# design 1

### Metal 3, design 1

Cells faint in the background.
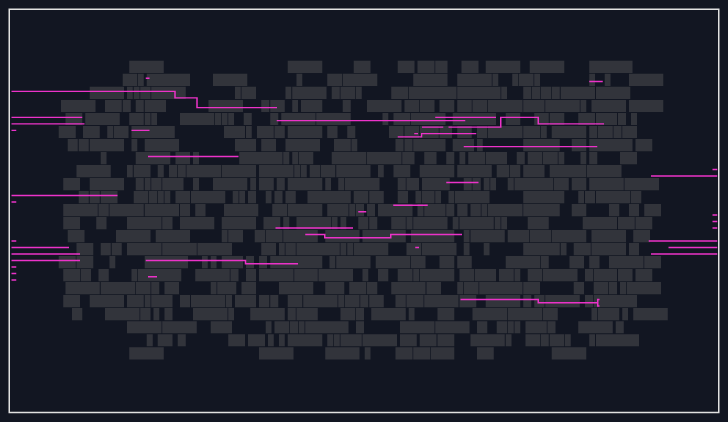
[src/rtl/microwave_pkg.sv]
// Shared types and constants for the microwave front-panel logic.
package microwave_pkg;

  localparam int unsigned KEY_W      = 10;
  localparam int unsigned KEY_CODE_W = 4;
  localparam int unsigned CNT1_W     = $clog2(KEY_W + 1);

  localparam logic BTN_IDLE   = 1'b1;
  localparam logic DOOR_RESET = 1'b0;

  typedef enum logic [1:0] {
    IDLE,
    PRESSED,
    LOCKOUT
  } kp_state_t;

  function automatic logic [CNT1_W-1:0] popcount(input logic [KEY_W-1:0] vec);
    logic [CNT1_W-1:0] cnt;
    cnt = '0;
    for (int unsigned i = 0; i < KEY_W; i++) begin
      cnt = cnt + CNT1_W'(vec[i]);
    end
    return cnt;
  endfunction

  // OR-reduction encoder; only meaningful for a one-hot input.
  function automatic logic [KEY_CODE_W-1:0] onehot_to_bin(input logic [KEY_W-1:0] oh);
    logic [KEY_CODE_W-1:0] idx;
    idx = '0;
    for (int unsigned i = 0; i < KEY_W; i++) begin
      if (oh[i]) begin
        idx = idx | KEY_CODE_W'(i);
      end
    end
    return idx;
  endfunction

endpackage

[src/rtl/input_conditioner_if.sv]
// Raw front-panel inputs and their conditioned counterparts.
interface input_conditioner_if;

  logic [microwave_pkg::KEY_W-1:0]      raw_keys;
  logic                                 raw_startn;
  logic                                 raw_stopn;
  logic                                 raw_clearn;
  logic                                 raw_door_closed;

  logic [microwave_pkg::KEY_W-1:0]      keypad;
  logic                                 key_valid;
  logic [microwave_pkg::KEY_CODE_W-1:0] key_code;
  logic                                 startn;
  logic                                 stopn;
  logic                                 clearn;
  logic                                 door_closed;

  // Panel side: drives raw switches, observes conditioned outputs.
  modport master (
    output raw_keys, raw_startn, raw_stopn, raw_clearn, raw_door_closed,
    input  keypad, key_valid, key_code, startn, stopn, clearn, door_closed
  );

  // Conditioner side.
  modport slave (
    input  raw_keys, raw_startn, raw_stopn, raw_clearn, raw_door_closed,
    output keypad, key_valid, key_code, startn, stopn, clearn, door_closed
  );

endinterface

[src/rtl/debounce_channel.sv]
// One synchronised, debounced input channel. FAST_FALL lets a 1->0 change through
// immediately after synchronisation while 0->1 still needs the full stable window.
module debounce_channel #(
  parameter int unsigned DEBOUNCE_CYCLES = 16,
  parameter int unsigned CNT_W           = $clog2(DEBOUNCE_CYCLES),
  parameter logic        RST_VAL         = 1'b0,
  parameter bit          FAST_FALL       = 1'b0
) (
  input  logic clock,
  input  logic reset,
  input  logic raw,
  output logic stable
);

  localparam logic [CNT_W-1:0] CNT_MAX = CNT_W'(DEBOUNCE_CYCLES - 1);

  logic             sync1_q, sync2_q;
  logic             stable_q, stable_d;
  logic [CNT_W-1:0] cnt_q, cnt_d;

  always_comb begin
    stable_d = stable_q;
    cnt_d    = '0;
    if (sync2_q != stable_q) begin
      if (FAST_FALL && !sync2_q) begin
        stable_d = 1'b0;
      end else if (cnt_q == CNT_MAX) begin
        stable_d = sync2_q;
      end else begin
        cnt_d = cnt_q + 1'b1;
      end
    end
  end

  always_ff @(posedge clock) begin
    if (reset) begin
      sync1_q  <= RST_VAL;
      sync2_q  <= RST_VAL;
      stable_q <= RST_VAL;
      cnt_q    <= '0;
    end else begin
      sync1_q  <= raw;
      sync2_q  <= sync1_q;
      stable_q <= stable_d;
      cnt_q    <= cnt_d;
    end
  end

  // Fail-safe channels drop as soon as the synchronised level falls, one cycle ahead
  // of the registered stable state.
  assign stable = FAST_FALL ? (stable_q & sync2_q) : stable_q;

endmodule

[src/rtl/input_conditioner.sv]
// Front-panel conditioner: debounces keypad, buttons and door, and turns the keypad into
// a single-key one-hot vector with a one-shot accept strobe.
module input_conditioner
  import microwave_pkg::*;
#(
  parameter int unsigned DEBOUNCE_CYCLES = 16
) (
  input logic                clock,
  input logic                reset,
  input_conditioner_if.slave bus
);

  logic [KEY_W-1:0]      key_stable;
  logic [CNT1_W-1:0]     key_count;
  logic                  startn_s, stopn_s, clearn_s, door_s;

  kp_state_t             state_q, state_d;
  logic [KEY_W-1:0]      keypad_q, keypad_d;
  logic [KEY_CODE_W-1:0] key_code_q, key_code_d;
  logic                  key_valid_q, key_valid_d;

  for (genvar i = 0; i < KEY_W; i++) begin : g_key
    debounce_channel #(
      .DEBOUNCE_CYCLES(DEBOUNCE_CYCLES),
      .RST_VAL        (1'b0),
      .FAST_FALL      (1'b0)
    ) u_key (
      .clock (clock),
      .reset (reset),
      .raw   (bus.raw_keys[i]),
      .stable(key_stable[i])
    );
  end

  debounce_channel #(
    .DEBOUNCE_CYCLES(DEBOUNCE_CYCLES),
    .RST_VAL        (BTN_IDLE),
    .FAST_FALL      (1'b0)
  ) u_start (
    .clock (clock),
    .reset (reset),
    .raw   (bus.raw_startn),
    .stable(startn_s)
  );

  debounce_channel #(
    .DEBOUNCE_CYCLES(DEBOUNCE_CYCLES),
    .RST_VAL        (BTN_IDLE),
    .FAST_FALL      (1'b0)
  ) u_stop (
    .clock (clock),
    .reset (reset),
    .raw   (bus.raw_stopn),
    .stable(stopn_s)
  );

  debounce_channel #(
    .DEBOUNCE_CYCLES(DEBOUNCE_CYCLES),
    .RST_VAL        (BTN_IDLE),
    .FAST_FALL      (1'b0)
  ) u_clear (
    .clock (clock),
    .reset (reset),
    .raw   (bus.raw_clearn),
    .stable(clearn_s)
  );

  debounce_channel #(
    .DEBOUNCE_CYCLES(DEBOUNCE_CYCLES),
    .RST_VAL        (DOOR_RESET),
    .FAST_FALL      (1'b1)
  ) u_door (
    .clock (clock),
    .reset (reset),
    .raw   (bus.raw_door_closed),
    .stable(door_s)
  );

  assign key_count = popcount(key_stable);

  always_comb begin
    state_d     = state_q;
    keypad_d    = keypad_q;
    key_code_d  = key_code_q;
    key_valid_d = 1'b0;
    unique case (state_q)
      IDLE: begin
        if (key_count == CNT1_W'(1)) begin
          state_d     = PRESSED;
          keypad_d    = key_stable;
          key_code_d  = onehot_to_bin(key_stable);
          key_valid_d = 1'b1;
        end else if (key_count >= CNT1_W'(2)) begin
          state_d = LOCKOUT;
        end
      end
      PRESSED: begin
        // Any change other than a clean release is treated as rollover.
        if (key_count == '0) begin
          state_d    = IDLE;
          keypad_d   = '0;
          key_code_d = '0;
        end else if (key_stable != keypad_q) begin
          state_d    = LOCKOUT;
          keypad_d   = '0;
          key_code_d = '0;
        end
      end
      LOCKOUT: begin
        if (key_count == '0) begin
          state_d = IDLE;
        end
      end
      default: begin
        state_d    = IDLE;
        keypad_d   = '0;
        key_code_d = '0;
      end
    endcase
  end

  always_ff @(posedge clock) begin
    if (reset) begin
      state_q     <= IDLE;
      keypad_q    <= '0;
      key_code_q  <= '0;
      key_valid_q <= 1'b0;
    end else begin
      state_q     <= state_d;
      keypad_q    <= keypad_d;
      key_code_q  <= key_code_d;
      key_valid_q <= key_valid_d;
    end
  end

  assign bus.keypad      = keypad_q;
  assign bus.key_code    = key_code_q;
  assign bus.key_valid   = key_valid_q;
  assign bus.startn      = startn_s;
  assign bus.stopn       = stopn_s;
  assign bus.clearn      = clearn_s;
  assign bus.door_closed = door_s;

  a_valid_single: assert property (@(posedge clock) disable iff (reset)
    key_valid_q |=> !key_valid_q);
  a_keypad_onehot: assert property (@(posedge clock) disable iff (reset)
    $onehot0(keypad_q));
  a_valid_has_key: assert property (@(posedge clock) disable iff (reset)
    key_valid_q |-> (keypad_q != '0));

endmodule

[src/flat_wrapper.sv]
// flat-port wrapper written by rule: the top's interface ports become plain ports
module input_conditioner_flat import microwave_pkg::*;
#(
  parameter int unsigned DEBOUNCE_CYCLES = 16
)
  (clock, reset, bus_raw_keys, bus_raw_startn, bus_raw_stopn, bus_raw_clearn, bus_raw_door_closed, bus_keypad, bus_key_valid, bus_key_code, bus_startn, bus_stopn, bus_clearn, bus_door_closed);
  input_conditioner_if bus_i ();
  input logic clock;
  input logic reset;
  input wire logic [$bits(bus_i.raw_keys)-1:0] bus_raw_keys;
  input wire logic [$bits(bus_i.raw_startn)-1:0] bus_raw_startn;
  input wire logic [$bits(bus_i.raw_stopn)-1:0] bus_raw_stopn;
  input wire logic [$bits(bus_i.raw_clearn)-1:0] bus_raw_clearn;
  input wire logic [$bits(bus_i.raw_door_closed)-1:0] bus_raw_door_closed;
  output wire logic [$bits(bus_i.keypad)-1:0] bus_keypad;
  output wire logic [$bits(bus_i.key_valid)-1:0] bus_key_valid;
  output wire logic [$bits(bus_i.key_code)-1:0] bus_key_code;
  output wire logic [$bits(bus_i.startn)-1:0] bus_startn;
  output wire logic [$bits(bus_i.stopn)-1:0] bus_stopn;
  output wire logic [$bits(bus_i.clearn)-1:0] bus_clearn;
  output wire logic [$bits(bus_i.door_closed)-1:0] bus_door_closed;
  assign bus_i.raw_keys = bus_raw_keys;
  assign bus_i.raw_startn = bus_raw_startn;
  assign bus_i.raw_stopn = bus_raw_stopn;
  assign bus_i.raw_clearn = bus_raw_clearn;
  assign bus_i.raw_door_closed = bus_raw_door_closed;
  assign bus_keypad = bus_i.keypad;
  assign bus_key_valid = bus_i.key_valid;
  assign bus_key_code = bus_i.key_code;
  assign bus_startn = bus_i.startn;
  assign bus_stopn = bus_i.stopn;
  assign bus_clearn = bus_i.clearn;
  assign bus_door_closed = bus_i.door_closed;
  input_conditioner #(.DEBOUNCE_CYCLES(DEBOUNCE_CYCLES)) u_core (.clock(clock), .reset(reset), .bus(bus_i));
endmodule
[config.mk]
export PLATFORM = sky130hd
export DESIGN_NAME = input_conditioner_flat
export DESIGN_NICKNAME = d
export VERILOG_FILES = /design/src/rtl/microwave_pkg.sv /design/src/rtl/input_conditioner_if.sv /design/src/rtl/debounce_channel.sv /design/src/rtl/input_conditioner.sv /design/src/flat_wrapper.sv
export SDC_FILE = /design/constraint.sdc
export NUM_CORES = 1
export LEC_CHECK = 0
export CAP_MARGIN = 20
export CORE_ASPECT_RATIO = 0.5
export CORE_MARGIN = 10
export CORE_UTILIZATION = 55
export DETAILED_ROUTE_END_ITERATION = 8
export GPL_TIMING_DRIVEN = 0
export PLACE_DENSITY_LB_ADDON = 0.2
export SETUP_SLACK_MARGIN = 0.1
export SLEW_MARGIN = 20
export SYNTH_ARGS = -nofsm -noshare
export SYNTH_HDL_FRONTEND = slang
export SYNTH_SLANG_ARGS = --single-unit
[constraint.sdc]
create_clock -name clock -period 4.9 [get_ports clock]
set_input_delay 0.98 -clock clock [delete_from_list [all_inputs] [get_ports clock]]
set_output_delay 0.98 -clock clock [all_outputs]
set_load 0.1 [all_outputs]
==> impl_metrics.xml <==
<?xml version="1.0" encoding="UTF-8"?>
<metrics>
  <group name="placement">
    <metric name="place_inst" unit="">582</metric>
    <metric name="dpl.hpwl" unit="um">5690</metric>
  </group>
  <group name="cells_and_area">
    <metric name="postLayoutCoreUtil" unit="%">70.4</metric>
    <metric name="layout_top_cells" unit="">dfxtp_1, nor2_1, xor2_1</metric>
    <metric name="final.fill_count" unit="">594</metric>
  </group>
  <group name="synthesis">
    <metric name="post_synth_xor_area_fraction" unit="%">9.92</metric>
    <metric name="postSynth.asyncResetShare" unit="%">0</metric>
    <metric name="netlist_area" unit="um2">4500</metric>
    <metric name="synthCells" unit="">436</metric>
  </group>
  <group name="worst_setup_path">
    <metric name="slowest_stage" unit="">fa_1</metric>
  </group>
  <group name="pwr">
    <metric name="leakage" unit="nW">2.56</metric>
    <metric name="pg_seq" unit="W">0.000959</metric>
  </group>
  <group name="run_status">
    <metric name="run_status" unit="">completed</metric>
  </group>
  <group name="die">
    <metric name="die-height" unit="um">84.0</metric>
    <metric name="std_cell_rows" unit="">23</metric>
    <metric name="io-pin-count" unit="">35</metric>
  </group>
  <group name="detailed_routing">
    <metric name="drt-vias-per-instance" unit="">5.03</metric>
  </group>
  <group name="clock_network">
    <metric name="cts-root-to-sink-buffers" unit="">2</metric>
  </group>
  <group name="sta">
    <metric name="clock_skew" unit="ps">6.66</metric>
  </group>
  <group name="global_route">
    <metric name="track_usage" unit="%">14.6</metric>
    <metric name="grt_first_pass_wirelength" unit="um">14500</metric>
    <metric name="use_met3" unit="%">6.39</metric>
  </group>
  <group name="hold_path">
    <metric name="worstHoldPathCells" unit="">1</metric>
    <metric name="min_from" unit="">u_core.u_start.sync1_q</metric>
    <metric name="min-delay-path-class" unit="">flip-flop to flip-flop</metric>
  </group>
</metrics>
About 'Metal 3' of design 1:
The layer holds 5.7% of the routed length. The layer carries 497 um of wire. The longest straight run is 39.1 um. The wires run mostly horizontal.


# design 2

### Congestion heat map, design 2

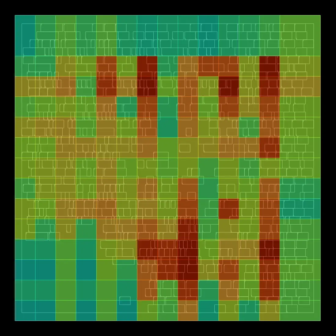
### Clock network drawn from the DEF, design 2

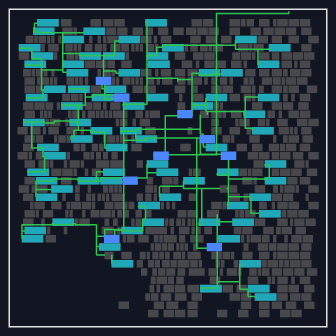
### Cells by drive strength, design 2

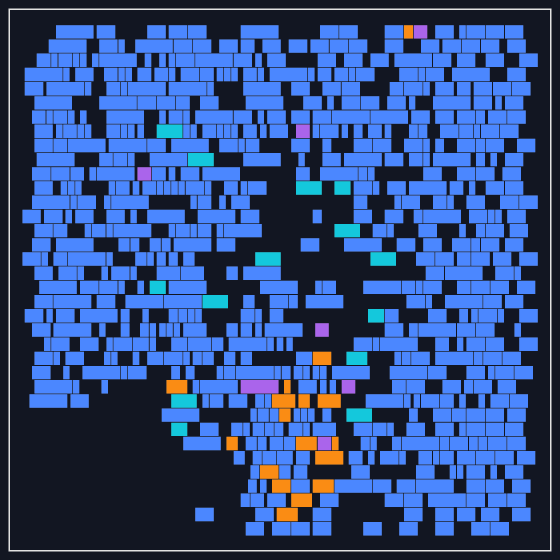
==> config.mk <==
export PLATFORM = sky130hd
export DESIGN_NAME = lsu_mem_arbiter
export DESIGN_NICKNAME = d
export VERILOG_FILES = /design/src/rtl/lsu_mem_arbiter.sv
export SDC_FILE = /design/constraint.sdc
export NUM_CORES = 1
export LEC_CHECK = 0
export CORE_MARGIN = 2
export CORE_UTILIZATION = 41
export CTS_CLUSTER_SIZE = 12
export DETAILED_ROUTE_END_ITERATION = 8
export PLACE_DENSITY = 0.83
export SLEW_MARGIN = 20
export SYNTH_ARGS = -nofsm -noshare
export SYNTH_HDL_FRONTEND = slang
export SYNTH_SLANG_ARGS = --single-unit
==> constraint.sdc <==
create_clock -name clk -period 5.1 [get_ports clk]
set_input_delay 0.765 -clock clk [delete_from_list [all_inputs] [get_ports clk]]
set_output_delay 0.765 -clock clk [all_outputs]
set_load 0.02 [all_outputs]
==> src/rtl/lsu_mem_arbiter.sv <==
// Round-robin arbiter sharing NUM_CHANNELS data-memory channels among NUM_CONSUMERS LSU ports.
// Optional perf counters (perf_grant_count / perf_stall_count) exist when LSU_MEM_ARBITER_PERF_EN is defined.
module lsu_mem_arbiter #(
   parameter int unsigned ADDR_BITS     = 8,
   parameter int unsigned DATA_BITS     = 8,
   parameter int unsigned NUM_CONSUMERS = 4,
   parameter int unsigned NUM_CHANNELS  = 1
) (
   input  logic                                    clk,
   input  logic                                    reset,
   input  logic [NUM_CONSUMERS-1:0]                consumer_read_valid,
   input  logic [NUM_CONSUMERS-1:0][ADDR_BITS-1:0] consumer_read_address,
   output logic [NUM_CONSUMERS-1:0]                consumer_read_ready,
   output logic [NUM_CONSUMERS-1:0][DATA_BITS-1:0] consumer_read_data,
   input  logic [NUM_CONSUMERS-1:0]                consumer_write_valid,
   input  logic [NUM_CONSUMERS-1:0][ADDR_BITS-1:0] consumer_write_address,
   input  logic [NUM_CONSUMERS-1:0][DATA_BITS-1:0] consumer_write_data,
   output logic [NUM_CONSUMERS-1:0]                consumer_write_ready,
   output logic [NUM_CHANNELS-1:0]                 mem_read_valid,
   output logic [NUM_CHANNELS-1:0][ADDR_BITS-1:0]  mem_read_address,
   input  logic [NUM_CHANNELS-1:0]                 mem_read_ready,
   input  logic [NUM_CHANNELS-1:0][DATA_BITS-1:0]  mem_read_data,
   output logic [NUM_CHANNELS-1:0]                 mem_write_valid,
   output logic [NUM_CHANNELS-1:0][ADDR_BITS-1:0]  mem_write_address,
   output logic [NUM_CHANNELS-1:0][DATA_BITS-1:0]  mem_write_data,
   input  logic [NUM_CHANNELS-1:0]                 mem_write_ready
`ifdef LSU_MEM_ARBITER_PERF_EN
   ,
   output logic [15:0]                             perf_grant_count,
   output logic [15:0]                             perf_stall_count
`endif
);

   localparam int unsigned IDX_W = (NUM_CONSUMERS > 1) ? $clog2(NUM_CONSUMERS) : 1;
   localparam int unsigned CNT_W = 16;

   typedef enum logic [1:0] {
      S_IDLE,
      S_READ_WAIT,
      S_WRITE_WAIT,
      S_RELAY
   } state_e;

   state_e                                  state_q [NUM_CHANNELS];
   state_e                                  state_d [NUM_CHANNELS];
   logic [NUM_CHANNELS-1:0][IDX_W-1:0]      owner_q, owner_d;
   logic [NUM_CHANNELS-1:0]                 is_write_q, is_write_d;
   logic [NUM_CHANNELS-1:0]                 mem_rd_valid_q, mem_rd_valid_d;
   logic [NUM_CHANNELS-1:0][ADDR_BITS-1:0]  mem_rd_addr_q, mem_rd_addr_d;
   logic [NUM_CHANNELS-1:0]                 mem_wr_valid_q, mem_wr_valid_d;
   logic [NUM_CHANNELS-1:0][ADDR_BITS-1:0]  mem_wr_addr_q, mem_wr_addr_d;
   logic [NUM_CHANNELS-1:0][DATA_BITS-1:0]  mem_wr_data_q, mem_wr_data_d;
   logic [NUM_CONSUMERS-1:0]                rd_ready_q, rd_ready_d;
   logic [NUM_CONSUMERS-1:0]                wr_ready_q, wr_ready_d;
   logic [NUM_CONSUMERS-1:0][DATA_BITS-1:0] rd_data_q, rd_data_d;
   logic [NUM_CONSUMERS-1:0]                claim_q, claim_d;
   logic [IDX_W-1:0]                        rr_ptr_q, rr_ptr_d;

   logic [NUM_CONSUMERS-1:0]                req_any;
   logic [NUM_CONSUMERS-1:0]                taken;
   logic                                    found;
   logic [IDX_W-1:0]                        pick;
   logic [IDX_W-1:0]                        scan_idx;
   logic [IDX_W:0]                          scan_sum;
   logic [IDX_W:0]                          next_ptr;

   assign req_any = consumer_read_valid | consumer_write_valid;

   // Channel FSMs; `taken` accumulates claims plus this cycle's grants so lower channels win first.
   always_comb begin
      state_d        = state_q;
      owner_d        = owner_q;
      is_write_d     = is_write_q;
      mem_rd_valid_d = mem_rd_valid_q;
      mem_rd_addr_d  = mem_rd_addr_q;
      mem_wr_valid_d = mem_wr_valid_q;
      mem_wr_addr_d  = mem_wr_addr_q;
      mem_wr_data_d  = mem_wr_data_q;
      rd_ready_d     = rd_ready_q;
      wr_ready_d     = wr_ready_q;
      rd_data_d      = rd_data_q;
      claim_d        = claim_q;
      rr_ptr_d       = rr_ptr_q;
      taken          = claim_q;
      found          = 1'b0;
      pick           = '0;
      scan_idx       = '0;
      scan_sum       = '0;
      next_ptr       = '0;

      for (int c = 0; c < NUM_CHANNELS; c++) begin
         found = 1'b0;
         pick  = '0;
         case (state_q[c])
            S_IDLE: begin
               for (int unsigned i = 0; i < NUM_CONSUMERS; i++) begin
                  scan_sum = {1'b0, rr_ptr_q} + (IDX_W+1)'(i);
                  if (scan_sum >= (IDX_W+1)'(NUM_CONSUMERS)) begin
                     scan_sum = scan_sum - (IDX_W+1)'(NUM_CONSUMERS);
                  end
                  scan_idx = scan_sum[IDX_W-1:0];
                  if (!found && req_any[scan_idx] && !taken[scan_idx]) begin
                     found = 1'b1;
                     pick  = scan_idx;
                  end
               end
               if (found) begin
                  taken[pick]   = 1'b1;
                  claim_d[pick] = 1'b1;
                  owner_d[c]    = pick;
                  next_ptr      = {1'b0, pick} + (IDX_W+1)'(1);
                  rr_ptr_d      = (next_ptr == (IDX_W+1)'(NUM_CONSUMERS)) ? '0 : next_ptr[IDX_W-1:0];
                  if (consumer_read_valid[pick]) begin
                     is_write_d[c]     = 1'b0;
                     mem_rd_valid_d[c] = 1'b1;
                     mem_rd_addr_d[c]  = consumer_read_address[pick];
                     state_d[c]        = S_READ_WAIT;
                  end else begin
                     is_write_d[c]     = 1'b1;
                     mem_wr_valid_d[c] = 1'b1;
                     mem_wr_addr_d[c]  = consumer_write_address[pick];
                     mem_wr_data_d[c]  = consumer_write_data[pick];
                     state_d[c]        = S_WRITE_WAIT;
                  end
               end
            end
            S_READ_WAIT: begin
               if (mem_read_ready[c]) begin
                  mem_rd_valid_d[c]     = 1'b0;
                  rd_data_d[owner_q[c]] = mem_read_data[c];
                  rd_ready_d[owner_q[c]] = 1'b1;
                  state_d[c]            = S_RELAY;
               end
            end
            S_WRITE_WAIT: begin
               if (mem_write_ready[c]) begin
                  mem_wr_valid_d[c]      = 1'b0;
                  wr_ready_d[owner_q[c]] = 1'b1;
                  state_d[c]             = S_RELAY;
               end
            end
            S_RELAY: begin
               // Ready is held until the LSU drops its valid; only then is the consumer released.
               if (is_write_q[c] ? !consumer_write_valid[owner_q[c]]
                                 : !consumer_read_valid[owner_q[c]]) begin
                  rd_ready_d[owner_q[c]] = 1'b0;
                  wr_ready_d[owner_q[c]] = 1'b0;
                  claim_d[owner_q[c]]    = 1'b0;
                  state_d[c]             = S_IDLE;
               end
            end
            default: state_d[c] = S_IDLE;
         endcase
      end
   end

   always_ff @(posedge clk) begin
      if (!reset) begin
         for (int c = 0; c < NUM_CHANNELS; c++) begin
            state_q[c] <= S_IDLE;
         end
         owner_q        <= '0;
         is_write_q     <= '0;
         mem_rd_valid_q <= '0;
         mem_rd_addr_q  <= '0;
         mem_wr_valid_q <= '0;
         mem_wr_addr_q  <= '0;
         mem_wr_data_q  <= '0;
         rd_ready_q     <= '0;
         wr_ready_q     <= '0;
         rd_data_q      <= '0;
         claim_q        <= '0;
         rr_ptr_q       <= '0;
      end else begin
         state_q        <= state_d;
         owner_q        <= owner_d;
         is_write_q     <= is_write_d;
         mem_rd_valid_q <= mem_rd_valid_d;
         mem_rd_addr_q  <= mem_rd_addr_d;
         mem_wr_valid_q <= mem_wr_valid_d;
         mem_wr_addr_q  <= mem_wr_addr_d;
         mem_wr_data_q  <= mem_wr_data_d;
         rd_ready_q     <= rd_ready_d;
         wr_ready_q     <= wr_ready_d;
         rd_data_q      <= rd_data_d;
         claim_q        <= claim_d;
         rr_ptr_q       <= rr_ptr_d;
      end
   end

   assign consumer_read_ready  = rd_ready_q;
   assign consumer_read_data   = rd_data_q;
   assign consumer_write_ready = wr_ready_q;
   assign mem_read_valid       = mem_rd_valid_q;
   assign mem_read_address     = mem_rd_addr_q;
   assign mem_write_valid      = mem_wr_valid_q;
   assign mem_write_address    = mem_wr_addr_q;
   assign mem_write_data       = mem_wr_data_q;

`ifdef LSU_MEM_ARBITER_PERF_EN
   logic [CNT_W-1:0] perf_grant_q, perf_grant_d;
   logic [CNT_W-1:0] perf_stall_q, perf_stall_d;
   logic [CNT_W:0]   grant_sum;

   // Saturating counters; a stall is an unclaimed requester left ungranted this cycle.
   always_comb begin
      grant_sum    = {1'b0, perf_grant_q} + (CNT_W+1)'($countones(taken & ~claim_q));
      perf_grant_d = grant_sum[CNT_W] ? '1 : grant_sum[CNT_W-1:0];
      perf_stall_d = perf_stall_q;
      if ((|(req_any & ~taken)) && (perf_stall_q != '1)) begin
         perf_stall_d = perf_stall_q + CNT_W'(1);
      end
   end

   always_ff @(posedge clk) begin
      if (!reset) begin
         perf_grant_q <= '0;
         perf_stall_q <= '0;
      end else begin
         perf_grant_q <= perf_grant_d;
         perf_stall_q <= perf_stall_d;
      end
   end

   assign perf_grant_count = perf_grant_q;
   assign perf_stall_count = perf_stall_q;
`endif

endmodule

==> impl_metrics.xml <==
<?xml version="1.0" encoding="UTF-8"?>
<metrics>
  <group name="run_status">
    <metric name="run_status" unit="">completed</metric>
  </group>
  <group name="synthesis">
    <metric name="edf_count" unit="">0</metric>
    <metric name="synthFlopType" unit="">dfxtp_1</metric>
    <metric name="yosys-mux-area-fraction" unit="%">9.44</metric>
    <metric name="synthCells" unit="">497</metric>
    <metric name="netlist_area" unit="um2">4060</metric>
  </group>
  <group name="cells_and_area">
    <metric name="ff_latch_area" unit="um2">1540</metric>
    <metric name="sequential_portion_of_the_cell_area" unit="%">25.2</metric>
    <metric name="clk_share" unit="%">3.03</metric>
  </group>
  <group name="pwr">
    <metric name="largestPowerGroup" unit="">combinational cells</metric>
  </group>
  <group name="clock_network">
    <metric name="post_cts_hold_fix_buffer_tally" unit="">0</metric>
  </group>
  <group name="detailed_routing">
    <metric name="drt.antenna.violating_nets" unit="">0</metric>
    <metric name="route.met2.wl" unit="um">6210</metric>
  </group>
  <group name="hold_path">
    <metric name="timing.hold.worst_endpoint" unit="">mem_write_address[1]</metric>
  </group>
  <group name="placement">
    <metric name="post_dp_cell_area" unit="um2">5940</metric>
  </group>
  <group name="global_route">
    <metric name="grt_overflow" unit="">0</metric>
  </group>
  <group name="worst_setup_path">
    <metric name="startpoint" unit="">consumer_read_valid[0]</metric>
  </group>
</metrics>
## Picture notes: 'Congestion heat map' of design 2
routed len/inst: 16.8 um
utilization of the core after routing: 63.2%
GR met2 Demand/Resource: 38.2%
Total Routing Usage GR: 23.7%
met3 Use GR: 6.18%

## Picture notes: 'Clock network drawn from the DEF' of design 2
Key: cyan = flip-flops [count 77]; blue = clock drivers [count 9]; green = clock wires [length 994 um]
There are 10 routed clock nets.

## Picture notes: 'Cells by drive strength' of design 2
Key: cyan = _6 and larger [cells 14, share 2.1%]; orange = _2 cells [cells 17, share 2.5%]; blue = _0 and _1 cells [cells 629, share 94%]; purple = _3 and _4 cells [cells 7, share 1.0%]


# design 3

### Clock network drawn from the DEF, design 3

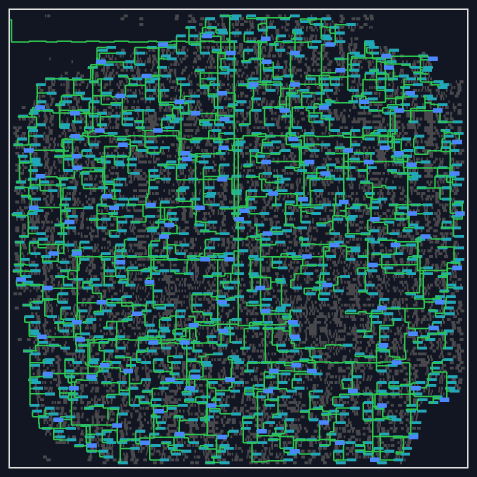
### src/rtl/gpr_file_sb.sv
// rtl/gpr_file_sb.sv - dual-read/dual-write register file with overflow flag and load scoreboard (GPR_BYPASS_EN enables same-cycle write-to-read forwarding)
module gpr_file_sb #(
    parameter int          DATA_W  = 32,
    parameter int          ADDR_W  = 5,
    parameter int          GP_REG  = 28,
    parameter logic [31:0] GP_INIT = 32'h0000_1800,
    parameter int          SP_REG  = 29,
    parameter logic [31:0] SP_INIT = 32'h0000_2ffc,
    parameter int          OVF_REG = 30
) (
    input  logic                  clk,
    input  logic                  reset,
    input  logic [ADDR_W-1:0]     ra,
    input  logic [ADDR_W-1:0]     rb,
    output logic [DATA_W-1:0]     busa,
    output logic [DATA_W-1:0]     busb,
    input  logic                  we,
    input  logic [ADDR_W-1:0]     rw,
    input  logic [DATA_W-1:0]     busw,
    input  logic                  we2,
    input  logic [ADDR_W-1:0]     rw2,
    input  logic [DATA_W-1:0]     busw2,
    input  logic                  OF,
    input  logic                  iss_ld,
    input  logic [ADDR_W-1:0]     iss_rd,
    output logic                  stall_a,
    output logic                  stall_b,
    output logic [(1<<ADDR_W)-1:0] busy
);

    localparam int NREG = 1 << ADDR_W;

    // Reset values are truncated or zero-extended to the datapath width
    localparam logic [DATA_W-1:0] GP_RST = DATA_W'(GP_INIT);
    localparam logic [DATA_W-1:0] SP_RST = DATA_W'(SP_INIT);

    logic [DATA_W-1:0] regs    [NREG];
    logic [DATA_W-1:0] reg_nxt [NREG];
    logic [NREG-1:0]   busy_q;
    logic [NREG-1:0]   busy_nxt;

    // Next register contents: port 1 wins a collision, OF forces bit 0 of the overflow register on top of any write
    always_comb begin
        for (int i = 0; i < NREG; i++) begin
            reg_nxt[i] = regs[i];
            if (i == 0) begin
                reg_nxt[i] = '0;
            end else begin
                if (we && rw == ADDR_W'(i)) begin
                    reg_nxt[i] = busw;
                end else if (we2 && rw2 == ADDR_W'(i)) begin
                    reg_nxt[i] = busw2;
                end
                if (OF && i == OVF_REG) begin
                    reg_nxt[i][0] = 1'b1;
                end
            end
        end
    end

    // Register storage with asynchronous reset to the GP/SP initial values
    always_ff @(posedge clk or posedge reset) begin
        if (reset) begin
            for (int i = 0; i < NREG; i++) begin
                if (i == GP_REG && i != 0) begin
                    regs[i] <= GP_RST;
                end else if (i == SP_REG && i != 0) begin
                    regs[i] <= SP_RST;
                end else begin
                    regs[i] <= '0;
                end
            end
        end else begin
            for (int i = 0; i < NREG; i++) begin
                regs[i] <= reg_nxt[i];
            end
        end
    end

    // Scoreboard update: load return clears, a new issue sets and wins over a same-index clear
    always_comb begin
        busy_nxt = busy_q;
        if (we2) begin
            busy_nxt[rw2] = 1'b0;
        end
        if (iss_ld) begin
            busy_nxt[iss_rd] = 1'b1;
        end
        busy_nxt[0] = 1'b0;
    end

    // Scoreboard state; reset forgets every outstanding load
    always_ff @(posedge clk or posedge reset) begin
        if (reset) begin
            busy_q <= '0;
        end else begin
            busy_q <= busy_nxt;
        end
    end

    assign busy = busy_q;

    // Read port A data and stall, optionally forwarding a same-cycle write
    always_comb begin
        busa    = (ra == '0) ? '0 : regs[ra];
        stall_a = (ra != '0) && busy_q[ra];
`ifdef GPR_BYPASS_EN
        if (ra != '0) begin
            if (we && rw == ra) begin
                busa = busw;
            end else if (we2 && rw2 == ra) begin
                busa = busw2;
            end
            if (we2 && rw2 == ra) begin
                stall_a = 1'b0;
            end
        end
`endif
    end

    // Read port B data and stall, optionally forwarding a same-cycle write
    always_comb begin
        busb    = (rb == '0) ? '0 : regs[rb];
        stall_b = (rb != '0) && busy_q[rb];
`ifdef GPR_BYPASS_EN
        if (rb != '0) begin
            if (we && rw == rb) begin
                busb = busw;
            end else if (we2 && rw2 == rb) begin
                busb = busw2;
            end
            if (we2 && rw2 == rb) begin
                stall_b = 1'b0;
            end
        end
`endif
    end

endmodule

### config.mk
export PLATFORM = sky130hd
export DESIGN_NAME = gpr_file_sb
export DESIGN_NICKNAME = d
export VERILOG_FILES = /design/src/rtl/gpr_file_sb.sv
export SDC_FILE = /design/constraint.sdc
export NUM_CORES = 2
export LEC_CHECK = 0
export CELL_PAD_IN_SITES_DETAIL_PLACEMENT = 1
export CELL_PAD_IN_SITES_GLOBAL_PLACEMENT = 1
export CORE_MARGIN = 2
export CORE_UTILIZATION = 35
export CTS_BUF_LIST = sky130_fd_sc_hd__clkbuf_16
export CTS_CLUSTER_DIAMETER = 150
export DETAILED_ROUTE_END_ITERATION = 10
export GPL_TIMING_DRIVEN = 0
export PLACE_DENSITY_LB_ADDON = 0.1
export SLEW_MARGIN = 5
export SYNTH_ARGS = -nofsm -noshare
export SYNTH_HDL_FRONTEND = slang
export SYNTH_SLANG_ARGS = --single-unit
### constraint.sdc
create_clock -name clk -period 37.3 [get_ports clk]
set_clock_uncertainty 0.15 [all_clocks]
set_input_delay 5.595 -clock clk [delete_from_list [all_inputs] [get_ports clk]]
set_output_delay 5.595 -clock clk [all_outputs]
set_load 0.1 [all_outputs]
==> impl_metrics.xml <==
<?xml version="1.0" encoding="UTF-8"?>
<metrics>
  <group name="die">
    <metric name="die-height" unit="um">434</metric>
    <metric name="core" unit="um2">183000</metric>
  </group>
  <group name="sta">
    <metric name="setup-tns-final" unit="ps">0</metric>
    <metric name="number_of_max_slew_violations_in_the_final_report" unit="">72</metric>
    <metric name="max_freq" unit="MHz">58.1</metric>
    <metric name="slew-limit-headroom" unit="%">-4.26</metric>
  </group>
  <group name="worst_setup_path">
    <metric name="slowest_stage" unit="">clkdlybuf4s50_1</metric>
    <metric name="startpoint_to_endpoint_class_of_the_critical_path" unit="">input port to primary output</metric>
    <metric name="timing.rr.end" unit="">busy[26]</metric>
    <metric name="worst_setup_path_end_kind" unit="">primary output</metric>
    <metric name="register_to_register_path_setup_slack" unit="ps">36250</metric>
  </group>
  <group name="cells_and_area">
    <metric name="clk_share" unit="%">5.54</metric>
    <metric name="postLayoutCoreUtil" unit="%">40.6</metric>
    <metric name="layout.cell_area.non_filler" unit="um2">74500</metric>
    <metric name="final-comb-area" unit="um2">35700</metric>
    <metric name="final.fill_count" unit="">20800</metric>
    <metric name="drive_above_1_share" unit="%">11.5</metric>
    <metric name="clockBufferCount" unit="">138</metric>
  </group>
  <group name="job">
    <metric name="openroad.warnings" unit="">49</metric>
    <metric name="max_cap_violations" unit="">8</metric>
  </group>
  <group name="run_status">
    <metric name="run_status" unit="">finished with violations</metric>
    <metric name="violated_checks" unit="">capacitance limit, slew limit</metric>
  </group>
  <group name="synthesis">
    <metric name="edf_count" unit="">0</metric>
    <metric name="dominant_combinational_cell_family_by_area_after_synthesis" unit="">multiplexers</metric>
    <metric name="synthCells" unit="">6601</metric>
  </group>
  <group name="pwr">
    <metric name="seq_power_share" unit="%">39.7</metric>
  </group>
  <group name="placement">
    <metric name="place_inst" unit="">9268</metric>
  </group>
</metrics>
About 'Clock network drawn from the DEF' of design 3:
Key: cyan = flip-flops [count 1,023]; blue = clock drivers [count 134]; green = clock wires [length 18,400 um]
There are 135 routed clock nets.


# design 4

### Metal 3, design 4

Cells faint in the background.
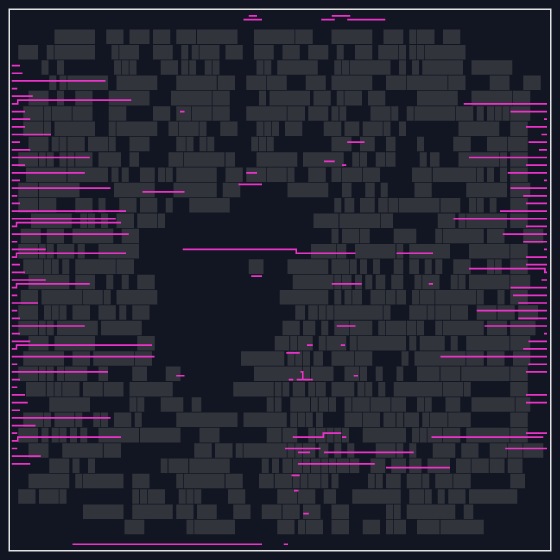
### Gate families picked out, design 4

The bar under the picture is 20 um long.
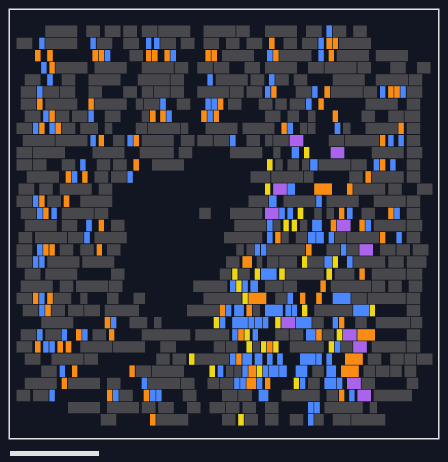
## src/rtl/multi_ported_sram_pkg.sv

```systemverilog
// Shared types and constants for the multi-ported SRAM write scheduler.
// Holds the scheduler state encoding and the conflict counter width.
package multi_ported_sram_pkg;

    localparam int CONFLICT_CNT_W = 16;

    typedef enum logic {
        ST_IDLE = 1'b0,
        ST_CLR  = 1'b1
    } state_e;

endpackage

```

## src/rtl/mpsram_wr_conflict.sv

```systemverilog
// Same-address conflict detector.
// A port is dropped when any higher-indexed port writes the same address in the same cycle.
module mpsram_wr_conflict
    import multi_ported_sram_pkg::*;
#(
    parameter int NUM_W  = 2,
    parameter int ADDR_W = 3
) (
    input  logic [NUM_W-1:0]        i_vld,
    input  logic [NUM_W*ADDR_W-1:0] i_addr,
    output logic [NUM_W-1:0]        o_drop
);

    // The highest index wins, so only comparisons against later ports can drop a port.
    always_comb begin
        o_drop = '0;
        for (int i = 0; i < NUM_W; i++) begin
            for (int j = i + 1; j < NUM_W; j++) begin
                if (i_vld[i] && i_vld[j] &&
                    (i_addr[i*ADDR_W +: ADDR_W] == i_addr[j*ADDR_W +: ADDR_W])) begin
                    o_drop[i] = 1'b1;
                end
            end
        end
    end

endmodule

```

## src/rtl/mpsram_wr_sched.sv

```systemverilog
// Write scheduler for a multi-ported SRAM: registers per-port writes, resolves
// same-address conflicts and runs a port-0 clear sweep on request.
module mpsram_wr_sched
    import multi_ported_sram_pkg::*;
#(
    parameter int NUM_W = 2,
    parameter int W     = 32,
    parameter int N     = 8,
    localparam int ADDR_W = $clog2(N)
) (
    input  logic                      clk,
    input  logic                      rst,
    input  logic [NUM_W-1:0]          in_vld,
    input  logic [NUM_W*ADDR_W-1:0]   in_addr,
    input  logic [NUM_W*W-1:0]        in_data,
    output logic                      in_rdy,
    input  logic                      init,
    output logic                      busy_w,
    output logic [NUM_W-1:0]          wen,
    output logic [NUM_W*ADDR_W-1:0]   waddr,
    output logic [NUM_W*W-1:0]        wdata,
    output logic [CONFLICT_CNT_W-1:0] conflict_cnt
);

    localparam int CNT_W = ADDR_W + 1;
    localparam int SUM_W = CONFLICT_CNT_W + 1;

    state_e                    r_state;
    state_e                    w_stateNext;
    logic [CNT_W-1:0]          r_sweepCnt;
    logic [CNT_W-1:0]          w_sweepCntNext;
    logic [NUM_W-1:0]          r_wen;
    logic [NUM_W*ADDR_W-1:0]   r_waddr;
    logic [NUM_W*W-1:0]        r_wdata;
    logic [CONFLICT_CNT_W-1:0] r_conflictCnt;
    logic [CONFLICT_CNT_W-1:0] w_conflictCntNext;
    logic [SUM_W-1:0]          w_sum;
    logic [NUM_W-1:0]          w_wen;
    logic [NUM_W*ADDR_W-1:0]   w_waddr;
    logic [NUM_W*W-1:0]        w_wdata;
    logic [NUM_W-1:0]          w_xfer;
    logic [NUM_W-1:0]          w_drop;

    assign in_rdy       = (r_state == ST_IDLE);
    assign busy_w       = (r_state == ST_CLR);
    assign wen          = r_wen;
    assign waddr        = r_waddr;
    assign wdata        = r_wdata;
    assign conflict_cnt = r_conflictCnt;
    assign w_xfer       = in_vld & {NUM_W{in_rdy}};

    mpsram_wr_conflict #(
        .NUM_W  (NUM_W),
        .ADDR_W (ADDR_W)
    ) u_conflict (
        .i_vld  (w_xfer),
        .i_addr (in_addr),
        .o_drop (w_drop)
    );

    // One spare carry bit is enough since at most NUM_W-1 ports drop per cycle.
    always_comb begin
        w_sum = {1'b0, r_conflictCnt};
        for (int i = 0; i < NUM_W; i++) begin
            w_sum = w_sum + SUM_W'(w_drop[i]);
        end
        w_conflictCntNext = w_sum[SUM_W-1] ? '1 : w_sum[CONFLICT_CNT_W-1:0];
    end

    always_comb begin
        w_stateNext    = r_state;
        w_sweepCntNext = r_sweepCnt;
        w_wen          = '0;
        w_waddr        = '0;
        w_wdata        = '0;
        case (r_state)
            ST_IDLE: begin
                w_wen   = w_xfer & ~w_drop;
                w_waddr = in_addr;
                w_wdata = in_data;
                if (init) begin
                    w_stateNext = ST_CLR;
                    // Accepted writes go out first; the sweep then starts from address 0 in CLR.
                    if (w_xfer == '0) begin
                        w_wen          = NUM_W'(1);
                        w_waddr        = '0;
                        w_wdata        = '0;
                        w_sweepCntNext = CNT_W'(1);
                    end else begin
                        w_sweepCntNext = '0;
                    end
                end
            end
            ST_CLR: begin
                if (r_sweepCnt == CNT_W'(N)) begin
                    w_stateNext    = ST_IDLE;
                    w_sweepCntNext = '0;
                end else begin
                    w_wen                = NUM_W'(1);
                    w_waddr[ADDR_W-1:0]  = r_sweepCnt[ADDR_W-1:0];
                    w_sweepCntNext       = r_sweepCnt + CNT_W'(1);
                end
            end
            default: w_stateNext = ST_IDLE;
        endcase
    end

    always_ff @(posedge clk) begin
        if (rst) begin
            r_state    <= ST_IDLE;
            r_sweepCnt <= '0;
        end else begin
            r_state    <= w_stateNext;
            r_sweepCnt <= w_sweepCntNext;
        end
    end

    always_ff @(posedge clk) begin
        if (rst) begin
            r_wen         <= '0;
            r_waddr       <= '0;
            r_wdata       <= '0;
            r_conflictCnt <= '0;
        end else begin
            r_wen         <= w_wen;
            r_waddr       <= w_waddr;
            r_wdata       <= w_wdata;
            r_conflictCnt <= w_conflictCntNext;
        end
    end

endmodule

```

## config.mk

```make
export PLATFORM = sky130hd
export DESIGN_NAME = mpsram_wr_sched
export DESIGN_NICKNAME = d
export VERILOG_FILES = /design/src/rtl/multi_ported_sram_pkg.sv /design/src/rtl/mpsram_wr_conflict.sv /design/src/rtl/mpsram_wr_sched.sv
export SDC_FILE = /design/constraint.sdc
export NUM_CORES = 1
export LEC_CHECK = 0
export ABC_AREA = 1
export CAP_MARGIN = 20
export CORE_UTILIZATION = 37
export CTS_BUF_LIST = sky130_fd_sc_hd__clkbuf_4
export DETAILED_ROUTE_END_ITERATION = 10
export GPL_TIMING_DRIVEN = 0
export PLACE_DENSITY = 0.78
export SLEW_MARGIN = 15
export SYNTH_ARGS = -nofsm -noshare
export SYNTH_HDL_FRONTEND = slang
export SYNTH_SLANG_ARGS = --single-unit
```

## constraint.sdc

```tcl
create_clock -name clk -period 1.5 [get_ports clk]
set_input_delay 0.225 -clock clk [delete_from_list [all_inputs] [get_ports clk]]
set_output_delay 0.225 -clock clk [all_outputs]
set_load 0.005 [all_outputs]
```

==> impl_metrics.xml <==
<?xml version="1.0" encoding="UTF-8"?>
<metrics>
  <group name="sta">
    <metric name="max_freq" unit="MHz">578</metric>
    <metric name="timing.final.ws_setup" unit="ps">-229</metric>
    <metric name="clock_skew" unit="ps">17.7</metric>
    <metric name="final-setup-viol-count" unit="">17</metric>
  </group>
  <group name="run_status">
    <metric name="run_status" unit="">finished with violations</metric>
    <metric name="violated_checks" unit="">setup timing</metric>
  </group>
  <group name="cells_and_area">
    <metric name="final-comb-area" unit="um2">1280</metric>
    <metric name="non_clock_buffer_area_share" unit="%">33.6</metric>
    <metric name="ff_latch_area" unit="um2">1910</metric>
    <metric name="layout_top_cells" unit="">nand2_1, dlygate4sd2_1, nor2_1</metric>
    <metric name="fraction_of_standard_cell_area_in_multi_input_logic" unit="%">23.8</metric>
    <metric name="finish.cell_count_without_fillers" unit="">710</metric>
  </group>
  <group name="worst_setup_path">
    <metric name="cpPeakStageDelay" unit="ps">390</metric>
    <metric name="reg2reg_from" unit="">busy_w</metric>
    <metric name="slowest_stage" unit="">dfxtp_4</metric>
  </group>
  <group name="die">
    <metric name="die-height" unit="um">95.9</metric>
    <metric name="core" unit="um2">8380</metric>
    <metric name="n_tap_cell" unit="">105</metric>
  </group>
  <group name="detailed_routing">
    <metric name="drtPass1Iterations" unit="">4</metric>
    <metric name="routed_length_on_met3" unit="um">812</metric>
    <metric name="route.met2.wl" unit="um">4350</metric>
  </group>
  <group name="synthesis">
    <metric name="synth-cells-yosys" unit="">403</metric>
    <metric name="adder_share" unit="%">1.53</metric>
  </group>
  <group name="hold_path">
    <metric name="min_from" unit="">in_data[62]</metric>
  </group>
  <group name="placement">
    <metric name="post_dp_cell_area" unit="um2">5070</metric>
  </group>
  <group name="clock_network">
    <metric name="worstSkewPairLatency" unit="ps">440</metric>
    <metric name="tritoncts.num_buffers" unit="">9</metric>
    <metric name="cts_max_level" unit="">3</metric>
  </group>
  <group name="pwr">
    <metric name="powerComb" unit="W">0.000744</metric>
    <metric name="total_switching_power" unit="W">0.00126</metric>
  </group>
</metrics>
## Picture notes: 'Metal 3' of design 4
The layer carries 813 um of wire. 112 nets have wire on it. The longest straight run is 33.4 um.

## Picture notes: 'Gate families picked out' of design 4
Key: purple = xor and xnor cells [cells 11]; yellow = inv cells [cells 29]; orange = nor cells [cells 92, where widely spread]; blue = nand cells [cells 134, where widely spread]


# design 5

### Congestion heat map, design 5

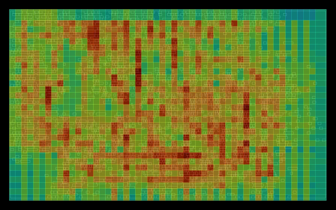
### Cells by drive strength, design 5

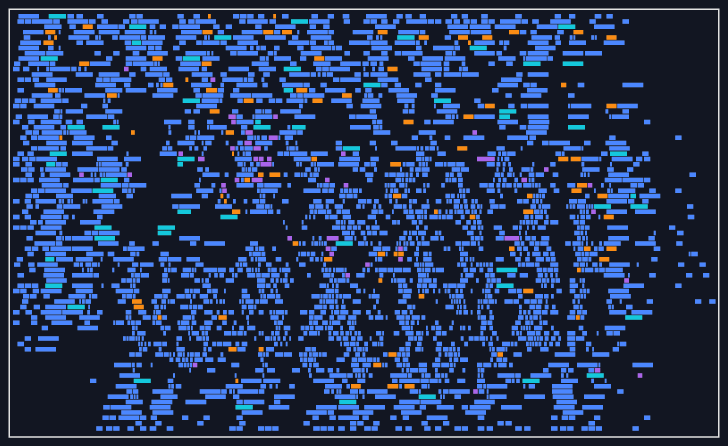
==> config.mk <==
export PLATFORM = sky130hd
export DESIGN_NAME = cdb_arbiter
export DESIGN_NICKNAME = d
export VERILOG_FILES = /design/src/rtl/cdb_pkg.sv /design/src/rtl/cdb_age_select.sv /design/src/rtl/cdb_arbiter.sv
export SDC_FILE = /design/constraint.sdc
export NUM_CORES = 1
export LEC_CHECK = 0
export CORE_ASPECT_RATIO = 0.6
export CORE_UTILIZATION = 30
export DETAILED_ROUTE_END_ITERATION = 7
export GPL_ROUTABILITY_DRIVEN = 0
export HOLD_SLACK_MARGIN = 0.08
export PLACE_DENSITY_LB_ADDON = 0.2
export SLEW_MARGIN = 20
export SYNTH_ARGS = -nofsm -noshare
export SYNTH_HDL_FRONTEND = slang
export SYNTH_HIERARCHICAL = 1
export SYNTH_SLANG_ARGS = --single-unit
==> constraint.sdc <==
create_clock -name CLK -period 17.25 [get_ports CLK]
set_input_delay 2.5875 -clock CLK [delete_from_list [all_inputs] [get_ports CLK]]
set_output_delay 2.5875 -clock CLK [all_outputs]
set_load 0.02 [all_outputs]
==> src/rtl/cdb_pkg.sv <==
`default_nettype none
// ============================================================================
//  Module   : cdb_pkg
//  Purpose  : Shared defaults and age-distance helper for the common data bus
//             (result broadcast) arbiter.
//  Revision : 1.0  initial release
// ============================================================================
package cdb_pkg;

    localparam int c_NUM_REQ    = 4;
    localparam int c_TAG_W      = 6;
    localparam int c_DATA_W     = 32;
    localparam int c_NUM_W      = 32;
    localparam int c_STARVE_MAX = 7;

    // Unsigned wrap distance of an instruction number from the ROB head;
    // a smaller distance means an older instruction.
    function automatic logic [c_NUM_W-1:0] age_dist(
        input logic [c_NUM_W-1:0] num,
        input logic [c_NUM_W-1:0] head
    );
        return num - head;
    endfunction

endpackage
`default_nettype wire

==> src/rtl/cdb_age_select.sv <==
`default_nettype none
// ============================================================================
//  Module   : cdb_age_select
//  Purpose  : Combinational one-hot selection among occupied result buffers:
//             the lowest-index starved buffer wins, otherwise the oldest
//             instruction wins, with ties resolved to the lowest index.
//  Revision : 1.0  initial release
// ============================================================================
module cdb_age_select
    import cdb_pkg::*;
#(
    parameter int NUM_REQ    = c_NUM_REQ,
    parameter int NUM_W      = c_NUM_W,
    parameter int STARVE_MAX = c_STARVE_MAX,
    parameter int CNT_W      = $clog2(c_STARVE_MAX + 1)
) (
    input  logic [NUM_REQ-1:0]       occ,
    input  logic [NUM_REQ*NUM_W-1:0] num,
    input  logic [NUM_REQ*CNT_W-1:0] cnt,
    input  logic [NUM_W-1:0]         rob_head_num,
    output logic [NUM_REQ-1:0]       sel
);

    localparam logic [CNT_W-1:0] c_STARVE = CNT_W'(STARVE_MAX);

    logic [NUM_REQ-1:0] w_starve_sel;
    logic [NUM_REQ-1:0] w_age_sel;
    logic               w_have_starve;
    logic               w_have_age;
    logic [NUM_W-1:0]   w_best_age;
    logic [NUM_W-1:0]   w_age;

    // Scan buffers in index order so the first hit on either criterion sticks
    always_comb begin
        w_starve_sel  = '0;
        w_age_sel     = '0;
        w_have_starve = 1'b0;
        w_have_age    = 1'b0;
        w_best_age    = '1;
        w_age         = '0;
        for (int i = 0; i < NUM_REQ; i++) begin
            w_age = age_dist(num[i*NUM_W +: NUM_W], rob_head_num);
            if (occ[i]) begin
                if (!w_have_starve && (cnt[i*CNT_W +: CNT_W] >= c_STARVE)) begin
                    w_have_starve   = 1'b1;
                    w_starve_sel    = '0;
                    w_starve_sel[i] = 1'b1;
                end
                // Strict less-than keeps the lower index on equal ages
                if (!w_have_age || (w_age < w_best_age)) begin
                    w_have_age   = 1'b1;
                    w_best_age   = w_age;
                    w_age_sel    = '0;
                    w_age_sel[i] = 1'b1;
                end
            end
        end
        sel = w_have_starve ? w_starve_sel : w_age_sel;
    end

endmodule
`default_nettype wire

==> src/rtl/cdb_arbiter.sv <==
`default_nettype none
// ============================================================================
//  Module   : cdb_arbiter
//  Purpose  : Shares the single result broadcast bus among NUM_REQ functional
//             units. Each unit owns a one-entry holding buffer; one buffer is
//             broadcast per cycle, oldest first, with a starvation override.
//  Revision : 1.0  initial release
// ============================================================================
module cdb_arbiter
    import cdb_pkg::*;
#(
    parameter int NUM_REQ    = c_NUM_REQ,
    parameter int TAG_W      = c_TAG_W,
    parameter int DATA_W     = c_DATA_W,
    parameter int NUM_W      = c_NUM_W,
    parameter int STARVE_MAX = c_STARVE_MAX
) (
    input  logic                      CLK,
    input  logic                      RESET,
    input  logic                      STALL,
    input  logic                      FLUSH,
    input  logic [NUM_REQ-1:0]        req_valid,
    input  logic [NUM_REQ*TAG_W-1:0]  req_tag,
    input  logic [NUM_REQ*DATA_W-1:0] req_val,
    input  logic [NUM_REQ*NUM_W-1:0]  req_num,
    output logic [NUM_REQ-1:0]        req_ready,
    input  logic [NUM_W-1:0]          rob_head_num,
    output logic                      exe_broadcast,
    output logic [TAG_W-1:0]          exe_broadcast_map,
    output logic [DATA_W-1:0]         exe_broadcast_val,
    output logic [NUM_W-1:0]          broadcast_num,
    output logic [NUM_REQ-1:0]        grant_onehot
);

    localparam int               CNT_W    = $clog2(STARVE_MAX + 1);
    localparam logic [CNT_W-1:0] c_STARVE = CNT_W'(STARVE_MAX);

    // Buffer state
    logic                      r_live;
    logic [NUM_REQ-1:0]        r_occ;
    logic [NUM_REQ*CNT_W-1:0]  r_cnt;
    logic [NUM_REQ*TAG_W-1:0]  r_tag;
    logic [NUM_REQ*DATA_W-1:0] r_val;
    logic [NUM_REQ*NUM_W-1:0]  r_num;

    // Registered broadcast
    logic                      r_bc_valid;
    logic [TAG_W-1:0]          r_bc_tag;
    logic [DATA_W-1:0]         r_bc_val;
    logic [NUM_W-1:0]          r_bc_num;
    logic [NUM_REQ-1:0]        r_grant;

    logic [NUM_REQ-1:0]        w_sel;
    logic [NUM_REQ-1:0]        w_accept;
    logic [NUM_REQ-1:0]        w_tag_nz;
    logic [TAG_W-1:0]          w_bc_tag;
    logic [DATA_W-1:0]         w_bc_val;
    logic [NUM_W-1:0]          w_bc_num;

    cdb_age_select #(
        .NUM_REQ    (NUM_REQ),
        .NUM_W      (NUM_W),
        .STARVE_MAX (STARVE_MAX),
        .CNT_W      (CNT_W)
    ) u_age_select (
        .occ          (r_occ),
        .num          (r_num),
        .cnt          (r_cnt),
        .rob_head_num (rob_head_num),
        .sel          (w_sel)
    );

    // Handshake: a buffer being drained this cycle may be refilled on the same edge;
    // r_live holds ready low until the first edge after reset release
    always_comb begin
        w_tag_nz = '0;
        for (int i = 0; i < NUM_REQ; i++) begin
            w_tag_nz[i] = |req_tag[i*TAG_W +: TAG_W];
        end
        req_ready = {NUM_REQ{r_live && !STALL && !FLUSH}} & (~r_occ | w_sel);
        w_accept  = req_valid & req_ready;
    end

    // One-hot mux of the granted buffer onto the broadcast bus; zero when idle
    always_comb begin
        w_bc_tag = '0;
        w_bc_val = '0;
        w_bc_num = '0;
        for (int i = 0; i < NUM_REQ; i++) begin
            if (w_sel[i]) begin
                w_bc_tag = r_tag[i*TAG_W  +: TAG_W];
                w_bc_val = r_val[i*DATA_W +: DATA_W];
                w_bc_num = r_num[i*NUM_W  +: NUM_W];
            end
        end
    end

    // Control state: occupancy, starvation counters and registered broadcast
    always_ff @(posedge CLK or negedge RESET) begin
        if (!RESET) begin
            r_live     <= 1'b0;
            r_occ      <= '0;
            r_cnt      <= '0;
            r_bc_valid <= 1'b0;
            r_bc_tag   <= '0;
            r_bc_val   <= '0;
            r_bc_num   <= '0;
            r_grant    <= '0;
        end else begin
            r_live <= 1'b1;
            if (FLUSH) begin
                r_occ      <= '0;
                r_cnt      <= '0;
                r_bc_valid <= 1'b0;
                r_bc_tag   <= '0;
                r_bc_val   <= '0;
                r_bc_num   <= '0;
                r_grant    <= '0;
            end else if (!STALL) begin
                r_bc_valid <= |w_sel;
                r_bc_tag   <= w_bc_tag;
                r_bc_val   <= w_bc_val;
                r_bc_num   <= w_bc_num;
                r_grant    <= w_sel;
                for (int i = 0; i < NUM_REQ; i++) begin
                    if (w_accept[i]) begin
                        // Tag 0 completes the handshake but is never broadcast
                        r_occ[i]                 <= w_tag_nz[i];
                        r_cnt[i*CNT_W +: CNT_W]  <= '0;
                    end else if (w_sel[i] || !r_occ[i]) begin
                        r_occ[i]                 <= 1'b0;
                        r_cnt[i*CNT_W +: CNT_W]  <= '0;
                    end else if (r_cnt[i*CNT_W +: CNT_W] < c_STARVE) begin
                        r_cnt[i*CNT_W +: CNT_W]  <= r_cnt[i*CNT_W +: CNT_W] + 1'b1;
                    end
                end
            end
        end
    end

    // Payload storage; only meaningful while the matching occupancy bit is set
    always_ff @(posedge CLK) begin
        for (int i = 0; i < NUM_REQ; i++) begin
            if (w_accept[i]) begin
                r_tag[i*TAG_W  +: TAG_W]  <= req_tag[i*TAG_W  +: TAG_W];
                r_val[i*DATA_W +: DATA_W] <= req_val[i*DATA_W +: DATA_W];
                r_num[i*NUM_W  +: NUM_W]  <= req_num[i*NUM_W  +: NUM_W];
            end
        end
    end

    assign exe_broadcast     = r_bc_valid;
    assign exe_broadcast_map = r_bc_tag;
    assign exe_broadcast_val = r_bc_val;
    assign broadcast_num     = r_bc_num;
    assign grant_onehot      = r_grant;

endmodule
`default_nettype wire

==> impl_metrics.xml <==
<?xml version="1.0" encoding="UTF-8"?>
<metrics>
  <group name="cells_and_area">
    <metric name="final.signal_buffer_count" unit="">428</metric>
    <metric name="sequential_portion_of_the_cell_area" unit="%">35.6</metric>
    <metric name="clk_share" unit="%">4.44</metric>
  </group>
  <group name="sta">
    <metric name="max_freq" unit="MHz">60.4</metric>
  </group>
  <group name="synthesis">
    <metric name="dominant_combinational_cell_family_by_area_after_synthesis" unit="">AND-OR/OR-AND gates</metric>
    <metric name="yosysChipArea" unit="um2">23600</metric>
    <metric name="synthAoiAreaFrac" unit="%">22.9</metric>
  </group>
  <group name="run_status">
    <metric name="run_status" unit="">completed</metric>
  </group>
  <group name="clock_network">
    <metric name="clk_root_buffer_cell" unit="">clkbuf_16</metric>
    <metric name="tritoncts_num_sinks" unit="">372</metric>
  </group>
  <group name="worst_setup_path">
    <metric name="timing.critical_path.buf_inv" unit="">6</metric>
  </group>
  <group name="placement">
    <metric name="post_dp_cell_area" unit="um2">28700</metric>
  </group>
  <group name="pwr">
    <metric name="netSwitchingFraction" unit="%">30.9</metric>
    <metric name="power_per_cell_area" unit="nW/um2">85.0</metric>
  </group>
  <group name="global_route">
    <metric name="grt_util_met1" unit="%">34.4</metric>
  </group>
  <group name="die">
    <metric name="io-pin-count" unit="">399</metric>
  </group>
  <group name="detailed_routing">
    <metric name="drt-vias-per-instance" unit="">5.56</metric>
  </group>
</metrics>
About 'Congestion heat map' of design 5:
Most Used Layer, Global Route: met1
Total Routing Usage GR: 23.0%
utilization of the core after routing: 38.7%

About 'Cells by drive strength' of design 5:
Key: cyan = _6 and larger [cells 55, share 2.1%]; blue = _0 and _1 cells [cells 2,406, share 93%]; purple = _3 and _4 cells [cells 45, share 1.7%]; orange = _2 cells [cells 88, share 3.4%]


# design 6

File: src/rtl/layer1_weight_loader.sv
// layer1_weight_loader: packs RELU_NODES serial weights per row and strobes each row into Layer1WeightStorage
// Ports: clk, reset (async, active-high), start (begin load at row 0),
//   in_valid/in_data/in_ready (weight stream handshake), writeEnable/NodeSelect/writeIn
//   (one strobe per packed row, lane k at [k*W +: W]), busy (FILL or WRITE), done (held until next start).
module layer1_weight_loader #(
  parameter int RELU_NODES = 32,
  parameter int W = 8,
  parameter int NUM_INPUTS = 784,
  parameter int SEL_WIDTH = 10
) (
  input  logic                    clk,
  input  logic                    reset,
  input  logic                    start,
  input  logic                    in_valid,
  input  logic [W-1:0]            in_data,
  output logic                    in_ready,
  output logic                    writeEnable,
  output logic [SEL_WIDTH-1:0]    NodeSelect,
  output logic [RELU_NODES*W-1:0] writeIn,
  output logic                    busy,
  output logic                    done
);
  localparam int LW = RELU_NODES > 1 ? $clog2(RELU_NODES) : 1;
  typedef enum logic [1:0] {IDLE, FILL, WRITE, DONE} stateType;
  stateType state, nextState;
  logic [LW-1:0] laneCnt;
  logic [SEL_WIDTH-1:0] rowCnt;
  logic [RELU_NODES*W-1:0] rowBuf, fullRow;
  logic take, lastLane, lastRow, launch;
  always_comb begin
    take = in_valid & in_ready;
    lastLane = laneCnt == LW'(RELU_NODES - 1);
    lastRow = rowCnt == SEL_WIDTH'(NUM_INPUTS - 1);
    launch = start & (state == IDLE || state == DONE);
    // row as it will look once the weight on in_data is accepted
    fullRow = rowBuf;
    fullRow[laneCnt*W +: W] = in_data;
    nextState = state;
    nextState = launch ? FILL
              : state == FILL ? (take && lastLane ? WRITE : FILL)
              : state == WRITE ? (lastRow ? DONE : FILL)
              : state;
  end
  always_ff @(posedge clk or posedge reset)
    if (reset) state <= IDLE;
    else state <= nextState;
  // outputs are registered from the next state so they line up with the state they describe
  always_ff @(posedge clk or posedge reset)
    if (reset) begin
      in_ready <= 1'b0;
      writeEnable <= 1'b0;
      busy <= 1'b0;
      done <= 1'b0;
      laneCnt <= '0;
      rowCnt <= '0;
      rowBuf <= '0;
      writeIn <= '0;
      NodeSelect <= '0;
    end else begin
      in_ready <= nextState == FILL;
      writeEnable <= nextState == WRITE;
      busy <= nextState == FILL || nextState == WRITE;
      done <= nextState == DONE;
      if (launch) begin
        laneCnt <= '0;
        rowCnt <= '0;
      end else if (take) begin
        rowBuf <= fullRow;
        laneCnt <= lastLane ? '0 : laneCnt + 1'b1;
        if (lastLane) begin
          writeIn <= fullRow;
          NodeSelect <= rowCnt;
        end
      end else if (state == WRITE && !lastRow) rowCnt <= rowCnt + 1'b1;
    end
endmodule
File: config.mk
export PLATFORM = sky130hd
export DESIGN_NAME = layer1_weight_loader
export DESIGN_NICKNAME = d
export VERILOG_FILES = /design/src/rtl/layer1_weight_loader.sv
export SDC_FILE = /design/constraint.sdc
export NUM_CORES = 1
export LEC_CHECK = 0
export ABC_CLOCK_PERIOD_IN_PS = 25300
export CAP_MARGIN = 25
export CORE_ASPECT_RATIO = 1.5
export CORE_MARGIN = 5
export CORE_UTILIZATION = 55
export CTS_BUF_LIST = sky130_fd_sc_hd__clkbuf_4 sky130_fd_sc_hd__clkbuf_8
export CTS_CLUSTER_DIAMETER = 60
export DETAILED_ROUTE_END_ITERATION = 10
export HOLD_SLACK_MARGIN = 0.06
export PLACE_DENSITY = 0.77
export RECOVER_POWER = 25
export SLEW_MARGIN = 30
export SYNTH_ARGS = -nofsm -noshare
export SYNTH_HDL_FRONTEND = slang
export SYNTH_SLANG_ARGS = --single-unit
export TNS_END_PERCENT = 100
File: constraint.sdc
create_clock -name clk -period 25.3 [get_ports clk]
set_input_delay 7.59 -clock clk [delete_from_list [all_inputs] [get_ports clk]]
set_output_delay 7.59 -clock clk [all_outputs]
set_load 0.03 [all_outputs]
### Clock network drawn from the DEF, design 6

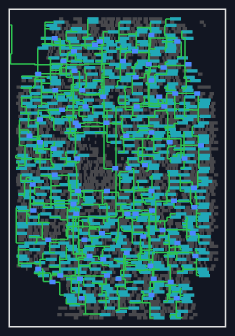
Key: green = clock wires [length 6,480 um]; cyan = flip-flops [count 543]; blue = clock drivers [count 79]
Position of the flops: widely spread.

### Metal 3, design 6

Cells faint in the background.
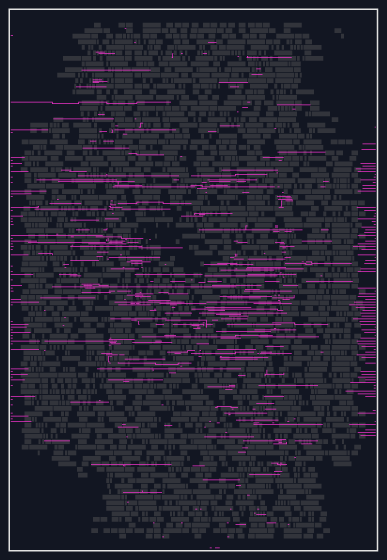
The wires run mostly horizontal. The layer holds 6.4% of the routed length.

### Cells by drive strength, design 6

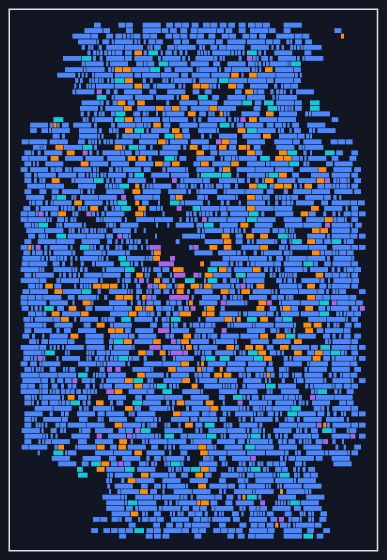
Key: orange = _2 cells [cells 210, share 8.4%]; blue = _0 and _1 cells [cells 2,132, share 85%]; cyan = _6 and larger [cells 108, share 4.3%]; purple = _3 and _4 cells [cells 54, share 2.2%]

==> impl_metrics.xml <==
<?xml version="1.0" encoding="UTF-8"?>
<metrics>
  <group name="run_status">
    <metric name="run_status" unit="">finished with violations</metric>
    <metric name="violated_checks" unit="">capacitance limit, slew limit</metric>
  </group>
  <group name="job">
    <metric name="max_cap_violations" unit="">6</metric>
  </group>
  <group name="synthesis">
    <metric name="edf_count" unit="">0</metric>
    <metric name="yosys.area.top_type_share" unit="%">57.2</metric>
    <metric name="synth-cells-yosys" unit="">2208</metric>
    <metric name="synth_seq_share" unit="%">57.2</metric>
    <metric name="netlist_area" unit="um2">23700</metric>
    <metric name="post_synth_xor_area_fraction" unit="%">0.369</metric>
  </group>
  <group name="pwr">
    <metric name="pg_seq" unit="W">0.00104</metric>
    <metric name="leakage" unit="nW">13.6</metric>
    <metric name="int_pwr" unit="W">0.00157</metric>
  </group>
  <group name="hold_path">
    <metric name="timing.hold.worst_endpoint" unit="">writeIn[131]</metric>
  </group>
  <group name="sta">
    <metric name="final-setup-viol-count" unit="">0</metric>
    <metric name="number_of_max_slew_violations_in_the_final_report" unit="">471</metric>
    <metric name="rsz0062_at_grt" unit="">no</metric>
  </group>
  <group name="cells_and_area">
    <metric name="postLayoutCoreUtil" unit="%">66.7</metric>
    <metric name="layout.cell_area.non_filler" unit="um2">28600</metric>
    <metric name="clockBufferCount" unit="">124</metric>
    <metric name="final-comb-area" unit="um2">9510</metric>
    <metric name="fraction_of_standard_cell_area_in_multi_input_logic" unit="%">33.3</metric>
    <metric name="syn2layout_area_growth" unit="%">20.3</metric>
  </group>
  <group name="die">
    <metric name="die-height" unit="um">264</metric>
  </group>
  <group name="detailed_routing">
    <metric name="drt-vias-per-instance" unit="">5.85</metric>
    <metric name="detail_route.wirelength.met1" unit="um">25000</metric>
    <metric name="totalWireLength" unit="um">66500</metric>
  </group>
  <group name="worst_setup_path">
    <metric name="timing.critical_path.buf_inv" unit="">5</metric>
  </group>
</metrics>

# design 7

[src/rtl/melody_player.sv]
// Autoplay sequencer in front of the piano tone generator: forwards switches when idle,
// or plays a fixed 15-note Ode to Joy phrase with programmable note hold and gap times.
module melody_player #(
  parameter int unsigned NOTE_TICKS = 25_000_000,
  parameter int unsigned GAP_TICKS  = 5_000_000,
  parameter int unsigned CNT_W      = 25
) (
  input  logic       CLK,
  input  logic       RESET,
  input  logic [7:0] sw_in,
  input  logic       start,
  input  logic       stop,
  input  logic       loop,
  output logic [7:0] key_out,
  output logic       busy,
  output logic       done,
  output logic [3:0] note_idx
);

  localparam int unsigned IDX_W = 4;
  localparam int unsigned KEY_W = 8;
  localparam logic [CNT_W-1:0] NOTE_LAST = CNT_W'(NOTE_TICKS - 1);
  localparam logic [CNT_W-1:0] GAP_LAST  = CNT_W'(GAP_TICKS - 1);
  localparam logic [IDX_W-1:0] IDX_LAST  = IDX_W'(14);

  typedef enum logic [1:0] {
    S_IDLE = 2'd0,
    S_NOTE = 2'd1,
    S_GAP  = 2'd2
  } state_e;

  state_e             state_q, state_d;
  logic [IDX_W-1:0]   idx_q, idx_d;
  logic [CNT_W-1:0]   cnt_q, cnt_d;
  logic [KEY_W-1:0]   key_q, key_d;
  logic               busy_q, busy_d;
  logic               done_q, done_d;

  // Song ROM: key bit number per entry (7 = C4 ... 0 = C5).
  function automatic logic [2:0] rom_key(input logic [IDX_W-1:0] i);
    case (i)
      4'd0, 4'd1, 4'd6, 4'd11, 4'd12: rom_key = 3'd5;
      4'd2, 4'd5:                     rom_key = 3'd4;
      4'd3, 4'd4:                     rom_key = 3'd3;
      4'd7, 4'd10, 4'd13, 4'd14:      rom_key = 3'd6;
      4'd8, 4'd9:                     rom_key = 3'd7;
      default:                        rom_key = 3'd0;
    endcase
  endfunction

  always_ff @(posedge CLK or posedge RESET) begin
    if (RESET) begin
      state_q <= S_IDLE;
      idx_q   <= '0;
      cnt_q   <= '0;
      key_q   <= '0;
      busy_q  <= 1'b0;
      done_q  <= 1'b0;
    end else begin
      state_q <= state_d;
      idx_q   <= idx_d;
      cnt_q   <= cnt_d;
      key_q   <= key_d;
      busy_q  <= busy_d;
      done_q  <= done_d;
    end
  end

  always_comb begin
    state_d = state_q;
    idx_d   = idx_q;
    cnt_d   = cnt_q;
    done_d  = 1'b0;

    case (state_q)
      S_IDLE: begin
        if (start) begin
          state_d = S_NOTE;
          idx_d   = '0;
          cnt_d   = '0;
        end
      end
      S_NOTE: begin
        if (cnt_q == NOTE_LAST) begin
          state_d = S_GAP;
          cnt_d   = '0;
        end else begin
          cnt_d = cnt_q + CNT_W'(1);
        end
      end
      S_GAP: begin
        if (cnt_q == GAP_LAST) begin
          cnt_d = '0;
          if (idx_q < IDX_LAST) begin
            state_d = S_NOTE;
            idx_d   = idx_q + IDX_W'(1);
          end else if (loop) begin
            state_d = S_NOTE;
            idx_d   = '0;
          end else begin
            state_d = S_IDLE;
            idx_d   = '0;
            done_d  = 1'b1;
          end
        end else begin
          cnt_d = cnt_q + CNT_W'(1);
        end
      end
      default: begin
        state_d = S_IDLE;
        idx_d   = '0;
        cnt_d   = '0;
      end
    endcase

    // Abort overrides start and a coincident natural completion.
    if (stop) begin
      state_d = S_IDLE;
      idx_d   = '0;
      cnt_d   = '0;
      done_d  = 1'b0;
    end

    // Outputs follow the next state so they change on the same edge as the FSM.
    busy_d = (state_d != S_IDLE);
    case (state_d)
      S_IDLE:  key_d = sw_in;
      S_NOTE:  key_d = KEY_W'(1) << rom_key(idx_d);
      default: key_d = '0;
    endcase
  end

  assign key_out  = key_q;
  assign busy     = busy_q;
  assign done     = done_q;
  assign note_idx = idx_q;

endmodule
[config.mk]
export PLATFORM = sky130hd
export DESIGN_NAME = melody_player
export DESIGN_NICKNAME = d
export VERILOG_FILES = /design/src/rtl/melody_player.sv
export SDC_FILE = /design/constraint.sdc
export NUM_CORES = 1
export LEC_CHECK = 0
export CAP_MARGIN = 0
export CORE_ASPECT_RATIO = 0.7
export CORE_UTILIZATION = 33
export DETAILED_ROUTE_END_ITERATION = 10
export PLACE_DENSITY = 0.5
export SLEW_MARGIN = 20
export SYNTH_ARGS = -nofsm -noshare
export SYNTH_HDL_FRONTEND = slang
export SYNTH_SLANG_ARGS = --single-unit
[constraint.sdc]
create_clock -name CLK -period 3.25 [get_ports CLK]
set_input_delay 0.325 -clock CLK [delete_from_list [all_inputs] [get_ports CLK]]
set_output_delay 0.325 -clock CLK [all_outputs]
set_load 0.01 [all_outputs]
### Clock network drawn from the DEF, design 7

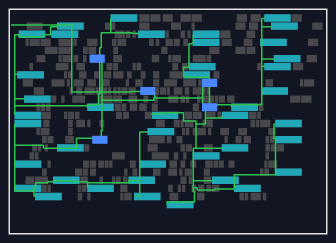
Key: cyan = flip-flops [count 41]; green = clock wires [length 636 um]; blue = clock drivers [count 5]
Position of the flops: widely spread. There are 6 routed clock nets.

==> impl_metrics.xml <==
<?xml version="1.0" encoding="UTF-8"?>
<metrics>
  <group name="synthesis">
    <metric name="netlist-cell-type-count" unit="">55</metric>
    <metric name="post_synth_xor_area_fraction" unit="%">2.46</metric>
    <metric name="synthCells" unit="">280</metric>
  </group>
  <group name="pwr">
    <metric name="largestPowerGroup" unit="">sequential cells</metric>
    <metric name="proportion_of_power_drawn_by_combinational_gates" unit="%">11.3</metric>
    <metric name="leakage" unit="nW">1.31</metric>
  </group>
  <group name="detailed_routing">
    <metric name="drtPass1Iterations" unit="">4</metric>
    <metric name="routed_length_on_met3" unit="um">288</metric>
    <metric name="totalWireLength" unit="um">6700</metric>
    <metric name="num_vias" unit="">2170</metric>
  </group>
  <group name="run_status">
    <metric name="run_status" unit="">completed</metric>
  </group>
  <group name="placement">
    <metric name="port_buffers" unit="">26</metric>
  </group>
  <group name="sta">
    <metric name="clock_skew" unit="ps">14.3</metric>
    <metric name="final-setup-viol-count" unit="">0</metric>
  </group>
  <group name="die">
    <metric name="n_tap_cell" unit="">98</metric>
  </group>
  <group name="worst_setup_path">
    <metric name="timing.rr.end" unit="">key_out[6]</metric>
  </group>
</metrics>
### Congestion heat map, design 7

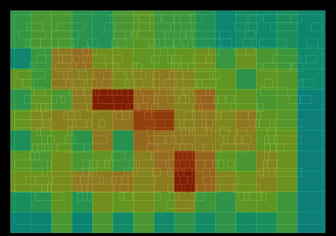
Total Routing Usage GR: 18.4%
met3 Use GR: 3.64%
GR met2 Demand/Resource: 22.7%


# design 8

$ cat src/rtl/ac97_frame_tx.sv
// AC97 link transmitter: serializes 256-bit frames on SDATA_OUT/SYNC from a
// BITCLK that is synchronized into I_CLK and edge-detected. Slot 0 tag, an
// optional codec register write in slots 1/2 and PCM left/right in slots 3/4.
module ac97_frame_tx #(
    parameter int SYNC_STAGES = 2,
    parameter int SAMPLE_W    = 20
) (
    input  logic                I_CLK,
    input  logic                I_RESET,
    input  logic                I_BITCLK,
    input  logic [SAMPLE_W-1:0] I_SO1,
    input  logic [SAMPLE_W-1:0] I_SO2,
    output logic                O_STROBE,
    input  logic                I_CMD_VALID,
    input  logic [6:0]          I_CMD_ADDR,
    input  logic [15:0]         I_CMD_DATA,
    output logic                O_CMD_READY,
    output logic                O_SYNC,
    output logic                O_SDATA_OUT
);

    logic [SYNC_STAGES-1:0] sync_q;
    logic                   bclk_prev_q;
    logic                   bclk_rise;

    logic [7:0]          bit_cnt_q, bit_cnt_d;
    logic [SAMPLE_W-1:0] left_q, left_d;
    logic [SAMPLE_W-1:0] right_q, right_d;
    logic                pend_q, pend_d;
    logic                cif_q, cif_d;
    logic [6:0]          hold_addr_q, hold_addr_d;
    logic [15:0]         hold_data_q, hold_data_d;
    logic [6:0]          slot_addr_q, slot_addr_d;
    logic [15:0]         slot_data_q, slot_data_d;
    logic                sync_o_q, sync_o_d;
    logic                sdata_q, sdata_d;
    logic                strobe_q, strobe_d;
    logic                ready_q, ready_d;

    // Place a sample MSB-first in the 20-bit slot, zero-padding the LSBs.
    function automatic logic [19:0] msb_align(input logic [SAMPLE_W-1:0] s);
        return 20'(s) << (20 - SAMPLE_W);
    endfunction

    // Serial bit for frame position b; slots 5..12 and anything past 95 are zero.
    function automatic logic frame_bit(
        input logic [7:0]  b,
        input logic        cif,
        input logic [6:0]  addr,
        input logic [15:0] data,
        input logic [19:0] l20,
        input logic [19:0] r20
    );
        logic [15:0] tag;
        logic [19:0] word;
        logic [7:0]  off;
        logic        res;
        tag  = {1'b1, cif, cif, 1'b1, 1'b1, 11'd0};
        word = '0;
        off  = '0;
        res  = 1'b0;
        if (b < 8'd16) begin
            res = tag[4'(8'd15 - b)];
        end else begin
            if (b < 8'd36) begin
                word = cif ? {1'b0, addr, 12'd0} : 20'd0;
                off  = b - 8'd16;
            end else if (b < 8'd56) begin
                word = cif ? {data, 4'd0} : 20'd0;
                off  = b - 8'd36;
            end else if (b < 8'd76) begin
                word = l20;
                off  = b - 8'd56;
            end else if (b < 8'd96) begin
                word = r20;
                off  = b - 8'd76;
            end
            res = word[5'(8'd19 - off)];
        end
        return res;
    endfunction

    assign bclk_rise = sync_q[SYNC_STAGES-1] & ~bclk_prev_q;

    // Frame sequencing, sample/command latching and next serial outputs.
    always_comb begin
        bit_cnt_d   = bit_cnt_q;
        left_d      = left_q;
        right_d     = right_q;
        pend_d      = pend_q;
        cif_d       = cif_q;
        hold_addr_d = hold_addr_q;
        hold_data_d = hold_data_q;
        slot_addr_d = slot_addr_q;
        slot_data_d = slot_data_q;
        sync_o_d    = sync_o_q;
        sdata_d     = sdata_q;
        strobe_d    = 1'b0;
        ready_d     = ready_q;

        if (bclk_rise) begin
            bit_cnt_d = bit_cnt_q + 8'd1;
            if (bit_cnt_q == 8'd0) begin
                left_d   = I_SO2;
                right_d  = I_SO1;
                strobe_d = 1'b1;
                cif_d    = pend_q;
                if (pend_q) begin
                    slot_addr_d = hold_addr_q;
                    slot_data_d = hold_data_q;
                    pend_d      = 1'b0;
                end
            end
            // Slots 1/2 are fully shifted out after bit 55, so the holder may refill.
            if (cif_q && bit_cnt_q == 8'd55) begin
                ready_d = 1'b1;
            end
            sync_o_d = (bit_cnt_q < 8'd16);
            sdata_d  = frame_bit(bit_cnt_q, cif_d, slot_addr_d, slot_data_d,
                                 msb_align(left_d), msb_align(right_d));
        end

        // A handshake coinciding with a frame start sees pend_q=0 there, so it
        // is carried by the following frame.
        if (I_CMD_VALID && ready_q) begin
            hold_addr_d = I_CMD_ADDR;
            hold_data_d = I_CMD_DATA;
            pend_d      = 1'b1;
            ready_d     = 1'b0;
        end
    end

    // Control, synchronizer and output registers with synchronous reset.
    always_ff @(posedge I_CLK) begin
        if (I_RESET) begin
            sync_q      <= '0;
            bclk_prev_q <= 1'b0;
            bit_cnt_q   <= 8'd0;
            left_q      <= '0;
            right_q     <= '0;
            pend_q      <= 1'b0;
            cif_q       <= 1'b0;
            sync_o_q    <= 1'b0;
            sdata_q     <= 1'b0;
            strobe_q    <= 1'b0;
            ready_q     <= 1'b1;
        end else begin
            sync_q      <= {sync_q[SYNC_STAGES-2:0], I_BITCLK};
            bclk_prev_q <= sync_q[SYNC_STAGES-1];
            bit_cnt_q   <= bit_cnt_d;
            left_q      <= left_d;
            right_q     <= right_d;
            pend_q      <= pend_d;
            cif_q       <= cif_d;
            sync_o_q    <= sync_o_d;
            sdata_q     <= sdata_d;
            strobe_q    <= strobe_d;
            ready_q     <= ready_d;
        end
    end

    // Command payload registers; only meaningful while pend_q/cif_q qualify them.
    always_ff @(posedge I_CLK) begin
        hold_addr_q <= hold_addr_d;
        hold_data_q <= hold_data_d;
        slot_addr_q <= slot_addr_d;
        slot_data_q <= slot_data_d;
    end

    assign O_STROBE    = strobe_q;
    assign O_CMD_READY = ready_q;
    assign O_SYNC      = sync_o_q;
    assign O_SDATA_OUT = sdata_q;

endmodule

$ cat config.mk
export PLATFORM = sky130hd
export DESIGN_NAME = ac97_frame_tx
export DESIGN_NICKNAME = d
export VERILOG_FILES = /design/src/rtl/ac97_frame_tx.sv
export SDC_FILE = /design/constraint.sdc
export NUM_CORES = 1
export LEC_CHECK = 0
export ABC_AREA = 1
export CORE_ASPECT_RATIO = 0.5
export CORE_MARGIN = 3
export CORE_UTILIZATION = 40
export DETAILED_ROUTE_END_ITERATION = 8
export GPL_TIMING_DRIVEN = 0
export PLACE_DENSITY_LB_ADDON = 0.08
export SKIP_CTS_REPAIR_TIMING = 1
export SLEW_MARGIN = 20
export SYNTH_ARGS = -nofsm -noshare
export SYNTH_HDL_FRONTEND = slang
export SYNTH_SLANG_ARGS = --single-unit
$ cat constraint.sdc
create_clock -name I_CLK -period 5 [get_ports I_CLK]
set_clock_uncertainty 0.15 [all_clocks]
set_input_delay 0.75 -clock I_CLK [delete_from_list [all_inputs] [get_ports I_CLK]]
set_output_delay 0.75 -clock I_CLK [all_outputs]
set_load 0.1 [all_outputs]
### Congestion heat map, design 8

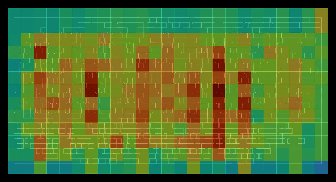
Global Route met1 Usage: 31.1%
Most Used Layer, Global Route: met2
GR met2 Demand/Resource: 32.0%
routed len/inst: 15.4 um

==> impl_metrics.xml <==
<?xml version="1.0" encoding="UTF-8"?>
<metrics>
  <group name="run_status">
    <metric name="run_status" unit="">completed</metric>
  </group>
  <group name="cells_and_area">
    <metric name="ff_latch_area" unit="um2">2520</metric>
    <metric name="non_clock_buffer_area_share" unit="%">13.6</metric>
    <metric name="layout_top_cells" unit="">nand2_1, inv_1, nand3_1</metric>
  </group>
  <group name="synthesis">
    <metric name="dominant_combinational_cell_family_by_area_after_synthesis" unit="">simple AND/OR/NAND/NOR gates</metric>
    <metric name="synthAoiAreaFrac" unit="%">12.0</metric>
    <metric name="synth-cells-yosys" unit="">758</metric>
    <metric name="synthesis.nets" unit="">833</metric>
    <metric name="post_synth_xor_area_fraction" unit="%">0.630</metric>
    <metric name="largest_area_cell" unit="">edfxtp_1</metric>
  </group>
  <group name="worst_setup_path">
    <metric name="startpoint_to_endpoint_class_of_the_critical_path" unit="">flip-flop to flip-flop</metric>
    <metric name="reg2reg_from" unit="">bit_cnt_q[0]</metric>
    <metric name="slowest_stage" unit="">clkbuf_1</metric>
  </group>
  <group name="pwr">
    <metric name="netSwitchingFraction" unit="%">27.6</metric>
    <metric name="power" unit="W">0.00197</metric>
    <metric name="power_per_cell_area" unit="nW/um2">289</metric>
  </group>
  <group name="global_route">
    <metric name="antenna_found_initial" unit="">0</metric>
  </group>
  <group name="sta">
    <metric name="final-setup-viol-count" unit="">0</metric>
    <metric name="worst_hold_slack" unit="ps">252</metric>
  </group>
  <group name="die">
    <metric name="core" unit="um2">13100</metric>
  </group>
  <group name="hold_path">
    <metric name="min-delay-path-class" unit="">flip-flop to flip-flop</metric>
  </group>
</metrics>
### Clock network drawn from the DEF, design 8

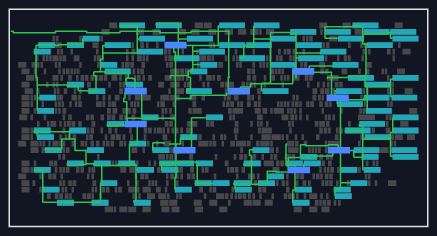
Key: cyan = flip-flops [count 103]; green = clock wires [length 1,380 um]; blue = clock drivers [count 9]
Position of the flops: widely spread. There are 10 routed clock nets.


# design 9

**src/rtl/prbs5_pkg.sv**
```systemverilog
// Shared types and constants for the PRBS5 (x^5+x^2+1) sequence checker.
package prbs5_pkg;

   typedef enum logic [1:0] {
      HUNT   = 2'd0,
      SYNC   = 2'd1,
      LOCKED = 2'd2
   } state_e;

   typedef enum logic {
      SHIFT_RX   = 1'b0,
      SHIFT_PRED = 1'b1
   } shift_mode_e;

   localparam int TAP_A       = 2;
   localparam int TAP_B       = 4;
   localparam int PRBS_LEN    = 5;
   localparam int PRBS_PERIOD = 31;

   // s(n) = s(n-3) ^ s(n-5) with hist[0] holding s(n-1)
   function automatic logic prbs_predict(input logic [PRBS_LEN-1:0] hist);
      return hist[TAP_A] ^ hist[TAP_B];
   endfunction

endpackage

```
**src/rtl/prbs5_predict.sv**
```systemverilog
// History shift register and next-bit predictor; mode chooses whether the
// received bit or the replica's own prediction is shifted in.
module prbs5_predict
   import prbs5_pkg::*;
(
   input  logic                clk,
   input  logic                rst,
   input  logic                advance,
   input  shift_mode_e         mode,
   input  logic                in_bit,
   output logic [PRBS_LEN-1:0] hist,
   output logic                pred
);

   logic [PRBS_LEN-1:0] hist_r;
   logic                pred_s;
   logic                shift_bit_s;

   // Prediction and selection of the bit entering the history
   always_comb begin
      pred_s      = prbs_predict(hist_r);
      shift_bit_s = in_bit;
      if (mode == SHIFT_PRED) begin
         shift_bit_s = pred_s;
      end else begin
         shift_bit_s = in_bit;
      end
   end

   // History register, newest bit at index 0
   always_ff @(posedge clk or posedge rst) begin
      if (rst) begin
         hist_r <= '0;
      end else if (advance) begin
         hist_r <= {hist_r[PRBS_LEN-2:0], shift_bit_s};
      end else begin
         hist_r <= hist_r;
      end
   end

   assign hist = hist_r;
   assign pred = pred_s;

endmodule

```
**config.mk**
```make
export PLATFORM = sky130hd
export DESIGN_NAME = prbs5_predict
export DESIGN_NICKNAME = d
export VERILOG_FILES = /design/src/rtl/prbs5_pkg.sv /design/src/rtl/prbs5_predict.sv
export SDC_FILE = /design/constraint.sdc
export NUM_CORES = 1
export LEC_CHECK = 0
export CAP_MARGIN = 0
export CELL_PAD_IN_SITES_DETAIL_PLACEMENT = 1
export CELL_PAD_IN_SITES_GLOBAL_PLACEMENT = 2
export CORE_AREA = 4 4 41 43
export DETAILED_ROUTE_END_ITERATION = 10
export DIE_AREA = 0 0 45 47
export GPL_TIMING_DRIVEN = 0
export PLACE_DENSITY_LB_ADDON = 0.1
export SLEW_MARGIN = 40
export SYNTH_ARGS = -nofsm -noshare
export SYNTH_HDL_FRONTEND = slang
export SYNTH_SLANG_ARGS = --single-unit
```
**constraint.sdc**
```tcl
create_clock -name clk -period 1.4 [get_ports clk]
set_input_delay 0.28 -clock clk [delete_from_list [all_inputs] [get_ports clk]]
set_output_delay 0.28 -clock clk [all_outputs]
set_load 0.005 [all_outputs]
```
==> impl_metrics.xml <==
<?xml version="1.0" encoding="UTF-8"?>
<metrics>
  <group name="run_status">
    <metric name="run_status" unit="">completed</metric>
  </group>
  <group name="die">
    <metric name="n_tap_cell" unit="">15</metric>
  </group>
  <group name="sta">
    <metric name="number_of_max_slew_violations_in_the_final_report" unit="">0</metric>
  </group>
  <group name="pwr">
    <metric name="powerComb" unit="W">0.000293</metric>
    <metric name="leakage" unit="nW">0.194</metric>
  </group>
  <group name="detailed_routing">
    <metric name="drc" unit="">0</metric>
    <metric name="drtPass1Iterations" unit="">1</metric>
    <metric name="drt-vias-per-instance" unit="">3.80</metric>
  </group>
  <group name="worst_setup_path">
    <metric name="crit_fanout" unit="">4</metric>
    <metric name="critPathLaunchType" unit="">flip-flop</metric>
    <metric name="register_to_register_path_setup_slack" unit="ps">320</metric>
    <metric name="timing.rr.end" unit="">hist[0]</metric>
  </group>
  <group name="cells_and_area">
    <metric name="n_antenna_cell" unit="">0</metric>
    <metric name="clockBufferCount" unit="">4</metric>
    <metric name="final.signal_buffer_count" unit="">12</metric>
    <metric name="nets" unit="">37</metric>
    <metric name="finish.cell_count_without_fillers" unit="">46</metric>
  </group>
  <group name="global_route">
    <metric name="use_met3" unit="%">1.53</metric>
    <metric name="number_of_global_route_vias_before_repair" unit="">214</metric>
  </group>
  <group name="synthesis">
    <metric name="synthesis.nets" unit="">20</metric>
    <metric name="post_synth_xor_area_fraction" unit="%">4.12</metric>
    <metric name="synth-cells-yosys" unit="">15</metric>
    <metric name="yosys.area.top_type_share" unit="%">58.8</metric>
    <metric name="synthTopCellsByCount" unit="">dfrtp_1, mux2_2</metric>
  </group>
  <group name="clock_network">
    <metric name="worstSkewPairLatency" unit="ps">240</metric>
    <metric name="post_cts_hold_fix_buffer_tally" unit="">0</metric>
  </group>
</metrics>
### Cells by drive strength, design 9

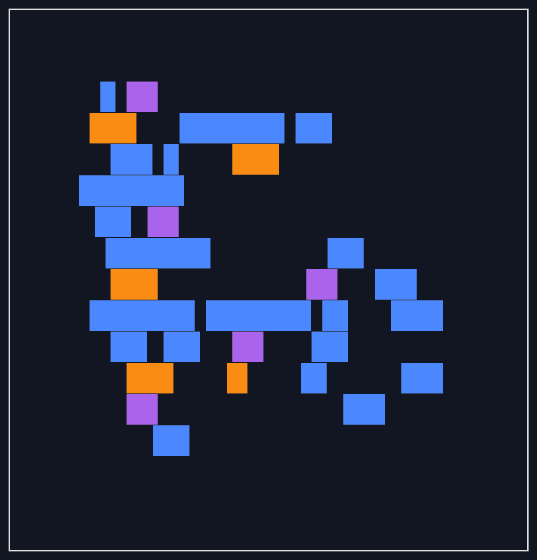
Key: blue = _0 and _1 cells [cells 21, share 68%]; purple = _3 and _4 cells [cells 5, share 16%]; orange = _2 cells [cells 5, share 16%]

### Floorplan with the power grid, design 9

Pins as bars on the die edge. Tap cells in gray.
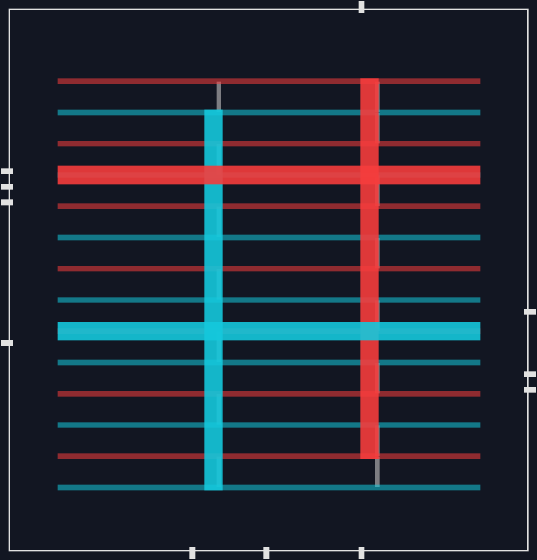
Key: red = VDD; cyan = VSS
15 tap cells. The core has 13 rows. 14 met1 rails follow the rows.


# design 10

`config.mk`:
```
export PLATFORM = sky130hd
export DESIGN_NAME = wasm_code_loader
export DESIGN_NICKNAME = d
export VERILOG_FILES = /design/src/rtl/wasm_code_loader_pkg.sv /design/src/rtl/wasm_header_check.sv /design/src/rtl/wasm_code_loader.sv
export SDC_FILE = /design/constraint.sdc
export NUM_CORES = 1
export LEC_CHECK = 0
export ABC_AREA = 1
export CAP_MARGIN = 15
export CORE_MARGIN = 1.5
export CORE_UTILIZATION = 45
export CTS_CLUSTER_SIZE = 25
export DETAILED_ROUTE_END_ITERATION = 10
export PLACE_DENSITY = 0.71
export SYNTH_ARGS = -nofsm -noshare
export SYNTH_HDL_FRONTEND = slang
export SYNTH_SLANG_ARGS = --single-unit
export TNS_END_PERCENT = 30
```
`constraint.sdc`:
```
create_clock -name clk -period 2.2 [get_ports clk]
set_clock_uncertainty 0.2 [all_clocks]
set_input_delay 0.33 -clock clk [delete_from_list [all_inputs] [get_ports clk]]
set_output_delay 0.33 -clock clk [all_outputs]
set_load 0.03 [all_outputs]
```
`src/rtl/wasm_code_loader_pkg.sv`:
```
// Shared constants for the WebAssembly program loader: header bytes,
// error codes and the load FSM state encoding.
package wasm_code_loader_pkg;

    typedef enum logic [1:0] {
        ST_HEADER = 2'd0,
        ST_BODY   = 2'd1,
        ST_DONE   = 2'd2,
        ST_ERROR  = 2'd3
    } state_t;

    localparam logic [31:0] WASM_MAGIC   = 32'h0061_736D;
    localparam logic [31:0] WASM_VERSION = 32'h0100_0000;

    localparam logic [2:0] ERR_NONE     = 3'd0;
    localparam logic [2:0] ERR_MAGIC    = 3'd1;
    localparam logic [2:0] ERR_VERSION  = 3'd2;
    localparam logic [2:0] ERR_OVERFLOW = 3'd3;
    localparam logic [2:0] ERR_TRUNC    = 3'd4;

    // Expected header byte at stream position idx (magic first, then version).
    function automatic logic [7:0] hdr_byte(input logic [2:0] idx);
        logic [7:0] b;
        unique case (idx)
            3'd0: b = WASM_MAGIC[31:24];
            3'd1: b = WASM_MAGIC[23:16];
            3'd2: b = WASM_MAGIC[15:8];
            3'd3: b = WASM_MAGIC[7:0];
            3'd4: b = WASM_VERSION[31:24];
            3'd5: b = WASM_VERSION[23:16];
            3'd6: b = WASM_VERSION[15:8];
            default: b = WASM_VERSION[7:0];
        endcase
        return b;
    endfunction

endpackage

```
`src/rtl/wasm_header_check.sv`:
```
// Combinational compare of one header byte against the WASM magic/version
// pattern; also reports which error class a mismatch at this index belongs to.
module wasm_header_check
    import wasm_code_loader_pkg::*;
(
    input  logic [2:0] index,
    input  logic [7:0] data,
    output logic       match,
    output logic [2:0] err_class
);

    assign match     = (data == hdr_byte(index));
    assign err_class = index[2] ? ERR_VERSION : ERR_MAGIC;

endmodule

```
`src/rtl/wasm_code_loader.sv`:
```
// Streams a WebAssembly image into program memory at sequential addresses,
// validating the 8-byte header and holding the CPU in reset until loaded.
//
//   state  | meaning
//   HEADER | accepting header bytes 0..7, each compared before being written
//   BODY   | accepting and writing code bytes until in_last
//   DONE   | image loaded, cpu released, waiting for restart
//   ERROR  | load aborted, error code held, waiting for restart
module wasm_code_loader
    import wasm_code_loader_pkg::*;
#(
    parameter int          ADDR_WIDTH   = 16,
    parameter int unsigned START_ADDR   = 0,
    parameter bit          CHECK_HEADER = 1'b1
) (
    input  logic                  clk,
    input  logic                  reset,
    input  logic [7:0]            in_data,
    input  logic                  in_valid,
    input  logic                  in_last,
    output logic                  in_ready,
    input  logic                  restart,
    output logic [ADDR_WIDTH-1:0] mem_addr,
    output logic [7:0]            mem_data,
    output logic                  mem_we,
    output logic                  cpu_reset,
    output logic                  done,
    output logic [2:0]            error
);

    localparam logic [ADDR_WIDTH-1:0] START      = ADDR_WIDTH'(START_ADDR);
    localparam state_t                LOAD_STATE = CHECK_HEADER ? ST_HEADER : ST_BODY;

    state_t                  state_q, state_d;
    logic [2:0]              index_q, index_d;
    logic [ADDR_WIDTH-1:0]   addr_q, addr_d;
    logic                    full_q, full_d;
    logic [2:0]              err_d;
    logic                    accept;
    logic                    wr_en;
    logic                    release_cpu;
    logic                    hdr_match;
    logic [2:0]              hdr_err;

    wasm_header_check u_header_check (
        .index     (index_q),
        .data      (in_data),
        .match     (hdr_match),
        .err_class (hdr_err)
    );

    assign in_ready = (state_q == ST_HEADER) || (state_q == ST_BODY);
    assign accept   = in_valid && in_ready;

    always_comb begin
        state_d     = state_q;
        index_d     = index_q;
        addr_d      = addr_q;
        full_d      = full_q;
        err_d       = error;
        wr_en       = 1'b0;
        release_cpu = (state_q == ST_DONE) && !restart;

        unique case (state_q)
            ST_HEADER: begin
                if (accept) begin
                    if (full_q) begin
                        err_d   = ERR_OVERFLOW;
                        state_d = ST_ERROR;
                    end else if (!hdr_match) begin
                        err_d   = hdr_err;
                        state_d = ST_ERROR;
                    end else begin
                        // A short image is still written up to its last byte.
                        wr_en   = 1'b1;
                        index_d = index_q + 3'd1;
                        if (in_last && (index_q != 3'd7)) begin
                            err_d   = ERR_TRUNC;
                            state_d = ST_ERROR;
                        end else if (index_q == 3'd7) begin
                            state_d = in_last ? ST_DONE : ST_BODY;
                        end
                    end
                end
            end
            ST_BODY: begin
                if (accept) begin
                    if (full_q) begin
                        err_d   = ERR_OVERFLOW;
                        state_d = ST_ERROR;
                    end else begin
                        wr_en = 1'b1;
                        if (in_last) begin
                            state_d = ST_DONE;
                        end
                    end
                end
            end
            ST_DONE, ST_ERROR: begin
                if (restart) begin
                    state_d = LOAD_STATE;
                    index_d = '0;
                    addr_d  = START;
                    full_d  = 1'b0;
                    err_d   = ERR_NONE;
                end
            end
        endcase

        // Top address is written once; afterwards the counter parks instead of wrapping.
        if (wr_en) begin
            if (addr_q == '1) begin
                full_d = 1'b1;
            end else begin
                addr_d = addr_q + ADDR_WIDTH'(1);
            end
        end
    end

    always_ff @(posedge clk) begin
        if (reset) begin
            state_q   <= LOAD_STATE;
            index_q   <= '0;
            addr_q    <= START;
            full_q    <= 1'b0;
            error     <= ERR_NONE;
            mem_we    <= 1'b0;
            mem_addr  <= START;
            mem_data  <= '0;
            cpu_reset <= 1'b1;
            done      <= 1'b0;
        end else begin
            state_q   <= state_d;
            index_q   <= index_d;
            addr_q    <= addr_d;
            full_q    <= full_d;
            error     <= err_d;
            mem_we    <= wr_en;
            if (wr_en) begin
                mem_addr <= addr_q;
                mem_data <= in_data;
            end
            cpu_reset <= !release_cpu;
            done      <= release_cpu;
        end
    end

endmodule

```
### Cells by drive strength, design 10

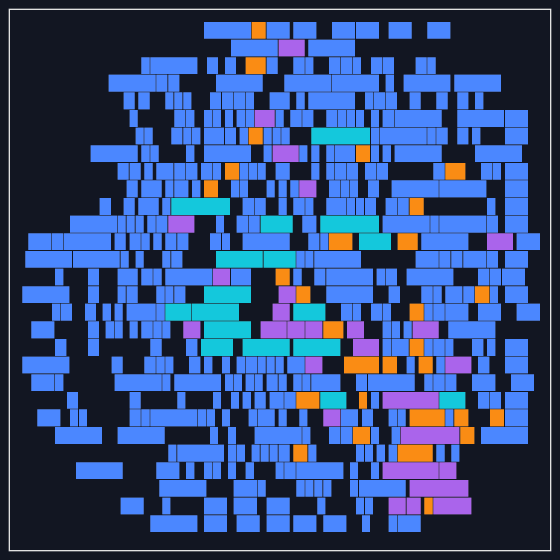
Key: blue = _0 and _1 cells [cells 411, share 85%]; cyan = _6 and larger [cells 17, share 3.5%]; orange = _2 cells [cells 29, share 6.0%]; purple = _3 and _4 cells [cells 27, share 5.6%]

### Clock network drawn from the DEF, design 10

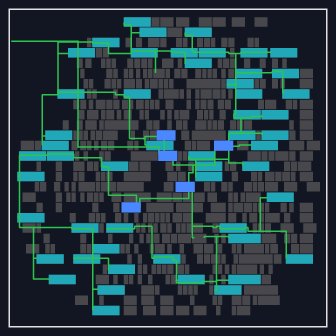
Key: green = clock wires [length 660 um]; blue = clock drivers [count 5]; cyan = flip-flops [count 52]
There are 6 routed clock nets. Position of the flops: widely spread.

==> impl_metrics.xml <==
<?xml version="1.0" encoding="UTF-8"?>
<metrics>
  <group name="synthesis">
    <metric name="synth_seq_share" unit="%">35.8</metric>
    <metric name="netlist-cell-type-count" unit="">29</metric>
  </group>
  <group name="cells_and_area">
    <metric name="largest_registers" unit="">addr_q x16, mem_addr x16, mem_data x8</metric>
    <metric name="postLayoutCoreUtil" unit="%">59.9</metric>
    <metric name="non_clock_buffer_area_share" unit="%">18.3</metric>
    <metric name="final.fill_count" unit="">593</metric>
  </group>
  <group name="sta">
    <metric name="timing.final.ws_setup" unit="ps">-17.6</metric>
    <metric name="worst_hold_slack" unit="ps">263</metric>
    <metric name="final-setup-viol-count" unit="">17</metric>
  </group>
  <group name="global_route">
    <metric name="grt.met2_usage" unit="%">32.1</metric>
    <metric name="antenna_found_initial" unit="">0</metric>
  </group>
  <group name="pwr">
    <metric name="int_pwr" unit="W">0.00152</metric>
  </group>
  <group name="detailed_routing">
    <metric name="route.met2.wl" unit="um">3310</metric>
  </group>
  <group name="run_status">
    <metric name="run_status" unit="">finished with violations</metric>
    <metric name="violated_checks" unit="">setup timing</metric>
  </group>
</metrics>

# design 11

### Gate families picked out, design 11

The bar under the picture is 20 um long.
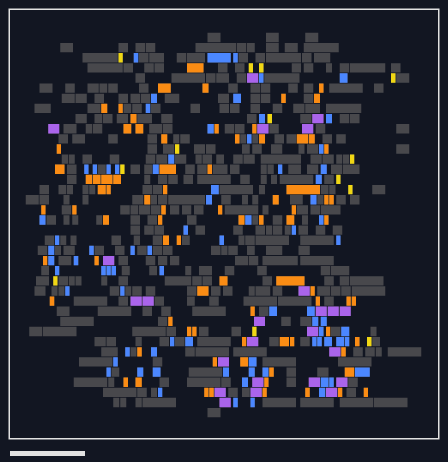
### Cells by drive strength, design 11

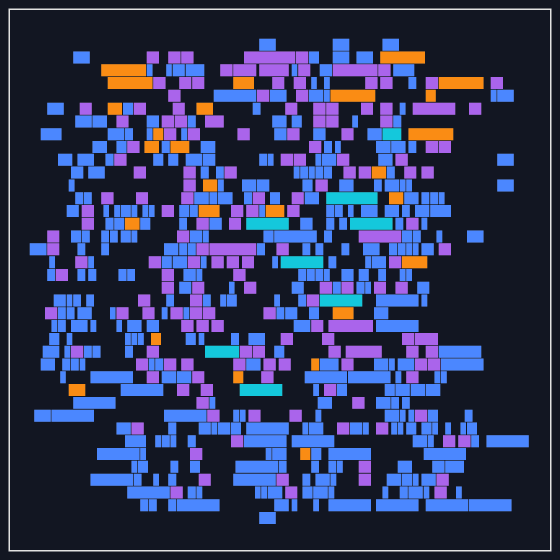
$ cat config.mk
export PLATFORM = sky130hd
export DESIGN_NAME = tempo_control
export DESIGN_NICKNAME = d
export VERILOG_FILES = /design/src/rtl/tempo_control.sv
export SDC_FILE = /design/constraint.sdc
export NUM_CORES = 1
export LEC_CHECK = 0
export CORE_MARGIN = 4
export CORE_UTILIZATION = 28
export CTS_CLUSTER_DIAMETER = 30
export CTS_CLUSTER_SIZE = 28
export DETAILED_ROUTE_END_ITERATION = 12
export HOLD_SLACK_MARGIN = 0.03
export PLACE_DENSITY_LB_ADDON = 0.1
export SLEW_MARGIN = 10
export SYNTH_ARGS = -nofsm -noshare
export SYNTH_HDL_FRONTEND = slang
export SYNTH_SLANG_ARGS = --single-unit
$ cat constraint.sdc
create_clock -name clk -period 2.55 [get_ports clk]
set_clock_uncertainty 0.05 [all_clocks]
set_input_delay 0.3825 -clock clk [delete_from_list [all_inputs] [get_ports clk]]
set_output_delay 0.3825 -clock clk [all_outputs]
set_load 0.05 [all_outputs]
$ cat src/rtl/tempo_control.sv
`default_nettype none
// ============================================================================
// Module      : tempo_control
// Description : Metronome tempo controller. Owns the BPM register and turns
//               debounced UP/DOWN button levels and press pulses into single
//               steps, hold-to-auto-repeat steps and a both-buttons return to
//               the default tempo.
//               Optional feature macro: TEMPO_ACCEL_EN (accelerated repeat
//               step after ACCEL_REPEATS repeat steps).
// Revision    : 1.0 - initial release
// ============================================================================
module tempo_control #(
    parameter int BPM_MIN       = 30,
    parameter int BPM_MAX       = 240,
    parameter int BPM_DEFAULT   = 120,
    parameter int HOLD_CYCLES   = 6_000_000,
    parameter int REPEAT_CYCLES = 1_200_000,
    parameter int ACCEL_REPEATS = 10,
    parameter int ACCEL_STEP    = 5
) (
    input  logic       clk,
    input  logic       reset,
    input  logic       up_state,
    input  logic       up_pressed,
    input  logic       down_state,
    input  logic       down_pressed,
    output logic [7:0] bpm,
    output logic       bpm_changed,
    output logic       repeating
);

    // Counter sized for the longer of the two intervals.
    localparam int c_CNT_MAX = (HOLD_CYCLES > REPEAT_CYCLES) ? HOLD_CYCLES : REPEAT_CYCLES;
    localparam int c_CNT_W   = (c_CNT_MAX > 1) ? $clog2(c_CNT_MAX) : 1;

    localparam logic [c_CNT_W-1:0] c_HOLD_LAST   = c_CNT_W'(HOLD_CYCLES - 1);
    localparam logic [c_CNT_W-1:0] c_REPEAT_LAST = c_CNT_W'(REPEAT_CYCLES - 1);
    localparam logic [c_CNT_W-1:0] c_CNT_ONE     = c_CNT_W'(1);

    localparam logic [7:0] c_BPM_MIN     = 8'(BPM_MIN);
    localparam logic [7:0] c_BPM_MAX     = 8'(BPM_MAX);
    localparam logic [7:0] c_BPM_DEFAULT = 8'(BPM_DEFAULT);

    localparam logic [2:0] c_S_IDLE        = 3'd0;
    localparam logic [2:0] c_S_HOLD_UP     = 3'd1;
    localparam logic [2:0] c_S_REPEAT_UP   = 3'd2;
    localparam logic [2:0] c_S_HOLD_DOWN   = 3'd3;
    localparam logic [2:0] c_S_REPEAT_DOWN = 3'd4;
    localparam logic [2:0] c_S_BOTH        = 3'd5;

    // Reject parameter sets the datapath cannot represent.
    if (BPM_MAX > 255 || BPM_MIN > BPM_DEFAULT || BPM_DEFAULT > BPM_MAX ||
        HOLD_CYCLES < 2 || REPEAT_CYCLES < 2 ||
        ACCEL_REPEATS < 0 || ACCEL_REPEATS > 255 ||
        ACCEL_STEP < 1 || ACCEL_STEP > 255) begin : g_param_check
        $error("tempo_control: invalid parameter set");
    end

    logic [2:0]         r_state;
    logic [c_CNT_W-1:0] r_cnt;
    logic [7:0]         r_bpm;
    logic               r_changed;
    logic               r_repeating;

    logic [2:0]         w_state_nxt;
    logic [c_CNT_W-1:0] w_cnt_nxt;
    logic [7:0]         w_bpm_nxt;
    logic [7:0]         w_step;
    logic [7:0]         w_bpm_up;
    logic [7:0]         w_bpm_dn;
    logic               w_in_repeat;
    logic               w_dir_up;
    logic               w_own;
    logic               w_other;
    logic               w_expire;
    logic               w_nxt_repeat;

    // Saturating increment, evaluated at 9 bits so it cannot wrap.
    function automatic logic [7:0] f_step_up(input logic [7:0] cur, input logic [7:0] s);
        logic [8:0] sum;
        sum = {1'b0, cur} + {1'b0, s};
        if (sum > {1'b0, c_BPM_MAX})
            return c_BPM_MAX;
        return sum[7:0];
    endfunction

    // Saturating decrement; the comparison avoids ever forming a negative value.
    function automatic logic [7:0] f_step_dn(input logic [7:0] cur, input logic [7:0] s);
        if ({1'b0, cur} < ({1'b0, s} + {1'b0, c_BPM_MIN}))
            return c_BPM_MIN;
        return cur - s;
    endfunction

    assign w_in_repeat  = (r_state == c_S_REPEAT_UP) || (r_state == c_S_REPEAT_DOWN);
    assign w_dir_up     = (r_state == c_S_HOLD_UP)   || (r_state == c_S_REPEAT_UP);
    assign w_own        = w_dir_up ? up_state : down_state;
    assign w_other      = w_dir_up ? down_state : up_state;
    assign w_expire     = w_in_repeat ? (r_cnt == c_REPEAT_LAST) : (r_cnt == c_HOLD_LAST);
    assign w_nxt_repeat = (w_state_nxt == c_S_REPEAT_UP) || (w_state_nxt == c_S_REPEAT_DOWN);
    assign w_bpm_up     = f_step_up(r_bpm, w_step);
    assign w_bpm_dn     = f_step_dn(r_bpm, w_step);

`ifdef TEMPO_ACCEL_EN
    logic [7:0] r_rep;
    logic [7:0] w_rep_nxt;

    // Step size: the repeat step that takes rep past ACCEL_REPEATS is the
    // first accelerated one, hence the >= on the pre-increment value.
    always_comb begin
        w_step = 8'd1;
        if (w_in_repeat && (r_rep >= 8'(ACCEL_REPEATS)))
            w_step = 8'(ACCEL_STEP);
    end

    // Repeat counter: 1 on the first repeat step, saturating count after,
    // cleared whenever the machine is not going to a repeat state.
    always_comb begin
        w_rep_nxt = r_rep;
        if (!w_nxt_repeat)
            w_rep_nxt = 8'd0;
        else if (!w_in_repeat)
            w_rep_nxt = 8'd1;
        else if (w_expire && (r_rep != 8'hFF))
            w_rep_nxt = r_rep + 8'd1;
    end

    // Repeat-count register.
    always_ff @(posedge clk or posedge reset) begin
        if (reset)
            r_rep <= 8'd0;
        else
            r_rep <= w_rep_nxt;
    end
`else
    // Fixed single-step size.
    always_comb begin
        w_step = 8'd1;
    end
`endif

    // Next-state logic; in the hold/repeat states the release and the
    // other-button checks take priority over the interval expiry.
    always_comb begin
        w_state_nxt = r_state;
        w_cnt_nxt   = r_cnt;
        w_bpm_nxt   = r_bpm;
        case (r_state)
            c_S_IDLE: begin
                if (up_pressed && down_pressed) begin
                    w_state_nxt = c_S_BOTH;
                    w_bpm_nxt   = c_BPM_DEFAULT;
                end else if (up_pressed) begin
                    w_state_nxt = c_S_HOLD_UP;
                    w_bpm_nxt   = w_bpm_up;
                    w_cnt_nxt   = '0;
                end else if (down_pressed) begin
                    w_state_nxt = c_S_HOLD_DOWN;
                    w_bpm_nxt   = w_bpm_dn;
                    w_cnt_nxt   = '0;
                end
            end
            c_S_HOLD_UP, c_S_REPEAT_UP, c_S_HOLD_DOWN, c_S_REPEAT_DOWN: begin
                if (!w_own) begin
                    w_state_nxt = c_S_IDLE;
                    w_cnt_nxt   = '0;
                end else if (w_other) begin
                    w_state_nxt = c_S_BOTH;
                    w_bpm_nxt   = c_BPM_DEFAULT;
                    w_cnt_nxt   = '0;
                end else if (w_expire) begin
                    w_state_nxt = w_dir_up ? c_S_REPEAT_UP : c_S_REPEAT_DOWN;
                    w_bpm_nxt   = w_dir_up ? w_bpm_up : w_bpm_dn;
                    w_cnt_nxt   = '0;
                end else begin
                    w_cnt_nxt   = r_cnt + c_CNT_ONE;
                end
            end
            c_S_BOTH: begin
                if (!up_state && !down_state)
                    w_state_nxt = c_S_IDLE;
            end
            default: begin
                w_state_nxt = c_S_IDLE;
                w_cnt_nxt   = '0;
            end
        endcase
    end

    // State, counter, tempo and registered status outputs.
    always_ff @(posedge clk or posedge reset) begin
        if (reset) begin
            r_state     <= c_S_IDLE;
            r_cnt       <= '0;
            r_bpm       <= c_BPM_DEFAULT;
            r_changed   <= 1'b0;
            r_repeating <= 1'b0;
        end else begin
            r_state     <= w_state_nxt;
            r_cnt       <= w_cnt_nxt;
            r_bpm       <= w_bpm_nxt;
            r_changed   <= (w_bpm_nxt != r_bpm);
            r_repeating <= w_nxt_repeat;
        end
    end

    assign bpm         = r_bpm;
    assign bpm_changed = r_changed;
    assign repeating   = r_repeating;

endmodule
`default_nettype wire
==> impl_metrics.xml <==
<?xml version="1.0" encoding="UTF-8"?>
<metrics>
  <group name="pwr">
    <metric name="power" unit="W">0.00538</metric>
    <metric name="proportion_of_power_drawn_by_combinational_gates" unit="%">71.3</metric>
  </group>
  <group name="run_status">
    <metric name="violated_checks" unit="">setup timing</metric>
    <metric name="run_status" unit="">finished with violations</metric>
  </group>
  <group name="cells_and_area">
    <metric name="top_register" unit="">r_cnt</metric>
    <metric name="num-multi-input-gates" unit="">340</metric>
    <metric name="largest_register_ff_count" unit="">23</metric>
    <metric name="clk_share" unit="%">3.44</metric>
    <metric name="finish.cell_count_without_fillers" unit="">708</metric>
    <metric name="layout_top_cell_excl_fill_tap" unit="">buf_4</metric>
    <metric name="nets" unit="">577</metric>
  </group>
  <group name="sta">
    <metric name="timing.final.ws_setup" unit="ps">-224</metric>
    <metric name="final-setup-viol-count" unit="">2</metric>
  </group>
  <group name="synthesis">
    <metric name="yosysChipArea" unit="um2">3190</metric>
    <metric name="netlist-cell-type-count" unit="">73</metric>
    <metric name="postSynth.asyncResetShare" unit="%">100</metric>
    <metric name="and_or_nand_nor_area_share" unit="%">28.2</metric>
  </group>
  <group name="clock_network">
    <metric name="cts-root-to-sink-buffers" unit="">2</metric>
    <metric name="post_cts_resized" unit="">12</metric>
  </group>
  <group name="detailed_routing">
    <metric name="drc" unit="">0</metric>
    <metric name="drt.antenna.violating_nets" unit="">0</metric>
  </group>
  <group name="placement">
    <metric name="port_buffers" unit="">15</metric>
    <metric name="post_dp_cell_area" unit="um2">4620</metric>
  </group>
</metrics>
About 'Gate families picked out' of design 11:
Key: orange = nor cells [cells 82]; purple = xor and xnor cells [cells 24]; yellow = inv cells [cells 13]; blue = nand cells [cells 77]

About 'Cells by drive strength' of design 11:
Key: purple = _3 and _4 cells [cells 166, share 29%]; blue = _0 and _1 cells [cells 368, share 65%]; cyan = _6 and larger [cells 8, share 1.4%]; orange = _2 cells [cells 26, share 4.6%]



==> notes/layouts.md <==
Pictures saved along the way, in no particular order.

Gate families picked out.
panel A
The bar under the picture is 50 um long.
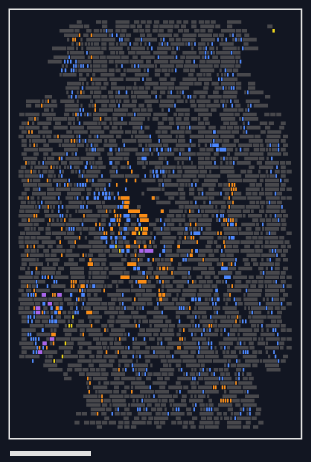
panel B
The bar under the picture is 100 um long.
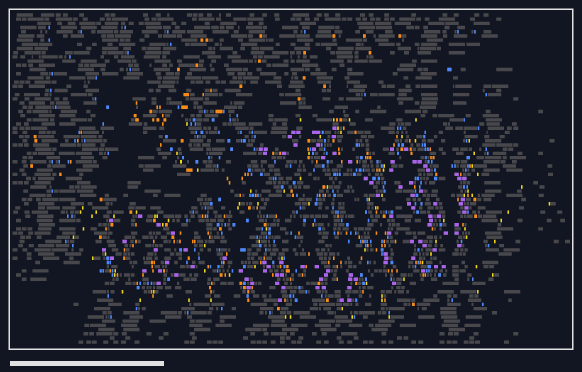
panel C
The bar under the picture is 20 um long.
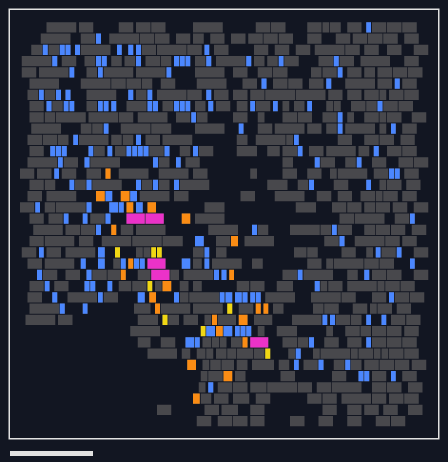
panel D
The bar under the picture is 50 um long.
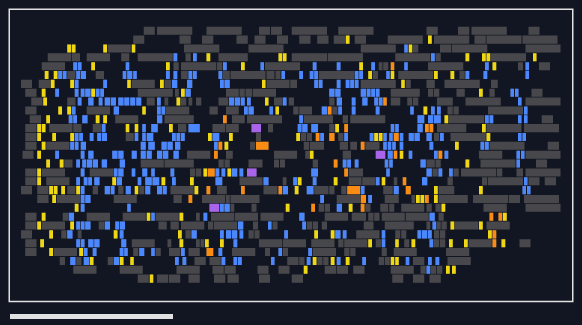
panel E
The bar under the picture is 50 um long.
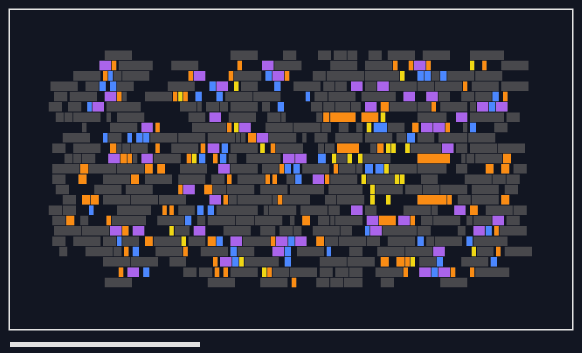
panel F
The bar under the picture is 20 um long.
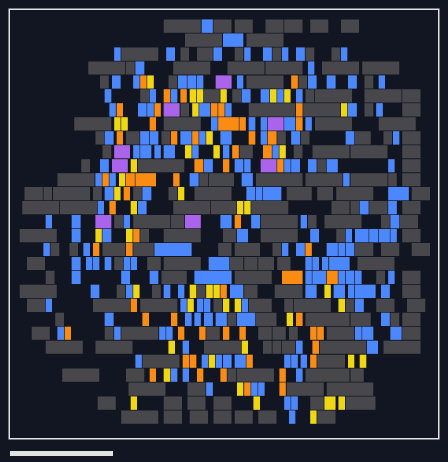
- most cells: panel B
For design 2, see panel C.
For design 5, see panel B.
For design 8, see panel D.
For design 1, see panel E.
For design 6, see panel A.
For design 10, see panel F.

Key to panel D:
Key: blue = nand cells [cells 309]; orange = nor cells [cells 35]; yellow = inv cells [cells 137, where widely spread]; purple = xor and xnor cells [cells 4, where center]


==> screenshots <==
Cells by drive strength.
Plate I
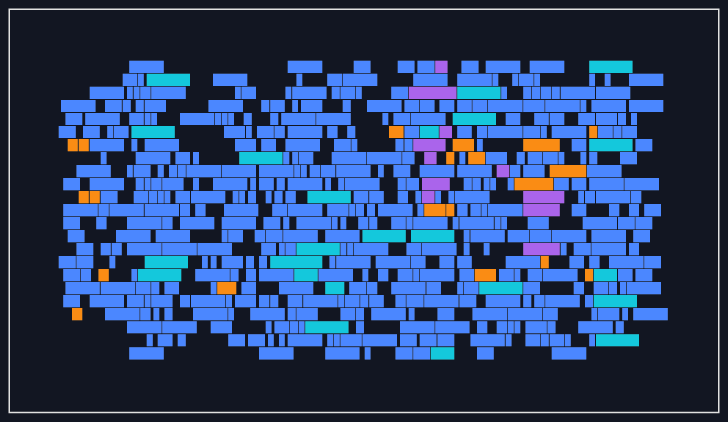
Plate II
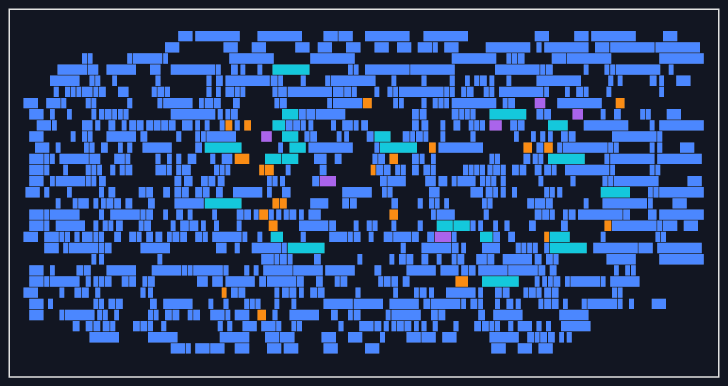
Plate III
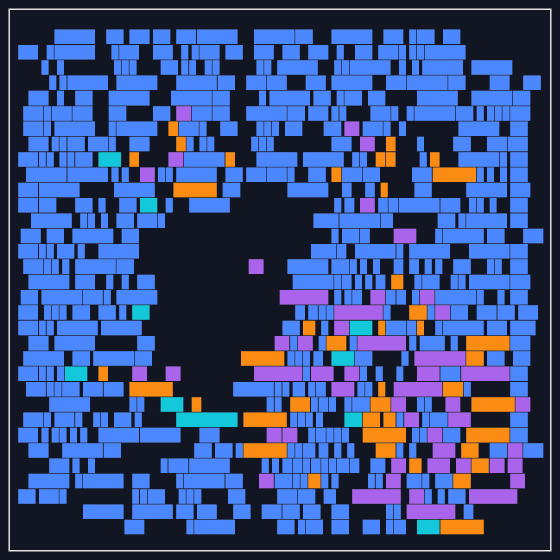
Plate IV
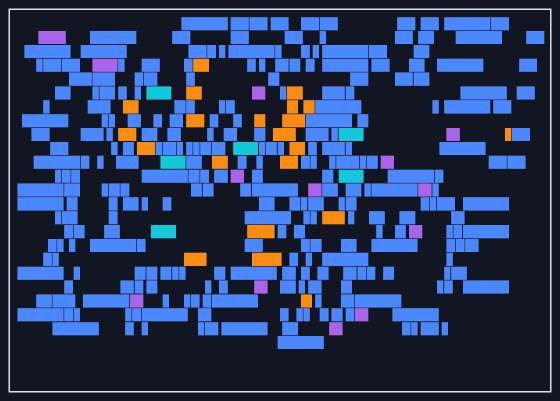
The one with the fewest cells is Plate IV.
The one with the most cells is Plate II.
design 1: Plate I
design 7: Plate IV
design 8: Plate II
design 4: Plate III

Power is estimated from default activity; no workload was simulated.
